# seg_scan_ctrl

**seg_scan_ctrl: cell outlines without signal wires**

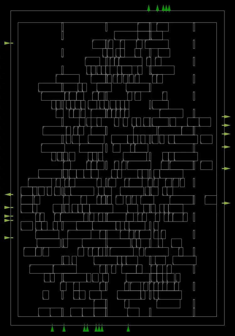

**config.mk**
```make
export PLATFORM = sky130hd
export DESIGN_NAME = seg_scan_ctrl
export DESIGN_NICKNAME = d
export VERILOG_FILES = /design/src/rtl/seg_pkg.sv /design/src/rtl/seg_decode.sv /design/src/rtl/seg_scan_ctrl.sv
export SDC_FILE = /design/constraint.sdc
export NUM_CORES = 1
export LEC_CHECK = 0
export ABC_AREA = 1
export CAP_MARGIN = 40
export CORE_ASPECT_RATIO = 1.5
export CORE_MARGIN = 2
export CORE_UTILIZATION = 35
export CTS_CLUSTER_SIZE = 24
export DETAILED_ROUTE_END_ITERATION = 7
export PLACE_DENSITY = 0.64
export SLEW_MARGIN = 20
export SYNTH_ARGS = -nofsm -noshare
export SYNTH_HDL_FRONTEND = slang
export SYNTH_HIERARCHICAL = 1
export SYNTH_SLANG_ARGS = --single-unit
```
**constraint.sdc**
```tcl
create_clock -name clk -period 4 [get_ports clk]
set_input_delay 0.6 -clock clk [delete_from_list [all_inputs] [get_ports clk]]
set_output_delay 0.6 -clock clk [all_outputs]
set_load 0.05 [all_outputs]
```
**src/rtl/seg_pkg.sv**
```systemverilog
// rtl/seg_pkg.sv - segment encodings and scheduler state type for the seven-segment scanner
package seg_pkg;

  // {a,b,c,d,e,f,g,dp}, active-high
  localparam logic [7:0] SEG_0     = 8'b11111100;
  localparam logic [7:0] SEG_1     = 8'b01100000;
  localparam logic [7:0] SEG_2     = 8'b11011010;
  localparam logic [7:0] SEG_3     = 8'b11110010;
  localparam logic [7:0] SEG_4     = 8'b01100110;
  localparam logic [7:0] SEG_5     = 8'b10110110;
  localparam logic [7:0] SEG_6     = 8'b10111110;
  localparam logic [7:0] SEG_7     = 8'b11100000;
  localparam logic [7:0] SEG_8     = 8'b11111110;
  localparam logic [7:0] SEG_9     = 8'b11110110;
  localparam logic [7:0] SEG_DASH  = 8'b00000010;
  localparam logic [7:0] SEG_BLANK = 8'h00;

  typedef enum logic {S_BLANK, S_SCAN} scan_state_t;

endpackage

```
**src/rtl/seg_decode.sv**
```systemverilog
// rtl/seg_decode.sv - combinational BCD nibble + dp + suppress to segment pattern
module seg_decode
  import seg_pkg::*;
(
  input  logic [3:0] nibble,
  input  logic       dp,
  input  logic       suppress,
  output logic [7:0] seg
);

  always_comb begin
    unique case (nibble)
      4'h0:    seg = SEG_0;
      4'h1:    seg = SEG_1;
      4'h2:    seg = SEG_2;
      4'h3:    seg = SEG_3;
      4'h4:    seg = SEG_4;
      4'h5:    seg = SEG_5;
      4'h6:    seg = SEG_6;
      4'h7:    seg = SEG_7;
      4'h8:    seg = SEG_8;
      4'h9:    seg = SEG_9;
      4'hF:    seg = SEG_BLANK;
      default: seg = SEG_DASH;
    endcase
    if (suppress) seg = SEG_BLANK;
    // dp survives suppression so a blanked leading digit can still carry a point
    seg[0] = dp;
  end

endmodule

```
**src/rtl/seg_scan_ctrl.sv**
```systemverilog
// rtl/seg_scan_ctrl.sv - double-buffered MSD-first digit scan scheduler with inter-digit blanking
// Optional LEADING_ZERO_BLANK_EN: blank zero digits above the most-significant nonzero digit.
module seg_scan_ctrl
  import seg_pkg::*;
#(
  parameter int NUM_DIGITS   = 2,
  parameter int DWELL_CYCLES = 1024,
  parameter int BLANK_CYCLES = 16
) (
  input  logic                    clk,
  input  logic                    res,
  input  logic                    load_valid,
  output logic                    load_ready,
  input  logic [4*NUM_DIGITS-1:0] digits_in,
  input  logic [NUM_DIGITS-1:0]   dp_in,
  output logic [NUM_DIGITS-1:0]   digit_sel,
  output logic [7:0]              digit_seg,
  output logic                    frame_tick
);

  localparam int CNT_MAX = (DWELL_CYCLES > BLANK_CYCLES) ? DWELL_CYCLES : BLANK_CYCLES;
  localparam int CNT_W   = (CNT_MAX > 1) ? $clog2(CNT_MAX) : 1;
  localparam int IDX_W   = (NUM_DIGITS > 1) ? $clog2(NUM_DIGITS) : 1;
  localparam logic [CNT_W-1:0] DWELL_LAST = CNT_W'(DWELL_CYCLES - 1);
  localparam logic [CNT_W-1:0] BLANK_LAST = CNT_W'(BLANK_CYCLES - 1);
  localparam logic [IDX_W-1:0] IDX_LAST   = IDX_W'(NUM_DIGITS - 1);

  scan_state_t             state;
  logic [CNT_W-1:0]        cnt;
  logic [IDX_W-1:0]        idx;
  logic                    pending;
  logic [4*NUM_DIGITS-1:0] shadow_digits, staging_digits, src_digits;
  logic [NUM_DIGITS-1:0]   shadow_dp, staging_dp, src_dp;
  logic [NUM_DIGITS-1:0]   sup;
  logic [NUM_DIGITS-1:0]   sel_next;
  logic                    frame_start;
  logic [3:0]              cur_nibble;
  logic                    cur_dp, cur_sup;
  logic [7:0]              dec_seg;

  assign load_ready = ~pending;
  assign sel_next   = NUM_DIGITS'(1) << idx;

  // On the frame-start edge the first digit must already reflect the staged value
  always_comb begin
    frame_start = (state == S_BLANK) && (cnt == BLANK_LAST) && (idx == IDX_LAST);
    src_digits  = (frame_start && pending) ? staging_digits : shadow_digits;
    src_dp      = (frame_start && pending) ? staging_dp : shadow_dp;
  end

`ifdef LEADING_ZERO_BLANK_EN
  logic lead_zero;
  always_comb begin
    lead_zero = 1'b1;
    sup       = '0;
    for (int i = NUM_DIGITS - 1; i >= 0; i--) begin
      lead_zero = lead_zero & (src_digits[4*i +: 4] == 4'h0);
      if (i != 0) sup[i] = lead_zero;
    end
  end
`else
  assign sup = '0;
`endif

  always_comb begin
    cur_nibble = 4'h0;
    cur_dp     = 1'b0;
    cur_sup    = 1'b0;
    for (int i = 0; i < NUM_DIGITS; i++) begin
      if (idx == IDX_W'(i)) begin
        cur_nibble = src_digits[4*i +: 4];
        cur_dp     = src_dp[i];
        cur_sup    = sup[i];
      end
    end
  end

  seg_decode u_decode (
    .nibble   (cur_nibble),
    .dp       (cur_dp),
    .suppress (cur_sup),
    .seg      (dec_seg)
  );

  always_ff @(posedge clk) begin
    if (res) begin
      state          <= S_BLANK;
      idx            <= IDX_LAST;
      cnt            <= '0;
      digit_sel      <= '0;
      digit_seg      <= SEG_BLANK;
      frame_tick     <= 1'b0;
      shadow_digits  <= '0;
      shadow_dp      <= '0;
      staging_digits <= '0;
      staging_dp     <= '0;
      pending        <= 1'b0;
    end else begin
      frame_tick <= 1'b0;
      if (load_valid && !pending) begin
        staging_digits <= digits_in;
        staging_dp     <= dp_in;
        pending        <= 1'b1;
      end
      unique case (state)
        S_BLANK: begin
          if (cnt == BLANK_LAST) begin
            state     <= S_SCAN;
            cnt       <= '0;
            digit_sel <= sel_next;
            digit_seg <= dec_seg;
            if (frame_start) begin
              frame_tick <= 1'b1;
              if (pending) begin
                shadow_digits <= staging_digits;
                shadow_dp     <= staging_dp;
                pending       <= 1'b0;
              end
            end
          end else begin
            cnt <= cnt + 1'b1;
          end
        end
        S_SCAN: begin
          if (cnt == DWELL_LAST) begin
            state     <= S_BLANK;
            cnt       <= '0;
            digit_sel <= '0;
            digit_seg <= SEG_BLANK;
            idx       <= (idx == '0) ? IDX_LAST : idx - 1'b1;
          end else begin
            cnt <= cnt + 1'b1;
          end
        end
      endcase
    end
  end

endmodule

```
# bit_sequencer

--- src/rtl/bit_seq_pkg.sv ---
// Shared types and helpers for the bit-serial program/bit-cycle sequencer.
package bit_seq_pkg;

  typedef enum logic [1:0] {
    IDLE = 2'd0,
    RUN  = 2'd1,
    STEP = 2'd2,
    HALT = 2'd3
  } seq_state_t;

  localparam int DATA_W_DEF = 8;

  // Next bit index within a serial word, wrapping at the word length.
  function automatic int bit_wrap_inc(input int cnt, input int data_w);
    return (cnt == data_w - 1) ? 0 : cnt + 1;
  endfunction

endpackage

--- src/rtl/bit_sequencer_rise_detect.sv ---
// Registered rising-edge detector: o_rise is high for the cycle in which
// i_sig is 1 and was 0 on the previous clock edge.
module rise_detect (
  input  logic i_clk,
  input  logic i_rst,
  input  logic i_sig,
  output logic o_rise
);

  logic r_prev;

  always_ff @(posedge i_clk) begin
    if (i_rst) r_prev <= 1'b0;
    else       r_prev <= i_sig;
  end

  assign o_rise = i_sig & ~r_prev;

endmodule

--- src/rtl/bit_sequencer.sv ---
// Program counter and bit-cycle sequencer for the bit-serial processor:
// free-run, single-step and halt-at-end-of-program control.
module bit_sequencer
  import bit_seq_pkg::*;
#(
  parameter int DATA_W   = DATA_W_DEF,
  parameter int CNT_W    = $clog2(DATA_W),
  parameter int PC_W     = 4,
  parameter int PROG_LEN = 16
) (
  input  logic             i_clk,
  input  logic             i_rst,
  input  logic             i_run,
  input  logic             i_step_mode,
  input  logic             i_step,
  input  logic             i_loop,
  input  logic             i_pcincr,
  input  logic             i_count_rst,
  output logic [PC_W-1:0]  o_pc,
  output logic [CNT_W-1:0] o_bit_count,
  output logic             o_cycle_en,
  output logic             o_halt,
  output logic             o_word_end
);

  localparam logic [PC_W-1:0]  LAST_PC  = PC_W'(PROG_LEN - 1);
  localparam logic [CNT_W-1:0] LAST_BIT = CNT_W'(DATA_W - 1);

  seq_state_t       r_state;
  seq_state_t       w_state_nxt;
  logic [PC_W-1:0]  r_pc;
  logic [CNT_W-1:0] r_bit_count;
  logic             w_step_rise;
  logic             w_cycle_en;
  logic             w_last_instr;

  rise_detect u_step_rise (
    .i_clk  (i_clk),
    .i_rst  (i_rst),
    .i_sig  (i_step),
    .o_rise (w_step_rise)
  );

  assign w_last_instr = (r_pc == LAST_PC);

  // Mode changes win over execution: a cycle that leaves RUN/STEP is not
  // executed, so a step edge arriving with a mode change is discarded.
  always_comb begin
    w_state_nxt = r_state;
    w_cycle_en  = 1'b0;
    case (r_state)
      IDLE: begin
        if (i_run) w_state_nxt = i_step_mode ? STEP : RUN;
      end
      RUN: begin
        if (!i_run)           w_state_nxt = IDLE;
        else if (i_step_mode) w_state_nxt = STEP;
        else                  w_cycle_en  = 1'b1;
      end
      STEP: begin
        if (!i_run)            w_state_nxt = IDLE;
        else if (!i_step_mode) w_state_nxt = RUN;
        else                   w_cycle_en  = w_step_rise;
      end
      HALT: w_state_nxt = HALT;
      default: w_state_nxt = IDLE;
    endcase
    if (w_cycle_en && i_pcincr && w_last_instr && !i_loop) w_state_nxt = HALT;
    if (i_rst) w_cycle_en = 1'b0;
  end

  always_ff @(posedge i_clk) begin
    if (i_rst) r_state <= IDLE;
    else       r_state <= w_state_nxt;
  end

  always_ff @(posedge i_clk) begin
    if (i_rst) begin
      r_bit_count <= '0;
    end else if (w_cycle_en) begin
      if (i_pcincr || i_count_rst) r_bit_count <= '0;
      else r_bit_count <= CNT_W'(bit_wrap_inc(int'(r_bit_count), DATA_W));
    end
  end

  // At the last instruction without looping the PC holds; the FSM halts.
  always_ff @(posedge i_clk) begin
    if (i_rst) begin
      r_pc <= '0;
    end else if (w_cycle_en && i_pcincr) begin
      if (!w_last_instr) r_pc <= r_pc + 1'b1;
      else if (i_loop)   r_pc <= '0;
    end
  end

  assign o_pc        = r_pc;
  assign o_bit_count = r_bit_count;
  assign o_cycle_en  = w_cycle_en;
  assign o_halt      = (r_state == HALT);
  assign o_word_end  = w_cycle_en & (r_bit_count == LAST_BIT);

endmodule

--- config.mk ---
export PLATFORM = sky130hd
export DESIGN_NAME = bit_sequencer
export DESIGN_NICKNAME = d
export VERILOG_FILES = /design/src/rtl/bit_seq_pkg.sv /design/src/rtl/bit_sequencer_rise_detect.sv /design/src/rtl/bit_sequencer.sv
export SDC_FILE = /design/constraint.sdc
export NUM_CORES = 1
export LEC_CHECK = 0
export CORE_ASPECT_RATIO = 1.25
export CORE_MARGIN = 10
export CORE_UTILIZATION = 38
export CTS_BUF_LIST = sky130_fd_sc_hd__clkbuf_2 sky130_fd_sc_hd__clkbuf_4 sky130_fd_sc_hd__clkbuf_8
export CTS_CLUSTER_SIZE = 40
export DETAILED_ROUTE_END_ITERATION = 10
export HOLD_SLACK_MARGIN = 0.12
export PLACE_DENSITY = 0.77
export REMOVE_ABC_BUFFERS = 1
export SLEW_MARGIN = 10
export SYNTH_ARGS = -nofsm -noshare
export SYNTH_HDL_FRONTEND = slang
export SYNTH_SLANG_ARGS = --single-unit
--- constraint.sdc ---
create_clock -name i_clk -period 5.15 [get_ports i_clk]
set_input_delay 1.03 -clock i_clk [delete_from_list [all_inputs] [get_ports i_clk]]
set_output_delay 1.03 -clock i_clk [all_outputs]
set_load 0.01 [all_outputs]

==> layout pictures side by side <==
Metal 3.
Scale bar: 20 um.
Plate I
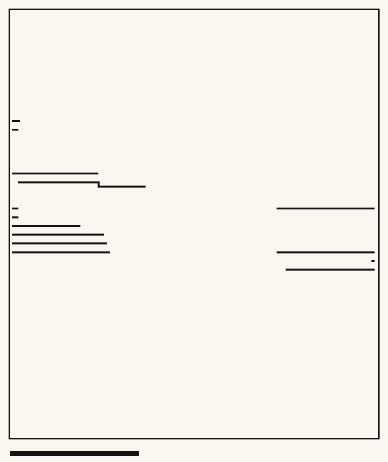
Plate II
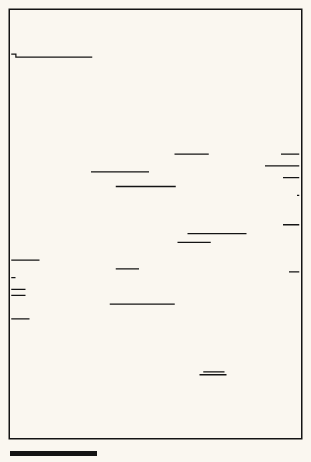
- Plate I = bit_sequencer
- Plate II = seg_scan_ctrl
The one with the largest die is Plate II.

**seg_scan_ctrl: sequential cells colored by netlist name**

Scale bar: 20 um. Other sequential cells in the stronger gray, the rest of the logic in the fainter gray.
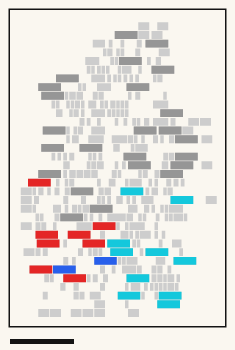
legend:
  cyan:
    name_in_the_netlist: cnt
    flops: 10
  blue:
    name_in_the_netlist: staging_dp
    flops: 2
  red:
    name_in_the_netlist: staging_digits
    flops: 8
    where: lower left
not colored: 24

Notes on 'cell outlines without signal wires' of seg_scan_ctrl above:
number of core rows: 34
Filler Cells Inserted: 647

==> impl_report.txt, seg_scan_ctrl <==
=== SYNTHESIS / PLACE & ROUTE SUMMARY ===
----------------------------------------------------
[Outcome]
  Run status ........................ finished clean

[Placed design]
  GPL Wtd Cong ........................ 0.831
  Post-Place Setup Slack ........................ 1.15 ns

[Synth]
  Area share of the leading cell type in the synthesized netlist ........................ 41.9%
  Post-synth ARST share ........................ 0%
  Count of mapped cells out of synthesis ........................ 292
  Unique cell types ........................ 28

[Drt]
  Post-detailed-route wirelength per cell ........................ 11.1 um
  Ratio of routed vias to standard cells ........................ between 4 and 5
  Total length of routed met2 wires ........................ 2280 um

[Worst setup path]
  Buf+Inv Stages, Crit Path ........................ 2
  Required arrival time at the worst endpoint ........................ 4.19 ns
  Worst reg-to-reg setup slack ........................ 1.13 ns
  Critical Path Sink Type ........................ register
  Slowest cell on crit path ........................ sky130_fd_sc_hd__nand4_1

[Pwr]
  Power density over the cells ........................ 321 nW/um^2

[Clocking]
  Sinks on Clock Net ........................ 44
  Total clock buffers created by CTS ........................ 5

[Floorplanning]
  Area of the die ........................ 6660 um^2
  DIE WIDTH ........................ 67.3 um

[Timing]
  Final setup violating endpoints ........................ 0
  Worst-margin pin slew ........................ roughly 0.84 ns

[Global routing]
  Total congestion overflow ........................ 0

[Layout]
  Number of flip-flops under the largest register name ........................ 10
  Reg with most FFs ........................ cnt
  Share of the core filled with cells in the final layout ........................ approximately 43%

[Hold path]
  Capture endpoint of the worst hold path ........................ staging_digits[6]

----------------------------------------------------
-- seg_scan_ctrl: cell type report --
type	count	area [um^2]
flip-flops and latches	44	881
fillers	647	3300
clock buffers	7	86.3
well taps	72	90.1
repair buffers	24	240
inverters	43	161
clock inverters	1	7.51
multi-input cells	197	1020
-- seg_scan_ctrl: power breakdown --
| group | switching, uW | internal, uW |
|---|---|---|
| Combinational | 28.5 | 20.6 |
| Clock | 154 | 141 |
| Sequential | 7.04 | 449 |
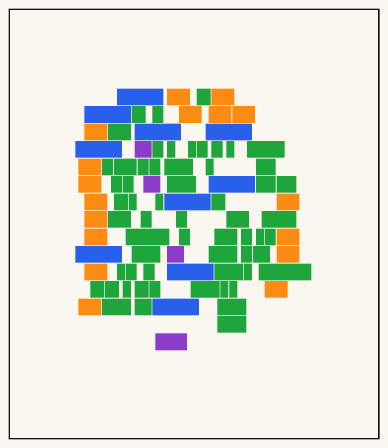
**Above:** bit_sequencer (placement by cell class).
legend:
  purple:
    class: clock drivers and dummy loads
    cells: 4
  blue:
    class: flip-flops
    cells: 10
  orange:
    class: other buffers and delay cells
    cells: 17
  green:
    class: all other logic
    cells: 60
sequential share of cell area: 22.6%
share of the core filled with cells in the final layout: 55.2%

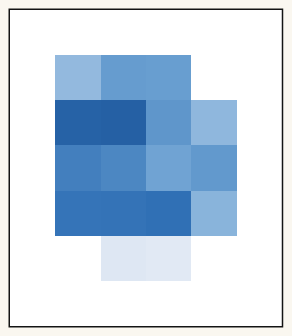
**Above:** bit_sequencer (cell density map).
The die is cut into 6 by 7 equal tiles; white is low, dark blue is high, 0 to 100% covered.
fullest tile: 81%
nearly empty tiles: 60%
densest ninth of the die: center
tiles over 75% full: 4.8%
mean over tiles: 23%
placeable core region: 1600 um^2
starting density of the core: 41.2%

==> impl_report.txt, bit_sequencer <==
=== SYNTHESIS / PLACE & ROUTE SUMMARY ===
----------------------------------------------------
[Outcome]
  Run status ........................ finished clean

[Clocking]
  CTS tree ........................ done
  Sinks on Clock Net ........................ 10

[Placed design]
  GPL Wtd Cong ........................ 0.824
  Number of buffers inserted by port buffering ........................ 17

[Global routing]
  Maximum number of pins on one net before global-route repair ........................ 13
  Number of antenna violations at the first check in global routing ........................ 0

[Timing]
  Worst slew margin relative to its limit ........................ between 60% and 70%

[Synth]
  Cell types with the largest area share after synthesis ........................ sky130_fd_sc_hd__dfxtp_1, sky130_fd_sc_hd__ha_1, sky130_fd_sc_hd__a21oi_1
  Synth warn ........................ 0

[Layout]
  Number of flip-flops under the largest register name ........................ 4
  Filler Cells Inserted ........................ 155

[Worst setup path]
  Required arrival time at the worst endpoint ........................ 4.12 ns

[Drt]
  Number of detailed-routing iterations run before antenna repair ........................ 3
  Total length of routed met2 wires ........................ 648 um
  Ratio of routed vias to standard cells ........................ 5.19
  Iteration-0 DRC Markers ........................ 3

[Pwr]
  Worst vdd ir ........................ approximately 0.00018 V
  Clock group power ........................ 69.8 uW

----------------------------------------------------
## bit_sequencer: cell type report
cell class	count	area (um^2)	share of cell area, %
flip-flops and latches	10	200	22.6
repair buffers	17	170	19.2
inverters	2	7.51	0.849
well taps	18	22.5	2.55
clock buffers	4	36.3	4.10
multi-input cells	58	448	50.6
## bit_sequencer: per-stage QoR
step,total power [uW],cells,worst slack (ns),cell area (um^2),hold WS [ns]
finish,276,109,1.27,885,0.481
floorplan,180,70,2.22,656,0.485
CTS,280,109,1.25,885,0.484
global placement,206,105,1.29,848,0.481
detailed placement,209,105,1.26,848,0.474
global route,294,109,1.17,885,0.516

# usb_in_packetizer_flat

**usb_in_packetizer_flat: metal 3**

Scale bar: 20 um.
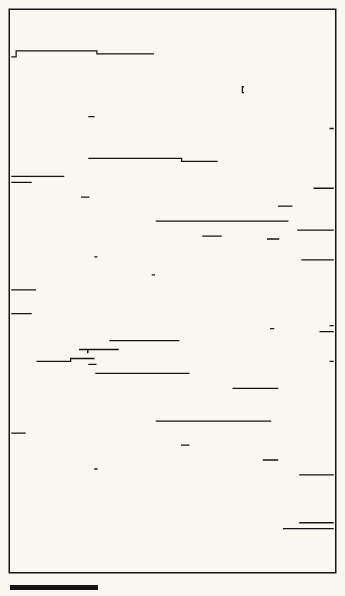

$ cat config.mk
export PLATFORM = sky130hd
export DESIGN_NAME = usb_in_packetizer_flat
export DESIGN_NICKNAME = d
export VERILOG_FILES = /design/src/rtl/usb_pkg.sv /design/src/rtl/usb_in_packetizer_if.sv /design/src/rtl/usb_crc16.sv /design/src/rtl/usb_in_packetizer.sv /design/src/flat_wrapper.sv
export SDC_FILE = /design/constraint.sdc
export NUM_CORES = 1
export LEC_CHECK = 0
export ABC_CLOCK_PERIOD_IN_PS = 3350
export CORE_ASPECT_RATIO = 1.75
export CORE_UTILIZATION = 55
export DETAILED_ROUTE_END_ITERATION = 10
export DONT_BUFFER_PORTS = 1
export PLACE_DENSITY_LB_ADDON = 0.08
export RECOVER_POWER = 100
export SLEW_MARGIN = 15
export SYNTH_ARGS = -nofsm -noshare
export SYNTH_HDL_FRONTEND = slang
export SYNTH_SLANG_ARGS = --single-unit
$ cat constraint.sdc
create_clock -name r_clk -period 3.35 [get_ports r_clk]
set_clock_uncertainty 0.05 [all_clocks]
set_input_delay 0.335 -clock r_clk [delete_from_list [all_inputs] [get_ports r_clk]]
set_output_delay 0.335 -clock r_clk [all_outputs]
set_load 0.02 [all_outputs]
$ cat src/rtl/usb_pkg.sv
// rtl/usb_pkg.sv - USB PID constants, CRC16 parameters and IN-packetizer state encoding
package usb_pkg;

  localparam logic [7:0] PID_DATA0 = 8'hC3;
  localparam logic [7:0] PID_DATA1 = 8'h4B;
  localparam logic [7:0] PID_NAK   = 8'h5A;
  localparam logic [7:0] PID_ACK   = 8'hD2;

  // CRC16-USB: poly 0x8005 processed LSB-first, hence the reflected constant.
  localparam logic [15:0] CRC16_INIT      = 16'hFFFF;
  localparam logic [15:0] CRC16_POLY_REFL = 16'hA001;

  typedef enum logic [3:0] {
    ST_IDLE,
    ST_PID,
    ST_FETCH,
    ST_LATCH,
    ST_SEND,
    ST_CRC_LO,
    ST_CRC_HI,
    ST_NAK,
    ST_PENDING,
    ST_REPLAY
  } pkt_state_e;

  // DATA PID selected by the current data toggle.
  function automatic logic [7:0] data_pid(input logic tog);
    return tog ? PID_DATA1 : PID_DATA0;
  endfunction

endpackage

$ cat src/rtl/usb_in_packetizer_if.sv
// rtl/usb_in_packetizer_if.sv - token, queue and serializer signals of the IN packetizer
interface usb_in_packetizer_if;

  logic       in_req;
  logic       ack_in;
  logic       fifo_empty;
  logic [7:0] fifo_data;
  logic       fifo_rd_en;
  logic [7:0] tx_data;
  logic       tx_valid;
  logic       tx_last;
  logic       tx_ready;
  logic       toggle;
  logic       busy;

  // Packetizer side.
  modport master (
    input  in_req, ack_in, fifo_empty, fifo_data, tx_ready,
    output fifo_rd_en, tx_data, tx_valid, tx_last, toggle, busy
  );

  // Token decoder / queue / serializer side.
  modport slave (
    output in_req, ack_in, fifo_empty, fifo_data, tx_ready,
    input  fifo_rd_en, tx_data, tx_valid, tx_last, toggle, busy
  );

endinterface

$ cat src/rtl/usb_crc16.sv
// rtl/usb_crc16.sv - combinational one-byte step of the reflected USB CRC16
module usb_crc16
  import usb_pkg::*;
(
  input  logic [15:0] crc_in,
  input  logic [7:0]  data,
  output logic [15:0] crc_out
);

  // Fold the byte into the low bits, then shift out eight bits LSB-first.
  always_comb begin
    logic [15:0] c;
    c = crc_in ^ {8'h00, data};
    for (int i = 0; i < 8; i++) begin
      c = c[0] ? ((c >> 1) ^ CRC16_POLY_REFL) : (c >> 1);
    end
    crc_out = c;
  end

endmodule

$ cat src/rtl/usb_in_packetizer.sv
// rtl/usb_in_packetizer.sv - builds USB IN DATA/NAK packets from the byte queue with replay
module usb_in_packetizer
  import usb_pkg::*;
#(
  parameter int MAX_PKT   = 8,
  parameter bit EMPTY_ZLP = 1'b0
) (
  input  logic                r_clk,
  input  logic                rst,
  usb_in_packetizer_if.master bus
);

  localparam int CW = $clog2(MAX_PKT + 1);
  localparam int AW = (MAX_PKT > 1) ? $clog2(MAX_PKT) : 1;
  localparam logic [CW-1:0] MAX_CNT = CW'(MAX_PKT);

  pkt_state_e    state_q, state_d;
  logic [CW-1:0] cnt_q, cnt_d;
  logic [CW-1:0] rlen_q, rlen_d;
  logic [15:0]   crc_q, crc_d;
  logic [15:0]   crc_next;
  logic [7:0]    byte_q, byte_d;
  logic          toggle_q, toggle_d;
  logic          rvalid_q, rvalid_d;
  logic          replay_q, replay_d;
  logic          zlp_q, zlp_d;

  logic [7:0]    replay_mem [MAX_PKT];
  logic [AW-1:0] mem_idx;
  logic          mem_we;
  logic [7:0]    lat_byte;

  logic          rd_en;
  logic          tx_valid;
  logic          tx_last;
  logic [7:0]    tx_data;

  assign mem_idx  = cnt_q[AW-1:0];
  // A replay takes its payload from the stored copy instead of the queue.
  assign lat_byte = replay_q ? replay_mem[mem_idx] : bus.fifo_data;

  usb_crc16 u_crc (
    .crc_in  (crc_q),
    .data    (lat_byte),
    .crc_out (crc_next)
  );

  // State and packet context registers, cleared asynchronously.
  always_ff @(posedge r_clk or negedge rst) begin
    if (!rst) begin
      state_q  <= ST_IDLE;
      cnt_q    <= '0;
      rlen_q   <= '0;
      crc_q    <= CRC16_INIT;
      byte_q   <= 8'h00;
      toggle_q <= 1'b0;
      rvalid_q <= 1'b0;
      replay_q <= 1'b0;
      zlp_q    <= 1'b0;
    end else begin
      state_q  <= state_d;
      cnt_q    <= cnt_d;
      rlen_q   <= rlen_d;
      crc_q    <= crc_d;
      byte_q   <= byte_d;
      toggle_q <= toggle_d;
      rvalid_q <= rvalid_d;
      replay_q <= replay_d;
      zlp_q    <= zlp_d;
    end
  end

  // Replay copy of the fresh payload, written as each queue byte is latched.
  always_ff @(posedge r_clk) begin
    if (mem_we) begin
      replay_mem[mem_idx] <= bus.fifo_data;
    end
  end

  // Next-state, queue pop and serializer outputs.
  always_comb begin
    state_d  = state_q;
    cnt_d    = cnt_q;
    rlen_d   = rlen_q;
    crc_d    = crc_q;
    byte_d   = byte_q;
    toggle_d = toggle_q;
    rvalid_d = rvalid_q;
    replay_d = replay_q;
    zlp_d    = zlp_q;
    mem_we   = 1'b0;
    rd_en    = 1'b0;
    tx_valid = 1'b0;
    tx_last  = 1'b0;
    tx_data  = 8'h00;

    unique case (state_q)
      ST_IDLE: begin
        if (bus.in_req) begin
          cnt_d    = '0;
          crc_d    = CRC16_INIT;
          replay_d = 1'b0;
          if (!bus.fifo_empty) begin
            zlp_d   = 1'b0;
            state_d = ST_PID;
          end else if (EMPTY_ZLP) begin
            zlp_d   = 1'b1;
            state_d = ST_PID;
          end else begin
            state_d = ST_NAK;
          end
        end
      end

      ST_PID, ST_REPLAY: begin
        tx_valid = 1'b1;
        tx_data  = data_pid(toggle_q);
        if (bus.tx_ready) begin
          state_d = zlp_q ? ST_CRC_LO : ST_FETCH;
        end
      end

      // Empty is looked at afresh on every visit so a short packet ends cleanly.
      ST_FETCH: begin
        if (replay_q) begin
          state_d = (cnt_q < rlen_q) ? ST_LATCH : ST_CRC_LO;
        end else if ((cnt_q < MAX_CNT) && !bus.fifo_empty) begin
          rd_en   = 1'b1;
          state_d = ST_LATCH;
        end else begin
          state_d = ST_CRC_LO;
        end
      end

      ST_LATCH: begin
        byte_d  = lat_byte;
        crc_d   = crc_next;
        mem_we  = !replay_q;
        cnt_d   = cnt_q + CW'(1);
        state_d = ST_SEND;
      end

      ST_SEND: begin
        tx_valid = 1'b1;
        tx_data  = byte_q;
        if (bus.tx_ready) begin
          state_d = ST_FETCH;
        end
      end

      ST_CRC_LO: begin
        tx_valid = 1'b1;
        tx_data  = ~crc_q[7:0];
        if (bus.tx_ready) begin
          state_d = ST_CRC_HI;
        end
      end

      ST_CRC_HI: begin
        tx_valid = 1'b1;
        tx_last  = 1'b1;
        tx_data  = ~crc_q[15:8];
        if (bus.tx_ready) begin
          rlen_d   = cnt_q;
          rvalid_d = 1'b1;
          state_d  = ST_PENDING;
        end
      end

      ST_NAK: begin
        tx_valid = 1'b1;
        tx_last  = 1'b1;
        tx_data  = PID_NAK;
        if (bus.tx_ready) begin
          state_d = ST_IDLE;
        end
      end

      // An ACK in the same cycle as a repeated IN wins; the IN is dropped.
      ST_PENDING: begin
        if (bus.ack_in) begin
          toggle_d = ~toggle_q;
          rvalid_d = 1'b0;
          state_d  = ST_IDLE;
        end else if (bus.in_req && rvalid_q) begin
          replay_d = 1'b1;
          cnt_d    = '0;
          crc_d    = CRC16_INIT;
          zlp_d    = (rlen_q == '0);
          state_d  = ST_REPLAY;
        end
      end

      default: begin
        state_d = ST_IDLE;
      end
    endcase
  end

  assign bus.fifo_rd_en = rd_en;
  assign bus.tx_data    = tx_data;
  assign bus.tx_valid   = tx_valid;
  assign bus.tx_last    = tx_last;
  assign bus.toggle     = toggle_q;
  assign bus.busy       = (state_q != ST_IDLE) && (state_q != ST_PENDING);

endmodule
$ cat src/flat_wrapper.sv
// flat-port wrapper written by rule: the top's interface ports become plain ports
module usb_in_packetizer_flat import usb_pkg::*;
#(
  parameter int MAX_PKT   = 8,
  parameter bit EMPTY_ZLP = 1'b0
)
  (r_clk, rst, bus_in_req, bus_ack_in, bus_fifo_empty, bus_fifo_data, bus_tx_ready, bus_fifo_rd_en, bus_tx_data, bus_tx_valid, bus_tx_last, bus_toggle, bus_busy);
  usb_in_packetizer_if bus_i ();
  input  logic r_clk;
  input  logic rst;
  input wire logic [$bits(bus_i.in_req)-1:0] bus_in_req;
  input wire logic [$bits(bus_i.ack_in)-1:0] bus_ack_in;
  input wire logic [$bits(bus_i.fifo_empty)-1:0] bus_fifo_empty;
  input wire logic [$bits(bus_i.fifo_data)-1:0] bus_fifo_data;
  input wire logic [$bits(bus_i.tx_ready)-1:0] bus_tx_ready;
  output wire logic [$bits(bus_i.fifo_rd_en)-1:0] bus_fifo_rd_en;
  output wire logic [$bits(bus_i.tx_data)-1:0] bus_tx_data;
  output wire logic [$bits(bus_i.tx_valid)-1:0] bus_tx_valid;
  output wire logic [$bits(bus_i.tx_last)-1:0] bus_tx_last;
  output wire logic [$bits(bus_i.toggle)-1:0] bus_toggle;
  output wire logic [$bits(bus_i.busy)-1:0] bus_busy;
  assign bus_i.in_req = bus_in_req;
  assign bus_i.ack_in = bus_ack_in;
  assign bus_i.fifo_empty = bus_fifo_empty;
  assign bus_i.fifo_data = bus_fifo_data;
  assign bus_i.tx_ready = bus_tx_ready;
  assign bus_fifo_rd_en = bus_i.fifo_rd_en;
  assign bus_tx_data = bus_i.tx_data;
  assign bus_tx_valid = bus_i.tx_valid;
  assign bus_tx_last = bus_i.tx_last;
  assign bus_toggle = bus_i.toggle;
  assign bus_busy = bus_i.busy;
  usb_in_packetizer #(.MAX_PKT(MAX_PKT), .EMPTY_ZLP(EMPTY_ZLP)) u_core (.r_clk(r_clk), .rst(rst), .bus(bus_i));
endmodule
# bspi_ctl

===== src/rtl/bspi_ctl.sv =====
// SPI register-access sequencer: turns the slave's per-frame byte stream into a
// command byte plus auto-incrementing register-bus reads/writes with read prefetch.
module bspi_ctl #(
  parameter int unsigned TMO = 255
) (
  input  logic       clk,
  input  logic       rstn,
  input  logic       frm,
  input  logic       bwv,
  input  logic [7:0] bdt,
  input  logic       brd,
  output logic       wfl,
  output logic [7:0] rdt,
  output logic       rey,
  output logic       bus_req,
  output logic       bus_we,
  output logic [6:0] bus_adr,
  output logic [7:0] bus_wdt,
  input  logic [7:0] bus_rdt,
  input  logic       bus_ack,
  output logic [1:0] err,
  output logic       busy
);

  typedef enum logic [2:0] {
    IDLE,
    CMD,
    WR_WAIT,
    WR_BUS,
    RD_BUS,
    RD_HOLD,
    DRAIN
  } state_t;

  state_t     state;
  logic       frm_q;
  logic [6:0] adr;
  logic [9:0] cnt;
  logic       tmo_hit;
  logic       done;

  // A timeout completes the transaction exactly like an ack would.
  assign tmo_hit = bus_req && !bus_ack && (cnt == 10'(TMO - 1));
  assign done    = bus_req && (bus_ack || tmo_hit);

  assign wfl  = (state == WR_BUS);
  assign busy = (state != IDLE);

  always_ff @(posedge clk or negedge rstn) begin
    if (!rstn) begin
      state   <= IDLE;
      frm_q   <= 1'b0;
      adr     <= '0;
      cnt     <= '0;
      rdt     <= '0;
      rey     <= 1'b1;
      bus_req <= 1'b0;
      bus_we  <= 1'b0;
      bus_adr <= '0;
      bus_wdt <= '0;
      err     <= '0;
    end else begin
      frm_q <= frm;
      cnt   <= (bus_req && !done) ? cnt + 10'd1 : '0;

      if (state == IDLE) begin
        if (frm && !frm_q) begin
          err   <= '0;
          state <= CMD;
        end
      end else if (state == DRAIN) begin
        // Outstanding transaction finishes; its read data is discarded.
        if (done) begin
          bus_req <= 1'b0;
          rey     <= 1'b1;
          state   <= IDLE;
          if (tmo_hit) err[1] <= 1'b1;
        end
      end else if (!frm) begin
        rey <= 1'b1;
        if (bus_req && !done) begin
          state <= DRAIN;
        end else begin
          bus_req <= 1'b0;
          state   <= IDLE;
          if (tmo_hit) err[1] <= 1'b1;
        end
      end else begin
        case (state)
          CMD: begin
            if (bwv) begin
              adr <= bdt[6:0];
              if (bdt[7]) begin
                bus_req <= 1'b1;
                bus_we  <= 1'b0;
                bus_adr <= bdt[6:0];
                state   <= RD_BUS;
              end else begin
                state <= WR_WAIT;
              end
            end
          end
          WR_WAIT: begin
            if (bwv) begin
              bus_wdt <= bdt;
              bus_adr <= adr;
              bus_we  <= 1'b1;
              bus_req <= 1'b1;
              state   <= WR_BUS;
            end
          end
          WR_BUS: begin
            if (bwv) err[0] <= 1'b1;
            if (done) begin
              bus_req <= 1'b0;
              adr     <= adr + 7'd1;
              state   <= WR_WAIT;
              if (tmo_hit) err[1] <= 1'b1;
            end
          end
          RD_BUS: begin
            if (brd && rey) err[0] <= 1'b1;
            if (done) begin
              bus_req <= 1'b0;
              rdt     <= tmo_hit ? 8'hFF : bus_rdt;
              rey     <= 1'b0;
              adr     <= adr + 7'd1;
              state   <= RD_HOLD;
              if (tmo_hit) err[1] <= 1'b1;
            end
          end
          RD_HOLD: begin
            if (brd) begin
              rey     <= 1'b1;
              bus_req <= 1'b1;
              bus_adr <= adr;
              state   <= RD_BUS;
            end
          end
          default: state <= IDLE;
        endcase
      end
    end
  end

endmodule

===== config.mk =====
export PLATFORM = sky130hd
export DESIGN_NAME = bspi_ctl
export DESIGN_NICKNAME = d
export VERILOG_FILES = /design/src/rtl/bspi_ctl.sv
export SDC_FILE = /design/constraint.sdc
export NUM_CORES = 1
export LEC_CHECK = 0
export CELL_PAD_IN_SITES_DETAIL_PLACEMENT = 0
export CELL_PAD_IN_SITES_GLOBAL_PLACEMENT = 1
export CORE_ASPECT_RATIO = 1.75
export CORE_MARGIN = 2
export CORE_UTILIZATION = 36
export DETAILED_ROUTE_END_ITERATION = 10
export PLACE_DENSITY = 0.87
export SYNTH_ARGS = -nofsm -noshare
export SYNTH_HDL_FRONTEND = slang
export SYNTH_SLANG_ARGS = --single-unit

===== constraint.sdc =====
create_clock -name clk -period 1.65 [get_ports clk]
set_input_delay 0.2475 -clock clk [delete_from_list [all_inputs] [get_ports clk]]
set_output_delay 0.2475 -clock clk [all_outputs]
set_load 0.01 [all_outputs]

**bspi_ctl: metal 3**

Scale bar: 20 um.
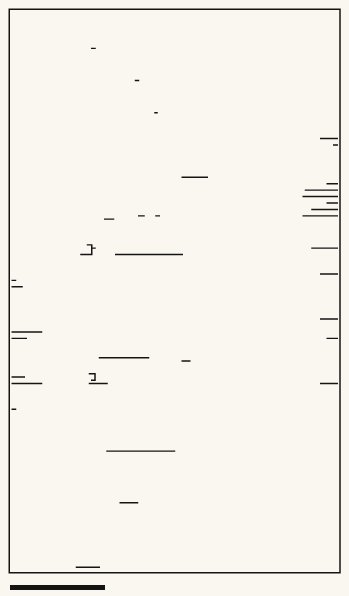
longest straight run: 14.3 um
wire length on this layer: 147 um
main direction: horizontal
share of all routed wire: 2.0%
nets with wire on the layer: 29

==> impl_report.txt, bspi_ctl <==
=== SYNTHESIS / PLACE & ROUTE SUMMARY ===
----------------------------------------------------
[Outcome]
  Run status ........................ finished with violations
  Violations in the final reports ........................ negative setup slack

[Drt]
  Detailed-route via count ........................ 2435

[Pwr]
  Sequential logic power ........................ between 2000 and 2500 uW

[Timing]
  Worst-case setup margin in the final layout ........................ -0.255 ns
  Final setup violating endpoints ........................ 20
  Cycle use final ........................ 115%

[Layout]
  Sequential share of cell area ........................ 29.4%
  Most frequent cells in the layout ........................ sky130_fd_sc_hd__buf_4, sky130_fd_sc_hd__clkdlybuf4s50_1, sky130_fd_sc_hd__dfrtp_1
  Final cell area excluding filler cells ........................ 4190 um^2
  Reg with most FFs ........................ cnt
  Synth-to-Final Area Change ........................ 54.9%

[Global routing]
  Total congestion overflow ........................ 0
  GRT Util Overall ........................ 17.8%

[Floorplanning]
  Starting density of the core ........................ between 30% and 40%
  Inserted tap cell count ........................ ~86

[Clocking]
  Maximum buffer depth of the clock tree ........................ 2
  Count of H-tree levels built during CTS ........................ 2

[Synth]
  Post-synth mux share ........................ between 7 and 8%
  Dominant cell by count in the synthesized netlist ........................ sky130_fd_sc_hd__dfrtp_1

[Worst setup path]
  Worst reg-to-reg setup slack ........................ -0.25 ns

----------------------------------------------------
-- bspi_ctl: stage by stage --
step | cells | hold WS (ns) | util (%)
after floorplan | 275 | -0.0481 | -
after global placement | 456 | 0.195 | 52.0
after detailed placement | 456 | 0.200 | 52.0
after CTS | 468 | 0.432 | 55.8
after global routing | 476 | 0.467 | 57.9
final | 476 | 0.429 | 57.9
-- bspi_ctl: per-layer routing --
metal | global-route usage (%) | up-vias
met1 | 19.8 | 1178
met3 | 2.73 | 11
li1 | - | 1204
met2 | 32.3 | 42
met4 | 8.46 | 0
met5 | 0 | -
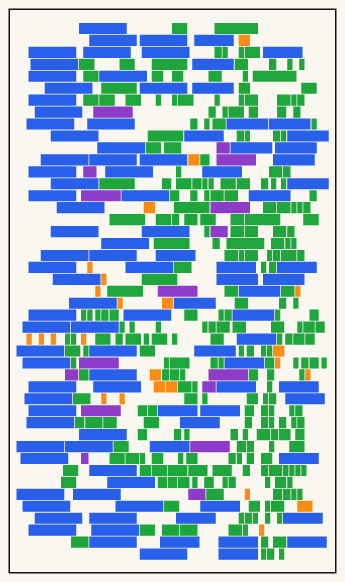
**Above:** usb_in_packetizer_flat (placement by cell class).
legend:
  orange:
    class: other buffers and delay cells
    cells: 24
  green:
    class: all other logic
    cells: 271
  purple:
    class: clock drivers and dummy loads
    cells: 16
  blue:
    class: flip-flops
    cells: 104

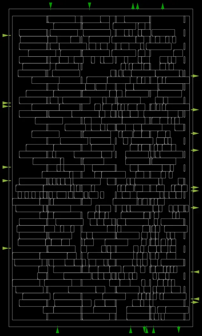
**Above:** usb_in_packetizer_flat (cell outlines without signal wires).
number of core rows: 45
non-filler cells in the finished layout: 532
share of the core filled with cells in the final layout: 62.2%
sequential share of cell area: 54.2%

About 'metal 3' of usb_in_packetizer_flat:
longest straight run: 29.9 um
nets with wire on the layer: 26
main direction: horizontal
share of all routed wire: 2.9%

==> impl_report.txt, usb_in_packetizer_flat <==
=== SYNTHESIS / PLACE & ROUTE SUMMARY ===
----------------------------------------------------
[Floorplanning]
  Number of I/O pins ........................ 27
  Inserted tap cell count ........................ roughly 120

[Timing]
  Final-report hold violation count ........................ 0
  Fmax ........................ roughly 320 MHz
  Worst-margin pin slew ........................ 2.17 ns
  Pins over their slew limit ........................ 41

[Worst setup path]
  Endpoint of the worst register-to-register path ........................ u_core.crc_q[15]
  Endpoint of the most critical setup path ........................ u_core.crc_q[15]
  Largest incremental delay on the critical path ........................ 0.51 ns

[Hold path]
  Count of cells along the worst hold path ........................ 0

[Pwr]
  Power of the combinational group ........................ 2200 uW
  Internal Dissipation ........................ 3200 uW
  Worst vdd ir ........................ 0.000425 V
  Top pwr grp ........................ combinational cells

[Run]
  Number of maximum-capacitance violations ........................ 1

[Clocking]
  Sinks on Clock Net ........................ 104
  Clock latency at the later pin of the worst-skew pair ........................ about 0.35 ns
  Post-CTS setup buffers ........................ 0
  CTS tree ........................ done

[Global routing]
  Maximum number of pins on one net before global-route repair ........................ approximately 41

[Outcome]
  Violations in the final reports ........................ max-capacitance violations, max-slew violations
  Run status ........................ finished with violations

[Layout]
  Multi-input logic cell count ........................ 254
  Seq Cell Count ........................ 104
  Clock buffer count in the final layout ........................ 9
  Most frequent cells in the layout ........................ sky130_fd_sc_hd__edfxtp_1, sky130_fd_sc_hd__nand2_1, sky130_fd_sc_hd__nor2_1
  Synth-to-Final Area Change ........................ 8.91%

[Drt]
  Post-detailed-route wirelength per cell ........................ approximately 19 um

[Synth]
  Top non-seq family ........................ multiplexers
  Count of library flops with an enable pin ........................ 64

----------------------------------------------------
[usb_in_packetizer_flat: state kept, by name, indices dropped and copies added, names as in the netlist]
signal,flops
u_core.byte_q,8
u_core.state_q,4
u_core.rvalid_q,1
u_core.replay_mem,64
u_core.cnt_q,4
u_core.bus.toggle,1
u_core.rlen_q,4
u_core.replay_q,1
u_core.zlp_q,1
u_core.crc_q,16
[usb_in_packetizer_flat: layer usage]
layer / routed length, um / vias up / GRT usage, %
met4: 199 / 0 / 8.60
li1: - / 1458 / -
met3: 291 / 14 / 3.38
met2: 5610 / 50 / 41.7
met5: 0 / - / 0
met1: 3930 / 1474 / 27.6

# ws2812_serializer

**ws2812_serializer: cell outlines without signal wires**

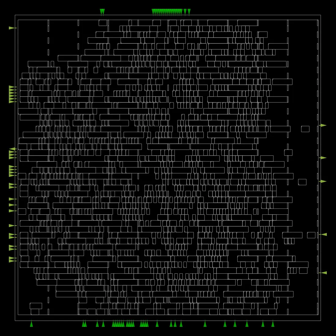

**src/rtl/ws2812_serializer.sv**
```systemverilog
// WS2812 one-wire serializer: bytes in (MSB first), programmable bit timing, frame-end reset phase.
// Optional: define WS2812_UNDERRUN_ABORT_EN to abort a starved frame into the reset phase.
module ws2812_serializer #(
    parameter int CNT_W = 16
) (
    input  logic             clk_in,
    input  logic             rst_n_in,
    input  logic             start_in,
    input  logic [CNT_W-1:0] byte_num_in,
    input  logic             byte_vld_in,
    input  logic [7:0]       byte_data_in,
    output logic             byte_rdy_out,
    input  logic [7:0]       t1_h_cnt_in,
    input  logic [7:0]       t1_l_cnt_in,
    input  logic [7:0]       t0_h_cnt_in,
    input  logic [7:0]       t0_l_cnt_in,
    input  logic [15:0]      rst_cnt_in,
    output logic             busy_out,
    output logic             done_out,
    output logic             ws2812_data_out
);

    typedef enum logic [2:0] {IDLE, FETCH, BIT_H, BIT_L, RST} state_t;

    state_t           state_q;
    logic [CNT_W-1:0] num_q;
    logic [CNT_W-1:0] acc_q;
    logic [7:0]       t1_h_q, t1_l_q, t0_h_q, t0_l_q;
    logic [15:0]      rst_len_q;
    logic [15:0]      rst_q;
    logic [7:0]       shift_q;
    logic [7:0]       pf_q;
    logic             pf_full_q;
    logic [7:0]       phase_q;
    logic [2:0]       bit_idx_q;
    logic             line_q;
    logic             busy_q;
    logic             done_q;

    logic             owed_d;
    logic             xfer_d;
    logic [7:0]       load_h_d;
    logic [7:0]       next_h_d;
    logic [7:0]       cur_l_d;
    logic [15:0]      rst_start_d;
    logic [15:0]      rst_load_d;

    // Counters hold "cycles remaining minus one", so a programmed 0 behaves like 1.
    function automatic logic [7:0] phase_len(input logic [7:0] t);
        return (t == 8'd0) ? 8'd0 : t - 8'd1;
    endfunction

    function automatic logic [15:0] rst_len(input logic [15:0] t);
        return (t == 16'd0) ? 16'd0 : t - 16'd1;
    endfunction

    assign owed_d       = (acc_q < num_q);
    assign byte_rdy_out = !pf_full_q && owed_d &&
                          (state_q == FETCH || state_q == BIT_H || state_q == BIT_L);
    assign xfer_d       = byte_vld_in && byte_rdy_out;

    assign load_h_d    = phase_len(pf_q[7]    ? t1_h_q : t0_h_q);
    assign next_h_d    = phase_len(shift_q[6] ? t1_h_q : t0_h_q);
    assign cur_l_d     = phase_len(shift_q[7] ? t1_l_q : t0_l_q);
    assign rst_start_d = rst_len(rst_cnt_in);
    assign rst_load_d  = rst_len(rst_len_q);

    assign busy_out        = busy_q;
    assign done_out        = done_q;
    assign ws2812_data_out = line_q;

    // NOTE: sequential state uses non-blocking assignments only, so every register
    // sees pre-edge values of the others regardless of statement order.
    always_ff @(posedge clk_in or negedge rst_n_in) begin
        if (!rst_n_in) begin
            // NOTE: the data registers (shift/prefetch) are reset too, so a fresh frame
            // can never leak stale pixel bits onto the line.
            state_q   <= IDLE;
            num_q     <= '0;
            acc_q     <= '0;
            t1_h_q    <= 8'd0;
            t1_l_q    <= 8'd0;
            t0_h_q    <= 8'd0;
            t0_l_q    <= 8'd0;
            rst_len_q <= 16'd0;
            rst_q     <= 16'd0;
            shift_q   <= 8'd0;
            pf_q      <= 8'd0;
            pf_full_q <= 1'b0;
            phase_q   <= 8'd0;
            bit_idx_q <= 3'd0;
            line_q    <= 1'b0;
            busy_q    <= 1'b0;
            done_q    <= 1'b0;
        end else begin
            done_q <= 1'b0;
            if (xfer_d) begin
                pf_q      <= byte_data_in;
                pf_full_q <= 1'b1;
                acc_q     <= acc_q + CNT_W'(1);
            end
            case (state_q)
                IDLE: begin
                    line_q <= 1'b0;
                    // busy_q is still set during the done cycle, which blocks a start there.
                    if (start_in && !busy_q) begin
                        busy_q    <= 1'b1;
                        num_q     <= byte_num_in;
                        t1_h_q    <= t1_h_cnt_in;
                        t1_l_q    <= t1_l_cnt_in;
                        t0_h_q    <= t0_h_cnt_in;
                        t0_l_q    <= t0_l_cnt_in;
                        rst_len_q <= rst_cnt_in;
                        acc_q     <= '0;
                        pf_full_q <= 1'b0;
                        if (byte_num_in == '0) begin
                            state_q <= RST;
                            rst_q   <= rst_start_d;
                        end else begin
                            state_q <= FETCH;
                            rst_q   <= 16'd0;
                        end
                    end else begin
                        busy_q <= 1'b0;
                    end
                end
                FETCH: begin
                    if (pf_full_q) begin
                        state_q   <= BIT_H;
                        line_q    <= 1'b1;
                        shift_q   <= pf_q;
                        pf_full_q <= 1'b0;
                        bit_idx_q <= 3'd7;
                        phase_q   <= load_h_d;
                    end
`ifdef WS2812_UNDERRUN_ABORT_EN
                    else if (rst_q == rst_len_q) begin
                        state_q   <= RST;
                        rst_q     <= rst_load_d;
                        pf_full_q <= 1'b0;
                    end else begin
                        rst_q <= rst_q + 16'd1;
                    end
`endif
                end
                BIT_H: begin
                    if (phase_q == 8'd0) begin
                        state_q <= BIT_L;
                        line_q  <= 1'b0;
                        phase_q <= cur_l_d;
                    end else begin
                        phase_q <= phase_q - 8'd1;
                    end
                end
                BIT_L: begin
                    if (phase_q != 8'd0) begin
                        phase_q <= phase_q - 8'd1;
                    end else if (bit_idx_q != 3'd0) begin
                        state_q   <= BIT_H;
                        line_q    <= 1'b1;
                        shift_q   <= {shift_q[6:0], 1'b0};
                        bit_idx_q <= bit_idx_q - 3'd1;
                        phase_q   <= next_h_d;
                    end else if (pf_full_q) begin
                        state_q   <= BIT_H;
                        line_q    <= 1'b1;
                        shift_q   <= pf_q;
                        pf_full_q <= 1'b0;
                        bit_idx_q <= 3'd7;
                        phase_q   <= load_h_d;
                    end else if (owed_d) begin
                        state_q <= FETCH;
                        rst_q   <= 16'd0;
                    end else begin
                        state_q <= RST;
                        rst_q   <= rst_load_d;
                    end
                end
                RST: begin
                    line_q <= 1'b0;
                    if (rst_q == 16'd0) begin
                        state_q <= IDLE;
                        done_q  <= 1'b1;
                    end else begin
                        rst_q <= rst_q - 16'd1;
                    end
                end
                default: begin
                    state_q <= IDLE;
                    line_q  <= 1'b0;
                end
            endcase
        end
    end

endmodule
```
**config.mk**
```make
export PLATFORM = sky130hd
export DESIGN_NAME = ws2812_serializer
export DESIGN_NICKNAME = d
export VERILOG_FILES = /design/src/rtl/ws2812_serializer.sv
export SDC_FILE = /design/constraint.sdc
export NUM_CORES = 1
export LEC_CHECK = 0
export ABC_AREA = 1
export CORE_UTILIZATION = 45
export DETAILED_ROUTE_END_ITERATION = 10
export GPL_TIMING_DRIVEN = 0
export PLACE_DENSITY = 0.69
export SLEW_MARGIN = 20
export SYNTH_ARGS = -nofsm -noshare
export SYNTH_HDL_FRONTEND = slang
export SYNTH_SLANG_ARGS = --single-unit
```
**constraint.sdc**
```tcl
create_clock -name clk_in -period 2.5 [get_ports clk_in]
set_input_delay 0.375 -clock clk_in [delete_from_list [all_inputs] [get_ports clk_in]]
set_output_delay 0.375 -clock clk_in [all_outputs]
set_load 0.005 [all_outputs]
```
# seg_readback

--- config.mk ---
export PLATFORM = sky130hd
export DESIGN_NAME = seg_readback
export DESIGN_NICKNAME = d
export VERILOG_FILES = /design/src/rtl/seg_pkg.sv /design/src/rtl/seg_pattern_to_nibble.sv /design/src/rtl/seg_readback.sv
export SDC_FILE = /design/constraint.sdc
export NUM_CORES = 1
export LEC_CHECK = 0
export CAP_MARGIN = 20
export CELL_PAD_IN_SITES_DETAIL_PLACEMENT = 1
export CELL_PAD_IN_SITES_GLOBAL_PLACEMENT = 2
export CORE_MARGIN = 2
export CORE_UTILIZATION = 37
export DETAILED_ROUTE_END_ITERATION = 10
export GPL_ROUTABILITY_DRIVEN = 0
export GPL_TIMING_DRIVEN = 1
export PLACE_DENSITY_LB_ADDON = 0.1
export SETUP_SLACK_MARGIN = 0.4
export SLEW_MARGIN = 25
export SYNTH_ARGS = -nofsm -noshare
export SYNTH_HDL_FRONTEND = slang
export SYNTH_SLANG_ARGS = --single-unit
--- constraint.sdc ---
create_clock -name clk -period 6.2 [get_ports clk]
set_clock_uncertainty 0.05 [all_clocks]
set_input_delay 0.62 -clock clk [delete_from_list [all_inputs] [get_ports clk]]
set_output_delay 0.62 -clock clk [all_outputs]
set_load 0.03 [all_outputs]
--- src/rtl/seg_pkg.sv ---
// seg_pkg: segment patterns shared with the display decoder, plus readback FSM states
package seg_pkg;
  typedef enum logic [1:0] {TRACK, LOCKED} state_t;
  // Active-low patterns, bit 6 = g ... bit 0 = a, indexed by hex value
  localparam logic [15:0][6:0] SEG_HEX = {
    7'b0001110, 7'b0000110, 7'b0100001, 7'b1000110,
    7'b0000011, 7'b0001000, 7'b0011000, 7'b0000000,
    7'b1111000, 7'b0000010, 7'b0010010, 7'b0011001,
    7'b0110000, 7'b0100100, 7'b1111001, 7'b1000000
  };
  localparam logic [6:0] SEG_BLANK = 7'b1111111;
endpackage

--- src/rtl/seg_pattern_to_nibble.sv ---
// seg_pattern_to_nibble: maps an active-low 7-segment pattern back to its hex digit
module seg_pattern_to_nibble
  import seg_pkg::*;
(
  input  logic [6:0] seg_i,
  output logic [3:0] nibble_o,
  output logic       is_hex_o,
  output logic       is_blank_o
);
  always_comb begin
    nibble_o = '0;
    is_hex_o = 1'b0;
    for (int i = 0; i < 16; i++) begin
      if (seg_i == SEG_HEX[i]) begin
        nibble_o = 4'(i);
        is_hex_o = 1'b1;
      end
    end
  end
  assign is_blank_o = seg_i == SEG_BLANK;
endmodule

--- src/rtl/seg_readback.sv ---
// seg_readback: recovers per-digit hex values from a multiplexed active-low 7-segment bus
module seg_readback
  import seg_pkg::*;
#(
  parameter int NUM_DIGITS    = 4,
  parameter int STABLE_CYCLES = 4
) (
  input  logic                    clk,
  input  logic                    reset,
  input  logic [6:0]              segIn,
  input  logic [NUM_DIGITS-1:0]   digitSel,
  input  logic                    errClr,
  output logic [4*NUM_DIGITS-1:0] valueOut,
  output logic [NUM_DIGITS-1:0]   digitValid,
  output logic                    updatePulse,
  output logic                    errorFlag,
  output logic                    frameDone
);
  logic [6:0] seg_q, prev_seg_q;
  logic [NUM_DIGITS-1:0] sel_q, prev_sel_q, seen_q, valid_q, seen_d;
  logic [4*NUM_DIGITS-1:0] value_q;
  logic [7:0] stab_q;
  state_t state_q;
  logic pulse_q, err_q, done_q;
  logic [3:0] nib;
  logic is_hex, is_blank, same, one_hot, capture;

  seg_pattern_to_nibble u_map (
    .seg_i     (seg_q),
    .nibble_o  (nib),
    .is_hex_o  (is_hex),
    .is_blank_o(is_blank)
  );

  assign same    = {seg_q, sel_q} == {prev_seg_q, prev_sel_q};
  assign one_hot = sel_q != '0 && (sel_q & (sel_q - NUM_DIGITS'(1))) == '0;
  // Zero or multi-hot selects still lock the window but never capture
  assign capture = state_q == TRACK && same && stab_q == 8'(STABLE_CYCLES - 1) && one_hot;
  assign seen_d  = seen_q | sel_q;

  always_ff @(posedge clk) begin
    if (reset) begin
      seg_q      <= '0;
      sel_q      <= '0;
      prev_seg_q <= '0;
      prev_sel_q <= '0;
      seen_q     <= '0;
      valid_q    <= '0;
      value_q    <= '0;
      stab_q     <= '0;
      state_q    <= TRACK;
      pulse_q    <= 1'b0;
      err_q      <= 1'b0;
      done_q     <= 1'b0;
    end else begin
      seg_q      <= segIn;
      sel_q      <= digitSel;
      prev_seg_q <= seg_q;
      prev_sel_q <= sel_q;
      pulse_q    <= capture;
      done_q     <= capture && (&seen_d);
      err_q      <= (capture && !is_hex && !is_blank) || (err_q && !errClr);
      if (capture) seen_q <= (&seen_d) ? '0 : seen_d;
      for (int i = 0; i < NUM_DIGITS; i++) begin
        if (capture && sel_q[i]) begin
          valid_q[i] <= is_hex;
          if (is_hex) value_q[4*i +: 4] <= nib;
        end
      end
      if (!same) begin
        state_q <= TRACK;
        stab_q  <= '0;
      end else if (state_q == TRACK) begin
        stab_q <= stab_q == 8'hff ? stab_q : stab_q + 8'd1;
        if (stab_q == 8'(STABLE_CYCLES - 1)) state_q <= LOCKED;
      end
    end
  end

  assign valueOut    = value_q;
  assign digitValid  = valid_q;
  assign updatePulse = pulse_q;
  assign errorFlag   = err_q;
  assign frameDone   = done_q;
endmodule

# disp_arbiter

### src/rtl/disp_arbiter.sv
// Round-robin arbiter that shares one 4-digit seven-segment display driver between
// N_REQ requesters: grant, latch frame, strobe, track busy, acknowledge, idle gap.
module disp_arbiter #(
    parameter int unsigned N_REQ          = 4,
    parameter int unsigned MIN_GAP        = 16,
    parameter int unsigned ACCEPT_TIMEOUT = 8
) (
    input  logic               clk_i,
    input  logic               sync_reset_i,
    input  logic [N_REQ-1:0]   req_i,
    input  logic [N_REQ*32-1:0] req_digits_i,
    input  logic               busy_i,
    output logic [N_REQ-1:0]   grant_o,
    output logic [N_REQ-1:0]   ack_o,
    output logic               err_o,
    output logic [31:0]        digits_o,
    output logic               disp_strobe_o
);

    localparam int unsigned IW      = $clog2(N_REQ);
    localparam int unsigned CNT_MAX = (ACCEPT_TIMEOUT > MIN_GAP) ? ACCEPT_TIMEOUT : MIN_GAP;
    localparam int unsigned CW      = $clog2(CNT_MAX + 1);

    typedef enum logic [2:0] {
        S_IDLE,
        S_STROBE,
        S_ACCEPT,
        S_RUN,
        S_GAP
    } state_t;

    state_t          state;
    logic [IW-1:0]   last_grant;
    logic [CW-1:0]   cnt;

    logic            win_valid_c;
    logic [IW-1:0]   win_idx_c;
    logic [N_REQ-1:0] win_onehot_c;
    logic [31:0]     win_frame_c;

    // last_grant + i never exceeds 2*N_REQ-1, so one conditional subtract wraps it
    function automatic logic [IW-1:0] wrap_idx(input int unsigned v);
        return (v >= N_REQ) ? IW'(v - N_REQ) : IW'(v);
    endfunction

    // Search upward from last_grant+1; iterating far-to-near leaves the nearest winner
    always_comb begin
        win_valid_c  = 1'b0;
        win_idx_c    = '0;
        win_frame_c  = '0;
        for (int unsigned i = N_REQ; i >= 1; i--) begin
            if (req_i[wrap_idx(32'(last_grant) + i)]) begin
                win_valid_c = 1'b1;
                win_idx_c   = wrap_idx(32'(last_grant) + i);
            end
        end
        for (int unsigned k = 0; k < N_REQ; k++) begin
            if (win_idx_c == IW'(k)) begin
                win_frame_c = req_digits_i[32*k +: 32];
            end
        end
        win_onehot_c = N_REQ'(1) << win_idx_c;
    end

    // The ack cycle is the first GAP cycle; MIN_GAP further idle cycles follow it
    always_ff @(posedge clk_i) begin
        if (sync_reset_i) begin
            state         <= S_IDLE;
            last_grant    <= IW'(N_REQ - 1);
            cnt           <= '0;
            grant_o       <= '0;
            ack_o         <= '0;
            err_o         <= 1'b0;
            digits_o      <= '0;
            disp_strobe_o <= 1'b0;
        end else begin
            ack_o         <= '0;
            err_o         <= 1'b0;
            disp_strobe_o <= 1'b0;
            case (state)
                S_IDLE: begin
                    if (!busy_i && win_valid_c) begin
                        grant_o       <= win_onehot_c;
                        digits_o      <= win_frame_c;
                        last_grant    <= win_idx_c;
                        disp_strobe_o <= 1'b1;
                        state         <= S_STROBE;
                    end
                end
                S_STROBE: begin
                    cnt   <= '0;
                    state <= S_ACCEPT;
                end
                S_ACCEPT: begin
                    if (busy_i) begin
                        state <= S_RUN;
                    end else if (cnt == CW'(ACCEPT_TIMEOUT - 1)) begin
                        err_o   <= 1'b1;
                        ack_o   <= grant_o;
                        grant_o <= '0;
                        cnt     <= '0;
                        state   <= S_GAP;
                    end else begin
                        cnt <= cnt + CW'(1);
                    end
                end
                S_RUN: begin
                    if (!busy_i) begin
                        ack_o   <= grant_o;
                        grant_o <= '0;
                        cnt     <= '0;
                        state   <= S_GAP;
                    end
                end
                S_GAP: begin
                    if (cnt == CW'(MIN_GAP)) begin
                        state <= S_IDLE;
                    end else begin
                        cnt <= cnt + CW'(1);
                    end
                end
                default: state <= S_IDLE;
            endcase
        end
    end

endmodule

### config.mk
export PLATFORM = sky130hd
export DESIGN_NAME = disp_arbiter
export DESIGN_NICKNAME = d
export VERILOG_FILES = /design/src/rtl/disp_arbiter.sv
export SDC_FILE = /design/constraint.sdc
export NUM_CORES = 1
export LEC_CHECK = 0
export CAP_MARGIN = 20
export CORE_ASPECT_RATIO = 1.2
export CORE_UTILIZATION = 40
export CTS_CLUSTER_DIAMETER = 30
export DETAILED_ROUTE_END_ITERATION = 7
export GPL_ROUTABILITY_DRIVEN = 1
export PLACE_DENSITY = 0.94
export SYNTH_ARGS = -nofsm -noshare
export SYNTH_HDL_FRONTEND = slang
export SYNTH_SLANG_ARGS = --single-unit
### constraint.sdc
create_clock -name clk_i -period 5.05 [get_ports clk_i]
set_input_delay 1.01 -clock clk_i [delete_from_list [all_inputs] [get_ports clk_i]]
set_output_delay 1.01 -clock clk_i [all_outputs]
set_load 0.02 [all_outputs]
# thiele_exec_sequencer

`src/rtl/thiele_isa_pkg.sv`:
```
// Thiele simple-ISA definitions shared by the exec sequencer and its mu ledger:
// opcodes, per-opcode mu costs, sequencer state encoding and instruction field slicing.
package thiele_isa_pkg;

  localparam logic [7:0] OPCODE_PNEW     = 8'h00;
  localparam logic [7:0] OPCODE_XOR_LOAD = 8'h0A;
  localparam logic [7:0] OPCODE_XOR_ADD  = 8'h0B;
  localparam logic [7:0] OPCODE_XOR_SWAP = 8'h0C;
  localparam logic [7:0] OPCODE_EMIT     = 8'h0E;
  localparam logic [7:0] OPCODE_HALT     = 8'hFF;

  localparam logic [7:0] MU_COST_PNEW     = 8'd1;
  localparam logic [7:0] MU_COST_XOR_LOAD = 8'd1;
  localparam logic [7:0] MU_COST_XOR_ADD  = 8'd1;
  localparam logic [7:0] MU_COST_XOR_SWAP = 8'd3;
  localparam logic [7:0] MU_COST_EMIT     = 8'd0;
  localparam logic [7:0] MU_COST_HALT     = 8'd1;

  typedef enum logic [2:0] {
    StIdle,
    StFetch,
    StDecode,
    StDispatch,
    StWait,
    StCommit,
    StHalted,
    StTimeout
  } seq_state_e;

  typedef struct packed {
    logic [7:0] opcode;
    logic [7:0] a;
    logic [7:0] b;
    logic [7:0] rsvd;
  } instr_t;

  function automatic instr_t slice_instr(input logic [31:0] word);
    instr_t f;
    f.opcode = word[31:24];
    f.a      = word[23:16];
    f.b      = word[15:8];
    f.rsvd   = word[7:0];
    return f;
  endfunction

  // Opcodes handed to the execution unit; everything else but HALT is undefined.
  function automatic logic is_dispatch_op(input logic [7:0] op);
    return (op == OPCODE_PNEW) || (op == OPCODE_XOR_LOAD) || (op == OPCODE_XOR_ADD) ||
           (op == OPCODE_XOR_SWAP) || (op == OPCODE_EMIT);
  endfunction

  function automatic logic [7:0] exec_cost(input logic [7:0] op);
    logic [7:0] c;
    c = '0;
    case (op)
      OPCODE_XOR_LOAD: c = MU_COST_XOR_LOAD;
      OPCODE_XOR_ADD:  c = MU_COST_XOR_ADD;
      OPCODE_XOR_SWAP: c = MU_COST_XOR_SWAP;
      OPCODE_EMIT:     c = MU_COST_EMIT;
      default:         c = '0;
    endcase
    return c;
  endfunction

endpackage

```
`src/rtl/thiele_mu_ledger.sv`:
```
// mu ledger: discovery/execution cost counters, their registered sum and the admitted
// module count, all advanced by single-cycle commit strobes from the sequencer.
module thiele_mu_ledger
  import thiele_isa_pkg::*;
#(
  parameter int unsigned MU_W        = 64,
  parameter int unsigned MAX_MODULES = 64
) (
  input  logic            clk,
  input  logic            rst_n,
  input  logic            clear,
  input  logic            pnew,
  input  logic            exec_en,
  input  logic [7:0]      exec_amt,
  output logic [MU_W-1:0] mu_discovery,
  output logic [MU_W-1:0] mu_execution,
  output logic [MU_W-1:0] mu_total,
  output logic [31:0]     num_modules
);

  logic [MU_W-1:0] disc_q, disc_d;
  logic [MU_W-1:0] exec_q, exec_d;
  logic [MU_W-1:0] total_q;
  logic [31:0]     mods_q, mods_d;

  always_comb begin
    disc_d = disc_q;
    exec_d = exec_q;
    mods_d = mods_q;
    if (clear) begin
      disc_d = '0;
      exec_d = '0;
      mods_d = '0;
    end else begin
      // PNEW beyond capacity is free and not counted.
      if (pnew && (mods_q < MAX_MODULES)) begin
        disc_d = disc_q + MU_W'(MU_COST_PNEW);
        mods_d = mods_q + 32'd1;
      end
      if (exec_en) begin
        exec_d = exec_q + MU_W'(exec_amt);
      end
    end
  end

  always_ff @(posedge clk or negedge rst_n) begin
    if (!rst_n) begin
      disc_q  <= '0;
      exec_q  <= '0;
      total_q <= '0;
      mods_q  <= '0;
    end else begin
      disc_q  <= disc_d;
      exec_q  <= exec_d;
      total_q <= disc_d + exec_d;
      mods_q  <= mods_d;
    end
  end

  assign mu_discovery = disc_q;
  assign mu_execution = exec_q;
  assign mu_total     = total_q;
  assign num_modules  = mods_q;

endmodule

```
`src/rtl/thiele_exec_sequencer.sv`:
```
// Fetch/decode/dispatch controller for the Thiele simple-ISA path: PC, step count, FSM and
// fetch latch, with mu accounting in thiele_mu_ledger. Define THIELE_WATCHDOG_EN for the watchdog.
module thiele_exec_sequencer
  import thiele_isa_pkg::*;
#(
  parameter int unsigned PC_W        = 8,
  parameter int unsigned MU_W        = 64,
  parameter int unsigned MAX_MODULES = 64,
  parameter int unsigned WDOG_LIMIT  = 10000
) (
  input  logic            clk,
  input  logic            rst_n,
  input  logic            start,
  output logic            imem_req,
  output logic [PC_W-1:0] imem_addr,
  input  logic [31:0]     imem_rdata,
  input  logic            imem_valid,
  output logic            exec_valid,
  input  logic            exec_ready,
  output logic [7:0]      exec_opcode,
  output logic [7:0]      exec_a,
  output logic [7:0]      exec_b,
  input  logic            exec_done,
  output logic [PC_W-1:0] pc,
  output logic [31:0]     step_count,
  output logic [31:0]     num_modules,
  output logic [MU_W-1:0] mu_discovery,
  output logic [MU_W-1:0] mu_execution,
  output logic [MU_W-1:0] mu_total,
  output logic            busy,
  output logic            halted,
  output logic            timeout,
  output logic            unknown_seen
);

  seq_state_e      state_q, state_d;
  logic [PC_W-1:0] pc_q, pc_d;
  logic [31:0]     step_q, step_d;
  instr_t          instr_q, instr_d;
  logic            unk_q, unk_d;

  logic            start_ok;
  logic            clear;
  logic            pnew;
  logic            exec_en;
  logic [7:0]      exec_amt;
  logic            wdog_fire;
  logic            halt_decode;

  assign busy        = !(state_q inside {StIdle, StHalted, StTimeout});
  assign start_ok    = start && !busy;
  assign halt_decode = (state_q == StDecode) && (instr_q.opcode == OPCODE_HALT);

`ifdef THIELE_WATCHDOG_EN
  logic [31:0] wdog_q;

  always_ff @(posedge clk or negedge rst_n) begin
    if (!rst_n) begin
      wdog_q <= '0;
    end else if (start_ok) begin
      wdog_q <= '0;
    end else if (busy) begin
      wdog_q <= wdog_q + 32'd1;
    end
  end

  // Fires in the busy cycle whose increment makes the count reach the limit.
  assign wdog_fire = busy && ((wdog_q + 32'd1) >= WDOG_LIMIT);
  assign timeout   = (state_q == StTimeout);
`else
  logic unused_wdog_limit;
  assign unused_wdog_limit = (WDOG_LIMIT != 0);
  assign wdog_fire         = 1'b0;
  assign timeout           = 1'b0;
`endif

  always_comb begin
    state_d  = state_q;
    pc_d     = pc_q;
    step_d   = step_q;
    instr_d  = instr_q;
    unk_d    = unk_q;
    clear    = 1'b0;
    pnew     = 1'b0;
    exec_en  = 1'b0;
    exec_amt = '0;

    case (state_q)
      StIdle, StHalted, StTimeout: begin
        if (start) begin
          state_d = StFetch;
          pc_d    = '0;
          step_d  = '0;
          unk_d   = 1'b0;
          clear   = 1'b1;
        end
      end
      StFetch: begin
        if (imem_valid) begin
          instr_d = slice_instr(imem_rdata);
          state_d = StDecode;
        end
      end
      StDecode: begin
        if (instr_q.opcode == OPCODE_HALT) begin
          state_d  = StHalted;
          exec_en  = 1'b1;
          exec_amt = MU_COST_HALT;
        end else if (is_dispatch_op(instr_q.opcode)) begin
          state_d = StDispatch;
        end else begin
          state_d = StCommit;
        end
      end
      StDispatch: begin
        if (exec_ready) begin
          state_d = StWait;
        end
      end
      StWait: begin
        if (exec_done) begin
          state_d = StCommit;
        end
      end
      StCommit: begin
        state_d = StFetch;
        pc_d    = pc_q + PC_W'(1);
        step_d  = step_q + 32'd1;
        if (instr_q.opcode == OPCODE_PNEW) begin
          pnew = 1'b1;
        end else if (is_dispatch_op(instr_q.opcode)) begin
          exec_en  = 1'b1;
          exec_amt = exec_cost(instr_q.opcode);
        end else begin
          unk_d = 1'b1;
        end
      end
      default: state_d = StIdle;
    endcase

    // Watchdog freezes everything, except that a HALT decoding this cycle still completes.
    if (wdog_fire && !halt_decode) begin
      state_d = StTimeout;
      pc_d    = pc_q;
      step_d  = step_q;
      instr_d = instr_q;
      unk_d   = unk_q;
      pnew    = 1'b0;
      exec_en = 1'b0;
    end
  end

  always_ff @(posedge clk or negedge rst_n) begin
    if (!rst_n) begin
      state_q <= StIdle;
      pc_q    <= '0;
      step_q  <= '0;
      instr_q <= '0;
      unk_q   <= 1'b0;
    end else begin
      state_q <= state_d;
      pc_q    <= pc_d;
      step_q  <= step_d;
      instr_q <= instr_d;
      unk_q   <= unk_d;
    end
  end

  thiele_mu_ledger #(
    .MU_W        (MU_W),
    .MAX_MODULES (MAX_MODULES)
  ) u_ledger (
    .clk          (clk),
    .rst_n        (rst_n),
    .clear        (clear),
    .pnew         (pnew),
    .exec_en      (exec_en),
    .exec_amt     (exec_amt),
    .mu_discovery (mu_discovery),
    .mu_execution (mu_execution),
    .mu_total     (mu_total),
    .num_modules  (num_modules)
  );

  logic unused_rsvd;
  assign unused_rsvd = ^instr_q.rsvd;

  assign imem_req     = (state_q == StFetch);
  assign imem_addr    = pc_q;
  assign exec_valid   = (state_q == StDispatch);
  assign exec_opcode  = instr_q.opcode;
  assign exec_a       = instr_q.a;
  assign exec_b       = instr_q.b;
  assign pc           = pc_q;
  assign step_count   = step_q;
  assign halted       = (state_q == StHalted);
  assign unknown_seen = unk_q;

endmodule

```
`config.mk`:
```
export PLATFORM = sky130hd
export DESIGN_NAME = thiele_exec_sequencer
export DESIGN_NICKNAME = d
export VERILOG_FILES = /design/src/rtl/thiele_isa_pkg.sv /design/src/rtl/thiele_mu_ledger.sv /design/src/rtl/thiele_exec_sequencer.sv
export SDC_FILE = /design/constraint.sdc
export NUM_CORES = 1
export LEC_CHECK = 0
export CORE_MARGIN = 10
export CORE_UTILIZATION = 40
export DETAILED_ROUTE_END_ITERATION = 8
export PLACE_DENSITY = 0.73
export SETUP_SLACK_MARGIN = 0.05
export SYNTH_ARGS = -nofsm -noshare
export SYNTH_HDL_FRONTEND = slang
export SYNTH_SLANG_ARGS = --single-unit
```
`constraint.sdc`:
```
create_clock -name clk -period 13.55 [get_ports clk]
set_clock_uncertainty 0.05 [all_clocks]
set_input_delay 1.355 -clock clk [delete_from_list [all_inputs] [get_ports clk]]
set_output_delay 1.355 -clock clk [all_outputs]
set_load 0.1 [all_outputs]
```
**ws2812_serializer: metal 3**

Scale bar: 50 um.
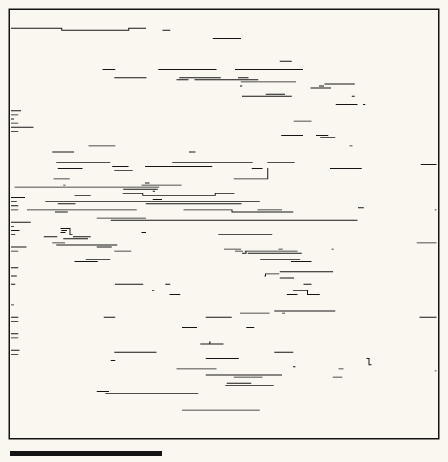
nets with wire on the layer: 112
share of all routed wire: 5.6%
GR met3 Demand/Resource: 3.63%
detailed-route via count: 8335
Final Routed Wirelength: 23700 um

## Picture notes: 'cell outlines without signal wires' of ws2812_serializer
Seq Cell Count: 130
sequential share of cell area: 30.8%
Filler Cells Inserted: 1760

==> impl_report.txt, ws2812_serializer <==
=== SYNTHESIS / PLACE & ROUTE SUMMARY ===
----------------------------------------------------
[Timing]
  Cycle use final ........................ 98.4%
  Final setup violating endpoints ........................ 0
  Pins over their slew limit ........................ 0
  Worst-margin pin slew ........................ roughly 0.65 ns

[Floorplanning]
  Placeable core region ........................ 18800 um^2

[Clocking]
  Post-CTS setup buffers ........................ 7
  Post-cts sizing count ........................ 18

[Outcome]
  Run status ........................ finished clean

[Layout]
  Clock buffer count in the final layout ........................ 24
  Largest cell class ........................ logic gates
  Combinational gate area ........................ 4690 um^2
  Synth-to-Final Area Change ........................ 21.5%

[Synth]
  Synth Net Count ........................ 1356
  Synth Seq Share ........................ a little under two fifths
  Adder and majority cell fraction of the synthesized area ........................ 4.03%
  Post-synthesis share of cell area spent on and, or, nand and nor gates ........................ 31.9%
  Most area-hungry cell type in the Yosys netlist ........................ sky130_fd_sc_hd__dfrtp_1
  Total cell area reported by yosys after synthesis ........................ 8690 um^2
  Yosys Instances ........................ roughly 1300

[Drt]
  Routed metal-1 wirelength ........................ 11200 um

[Worst setup path]
  Startpoint of the lowest-slack register-to-register path ........................ bit_idx_q[1]
  Nature of the critical path startpoint ........................ register
  Required arrival time at the worst endpoint ........................ 2.12 ns
  Worst reg-to-reg setup slack ........................ around 0.17 ns

[Pwr]
  Internal Dissipation ........................ 7060 uW
  Comb power frac ........................ slightly above 50%

[Global routing]
  Total congestion overflow ........................ 0
  Maximum number of pins on one net before global-route repair ........................ around 71

----------------------------------------------------
[ws2812_serializer: sequential cells by signal, indices dropped and copies added, names as in the netlist, 3 cells and up]
signal and cells:
acc_q 16, bit_idx_q 3, num_q 16, pf_q 8
phase_q 8, rst_len_q 16, rst_q 16, shift_q 8
state_q 3, t0_h_q 8, t0_l_q 8, t1_h_q 8
t1_l_q 8
[ws2812_serializer: cells by family (layout without fill, tap and decap cells)]
kind of cell             count (synthesis)  count (layout)
flip-flops                             130             130
adder cells (fa/ha/maj)                 28              28
AND-OR/OR-AND                          206             206
buffers and inverters                  195             316
AND/OR/NAND/NOR                        652             652
XOR/XNOR                                41              41
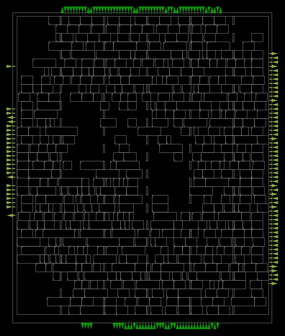
**Above:** disp_arbiter (cell outlines without signal wires).
placeable core region: 7660 um^2
Seq Cell Count: 52
sequential share of cell area: 20.4%
share of the core filled with cells in the final layout: 66.5%
Filler Cells Inserted: 636

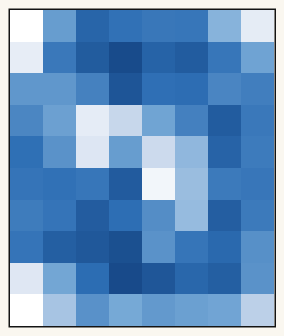
**Above:** disp_arbiter (cell density map).
The die is cut into 8 by 10 equal tiles; white is low, dark blue is high, 0 to 100% covered.
fullest tile: 89%
nearly empty tiles: 2.5%
tiles over 75% full: 28%
mean over tiles: 61%

==> impl_report.txt, disp_arbiter <==
=== SYNTHESIS / PLACE & ROUTE SUMMARY ===
----------------------------------------------------
[Timing]
  Cycle use final ........................ around 67%
  Fmax ........................ 295 MHz
  Worst-margin pin slew ........................ 1.03 ns

[Hold path]
  Capture endpoint of the worst hold path ........................ digits_o[4]
  Count of cells along the worst hold path ........................ 2

[Floorplanning]
  Number of I/O pins ........................ about 180

[Worst setup path]
  Endpoint of the worst register-to-register path ........................ digits_o[16]
  Nature of the critical path startpoint ........................ input port

[Layout]
  Dominant logic cell type in the layout ........................ sky130_fd_sc_hd__clkdlybuf4s50_1
  Fraction of standard cell area in multi-input logic ........................ 38.0%
  Final cell area excluding filler cells ........................ ~5100 um^2
  Clock buffer count in the final layout ........................ 7
  Clock distribution area overhead in the final layout ........................ between 1.5 and 2%
  Count of plain and timing-repair buffers ........................ 185
  Antenna diode count ........................ 0

[Placed design]
  Placed inst area ........................ 4980 um^2
  GPL Wtd Cong ........................ 0.829

[Global routing]
  GRT Util Overall ........................ 27.5%
  Met1 layer usage reported by global route ........................ 31.6%
  Total congestion overflow ........................ 0

[Clocking]
  Count of H-tree levels built during CTS ........................ 2
  Clock transition time at the flip-flop clock pins of the worst setup and hold paths ........................ 0.10 ns
  Root buf cell ........................ sky130_fd_sc_hd__clkbuf_8
  CTS tree ........................ done

[Synth]
  Synth cell count leaders ........................ sky130_fd_sc_hd__dfxtp_1, sky130_fd_sc_hd__nand2_1, sky130_fd_sc_hd__a21o_1
  Adder and majority cell fraction of the synthesized area ........................ less than 1%
  XOR Share, Synth ........................ less than 1%
  Unique cell types ........................ ~45
  Synthesized-area fraction occupied by ao, oa, aoi and oai cells ........................ 29.5%

[Outcome]
  Run status ........................ finished clean

----------------------------------------------------
==> disp_arbiter: power breakdown <==
group          total, uW  leakage [uW]  switching [uW]  internal (uW)
Combinational        478       0.00142             229            249
Clock                257     0.0000445             145            112
Sequential           478      0.000425            28.0            450
==> disp_arbiter: sequential cells by signal, summed over array words and instances (netlist names) <==
signal / flops
ack_o: 4
cnt: 5
digits_o: 32
disp_strobe_o: 1
err_o: 1
grant_o: 4
last_grant: 2
state: 3
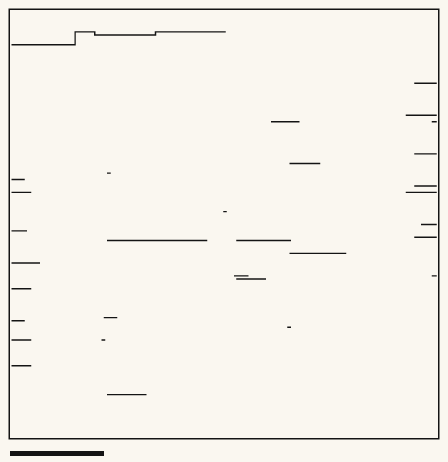
**Above:** seg_readback (metal 3).
Scale bar: 20 um.
longest straight run: 20.9 um
nets with wire on the layer: 21
share of all routed wire: 2.8%
GR met3 Demand/Resource: 4.26%
Final Routed Wirelength: 6680 um
detailed-route via count: 2204

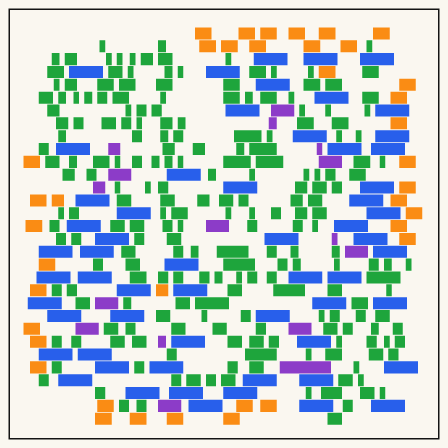
**Above:** seg_readback (placement by cell class).
legend:
  green:
    class: all other logic
    cells: 213
  purple:
    class: clock drivers and dummy loads
    cells: 16
  orange:
    class: other buffers and delay cells
    cells: 38
  blue:
    class: flip-flops
    cells: 58

==> impl_report.txt, seg_readback <==
=== SYNTHESIS / PLACE & ROUTE SUMMARY ===
----------------------------------------------------
[Synth]
  Synthesized cell area ........................ approximately 2800 um^2
  Synth warn ........................ 0
  Yosys Instances ........................ roughly 290
  Dominant cell by count in the synthesized netlist ........................ sky130_fd_sc_hd__dfxtp_1
  Count of library flops with an enable pin ........................ 0
  Count of mapped cells out of synthesis ........................ 293
  Synthesized-area fraction occupied by ao, oa, aoi and oai cells ........................ 14.7%

[Layout]
  Storage cell area ........................ approximately 1200 um^2
  Final cell area excluding filler cells ........................ 3340 um^2
  Number of flip-flops under the largest register name ........................ 16

[Worst setup path]
  Number of cells on the worst reg-to-reg path ........................ 5
  Arrival time worst endpoint ........................ 2.78 ns
  Largest incremental delay on the critical path ........................ 0.76 ns

[Hold path]
  Worst hold path startpoint ........................ valueOut[2]

[Floorplanning]
  Area of the die ........................ 8220 um^2
  Y dimension of the die ........................ 90.6 um

[Placed design]
  Number of cells in the design after placement ........................ ~400

[Global routing]
  Number of antenna violations at the first check in global routing ........................ 0

[Outcome]
  Run status ........................ finished clean

[Timing]
  Fmax ........................ 380 MHz

----------------------------------------------------
## seg_readback: cells by family after synthesis
family,Yosys count
simple gates,125
flops,58
compound gates,50
buf+inv,26
xor+xnor,20
mux,13
fa+ha+maj,1
## seg_readback: final cells by class
type	count	share of cell area (%)
inverter	4	0.449
clock inverter	5	1.65
sequential	58	34.7
clock buffer	11	3.93
multi-input combinational	209	44.3
tap	99	3.70
timing repair buffer	38	11.2
## seg_readback: power breakdown
part	switching (uW)	internal, uW
clock network	151	184
logic	31.6	27.9
registers	16.2	379
total	199	591
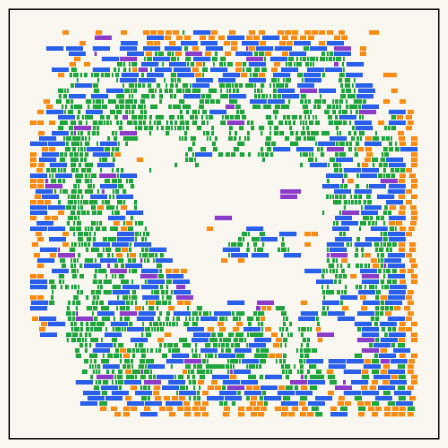
**Above:** thiele_exec_sequencer (placement by cell class).
legend:
  blue:
    class: flip-flops
    cells: 292
  green:
    class: all other logic
    cells: 1318
  purple:
    class: clock drivers and dummy loads
    cells: 59
  orange:
    class: other buffers and delay cells
    cells: 338

==> impl_report.txt, thiele_exec_sequencer <==
=== SYNTHESIS / PLACE & ROUTE SUMMARY ===
----------------------------------------------------
[Outcome]
  Run status ........................ finished clean

[Worst setup path]
  Crit path cell chain ........................ nor4_1, nand3_1, nor4_1, and2_1, nand2_1, nor3_1, nand4_1, xor2_1, nor2_1, ha_1, nand4_1, or2_2, nor4_1, o211ai_1, a21oi_1, a21boi_0, o211ai_1, xor2_1
  Logic depth of the worst path, buffers included ........................ 18
  Arrival time worst endpoint ........................ 7.42 ns
  Number of cells on the worst reg-to-reg path ........................ 18

[Pwr]
  Leakage dissipation ........................ 0.00936 uW
  Clock group power ........................ 884 uW
  Worst vdd ir ........................ about 0.00013 V

[Hold path]
  HP Class ........................ reg -> reg

[Floorplanning]
  Starting density of the core ........................ 40.3%
  Number of I/O pins ........................ 340

[Timing]
  Tmin final ........................ 7.04 ns
  Worst-case setup margin in the final layout ........................ 6.51 ns

[Synth]
  Count of library flops with an enable pin ........................ 0
  Post-synth mux share ........................ 2.33%

[Layout]
  Non-filler cells in the finished layout ........................ 2532
  Clock buffer count in the final layout ........................ 48
  Count of plain and timing-repair buffers ........................ about 340
  Largest cell class ........................ logic gates
  Final cell area excluding filler cells ........................ 20700 um^2

[Clocking]
  CTS tree ........................ done
  Post-CTS setup buffers ........................ 0

[Drt]
  Final ANT Viol Nets ........................ 0

----------------------------------------------------
## thiele_exec_sequencer: layer usage
| layer | part of all wire, % | vias up | GRT usage, % |
|---|---|---|---|
| met3 | 7.0 | 67 | 4.87 |
| met2 | 48 | 389 | 33.4 |
| met4 | 2.6 | 2 | 6.67 |
| li1 | - | 6555 | - |
| met1 | 43 | 6690 | 25.4 |
| met5 | 0.026 | - | 0 |

## Gallery

Sequential cells colored by netlist name.
panel A
Scale bar: 20 um. Other sequential cells in the stronger gray, the rest of the logic in the fainter gray.
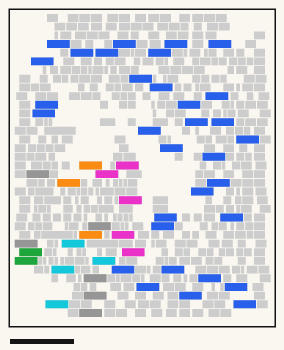
panel B
Scale bar: 50 um. Other sequential cells in the stronger gray, the rest of the logic in the fainter gray.
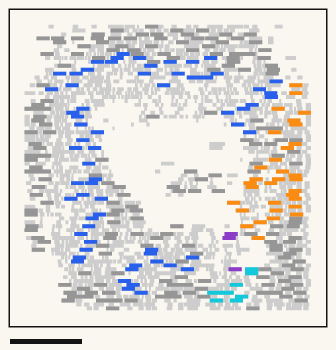
panel C
Scale bar: 20 um. Other sequential cells in the stronger gray, the rest of the logic in the fainter gray.
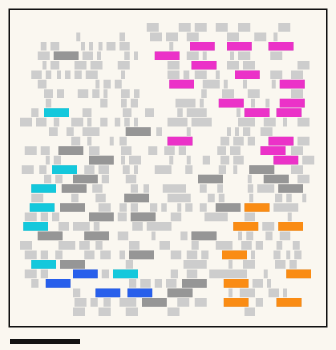
panel A: disp_arbiter
panel C: seg_readback
panel B: thiele_exec_sequencer
Of these, most cells: panel B



==> screenshots <==
Placement by cell class.
(a)
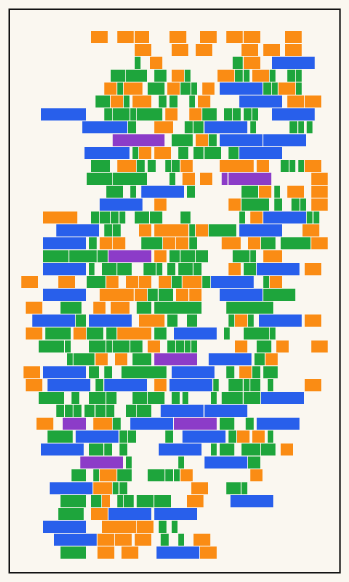
(b)
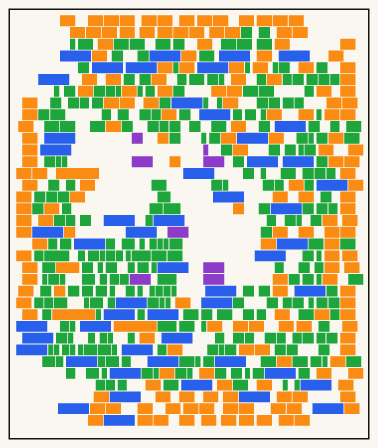
(c)
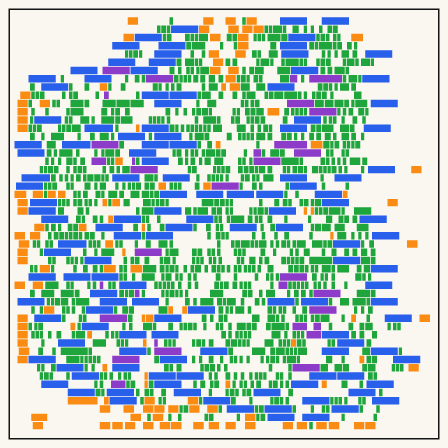
(d)
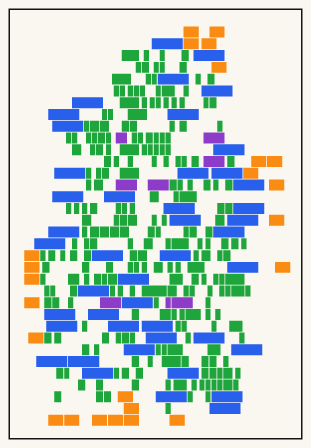
- lowest utilization: (d)
- most sequential cells: (c)
- (c) = ws2812_serializer
- (a) = bspi_ctl
- (b) = disp_arbiter
- (d) = seg_scan_ctrl


## Gallery

Cell density map.
shot_01.png
The die is cut into 7 by 12 equal tiles; white is low, dark blue is high, 0 to 100% covered.
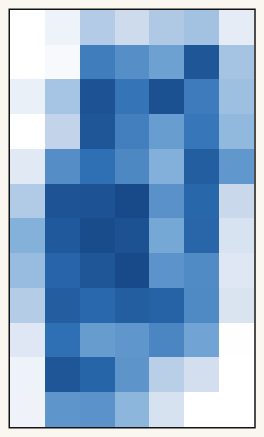
shot_02.png
The die is cut into 14 by 14 equal tiles; white is low, dark blue is high, 0 to 100% covered.
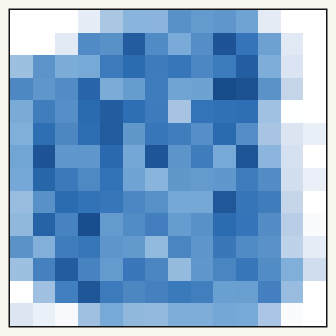
shot_03.png
The die is cut into 7 by 13 equal tiles; white is low, dark blue is high, 0 to 100% covered.
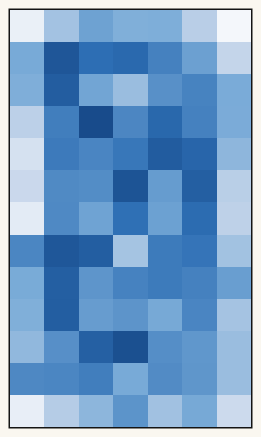
shot_04.png
The die is cut into 22 by 22 equal tiles; white is low, dark blue is high, 0 to 100% covered.
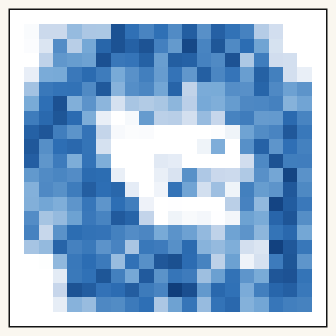
shot_05.png
The die is cut into 7 by 10 equal tiles; white is low, dark blue is high, 0 to 100% covered.
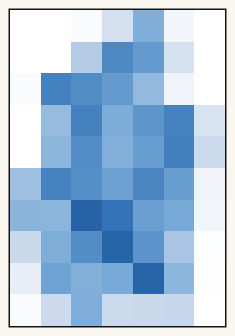
shot_06.png
The die is cut into 9 by 9 equal tiles; white is low, dark blue is high, 0 to 100% covered.
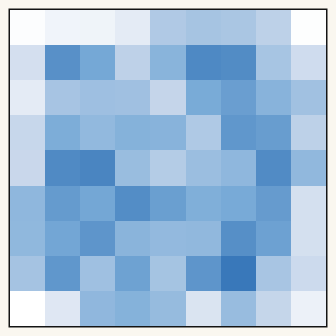
shot_06.png -> seg_readback
shot_04.png -> thiele_exec_sequencer
shot_01.png -> bspi_ctl
shot_05.png -> seg_scan_ctrl
shot_02.png -> ws2812_serializer
shot_03.png -> usb_in_packetizer_flat

Key to shot_04.png:
mean over tiles: 42%
fullest tile: 94%
tiles over 75% full: 15%

Power is estimated from default activity; no workload was simulated.
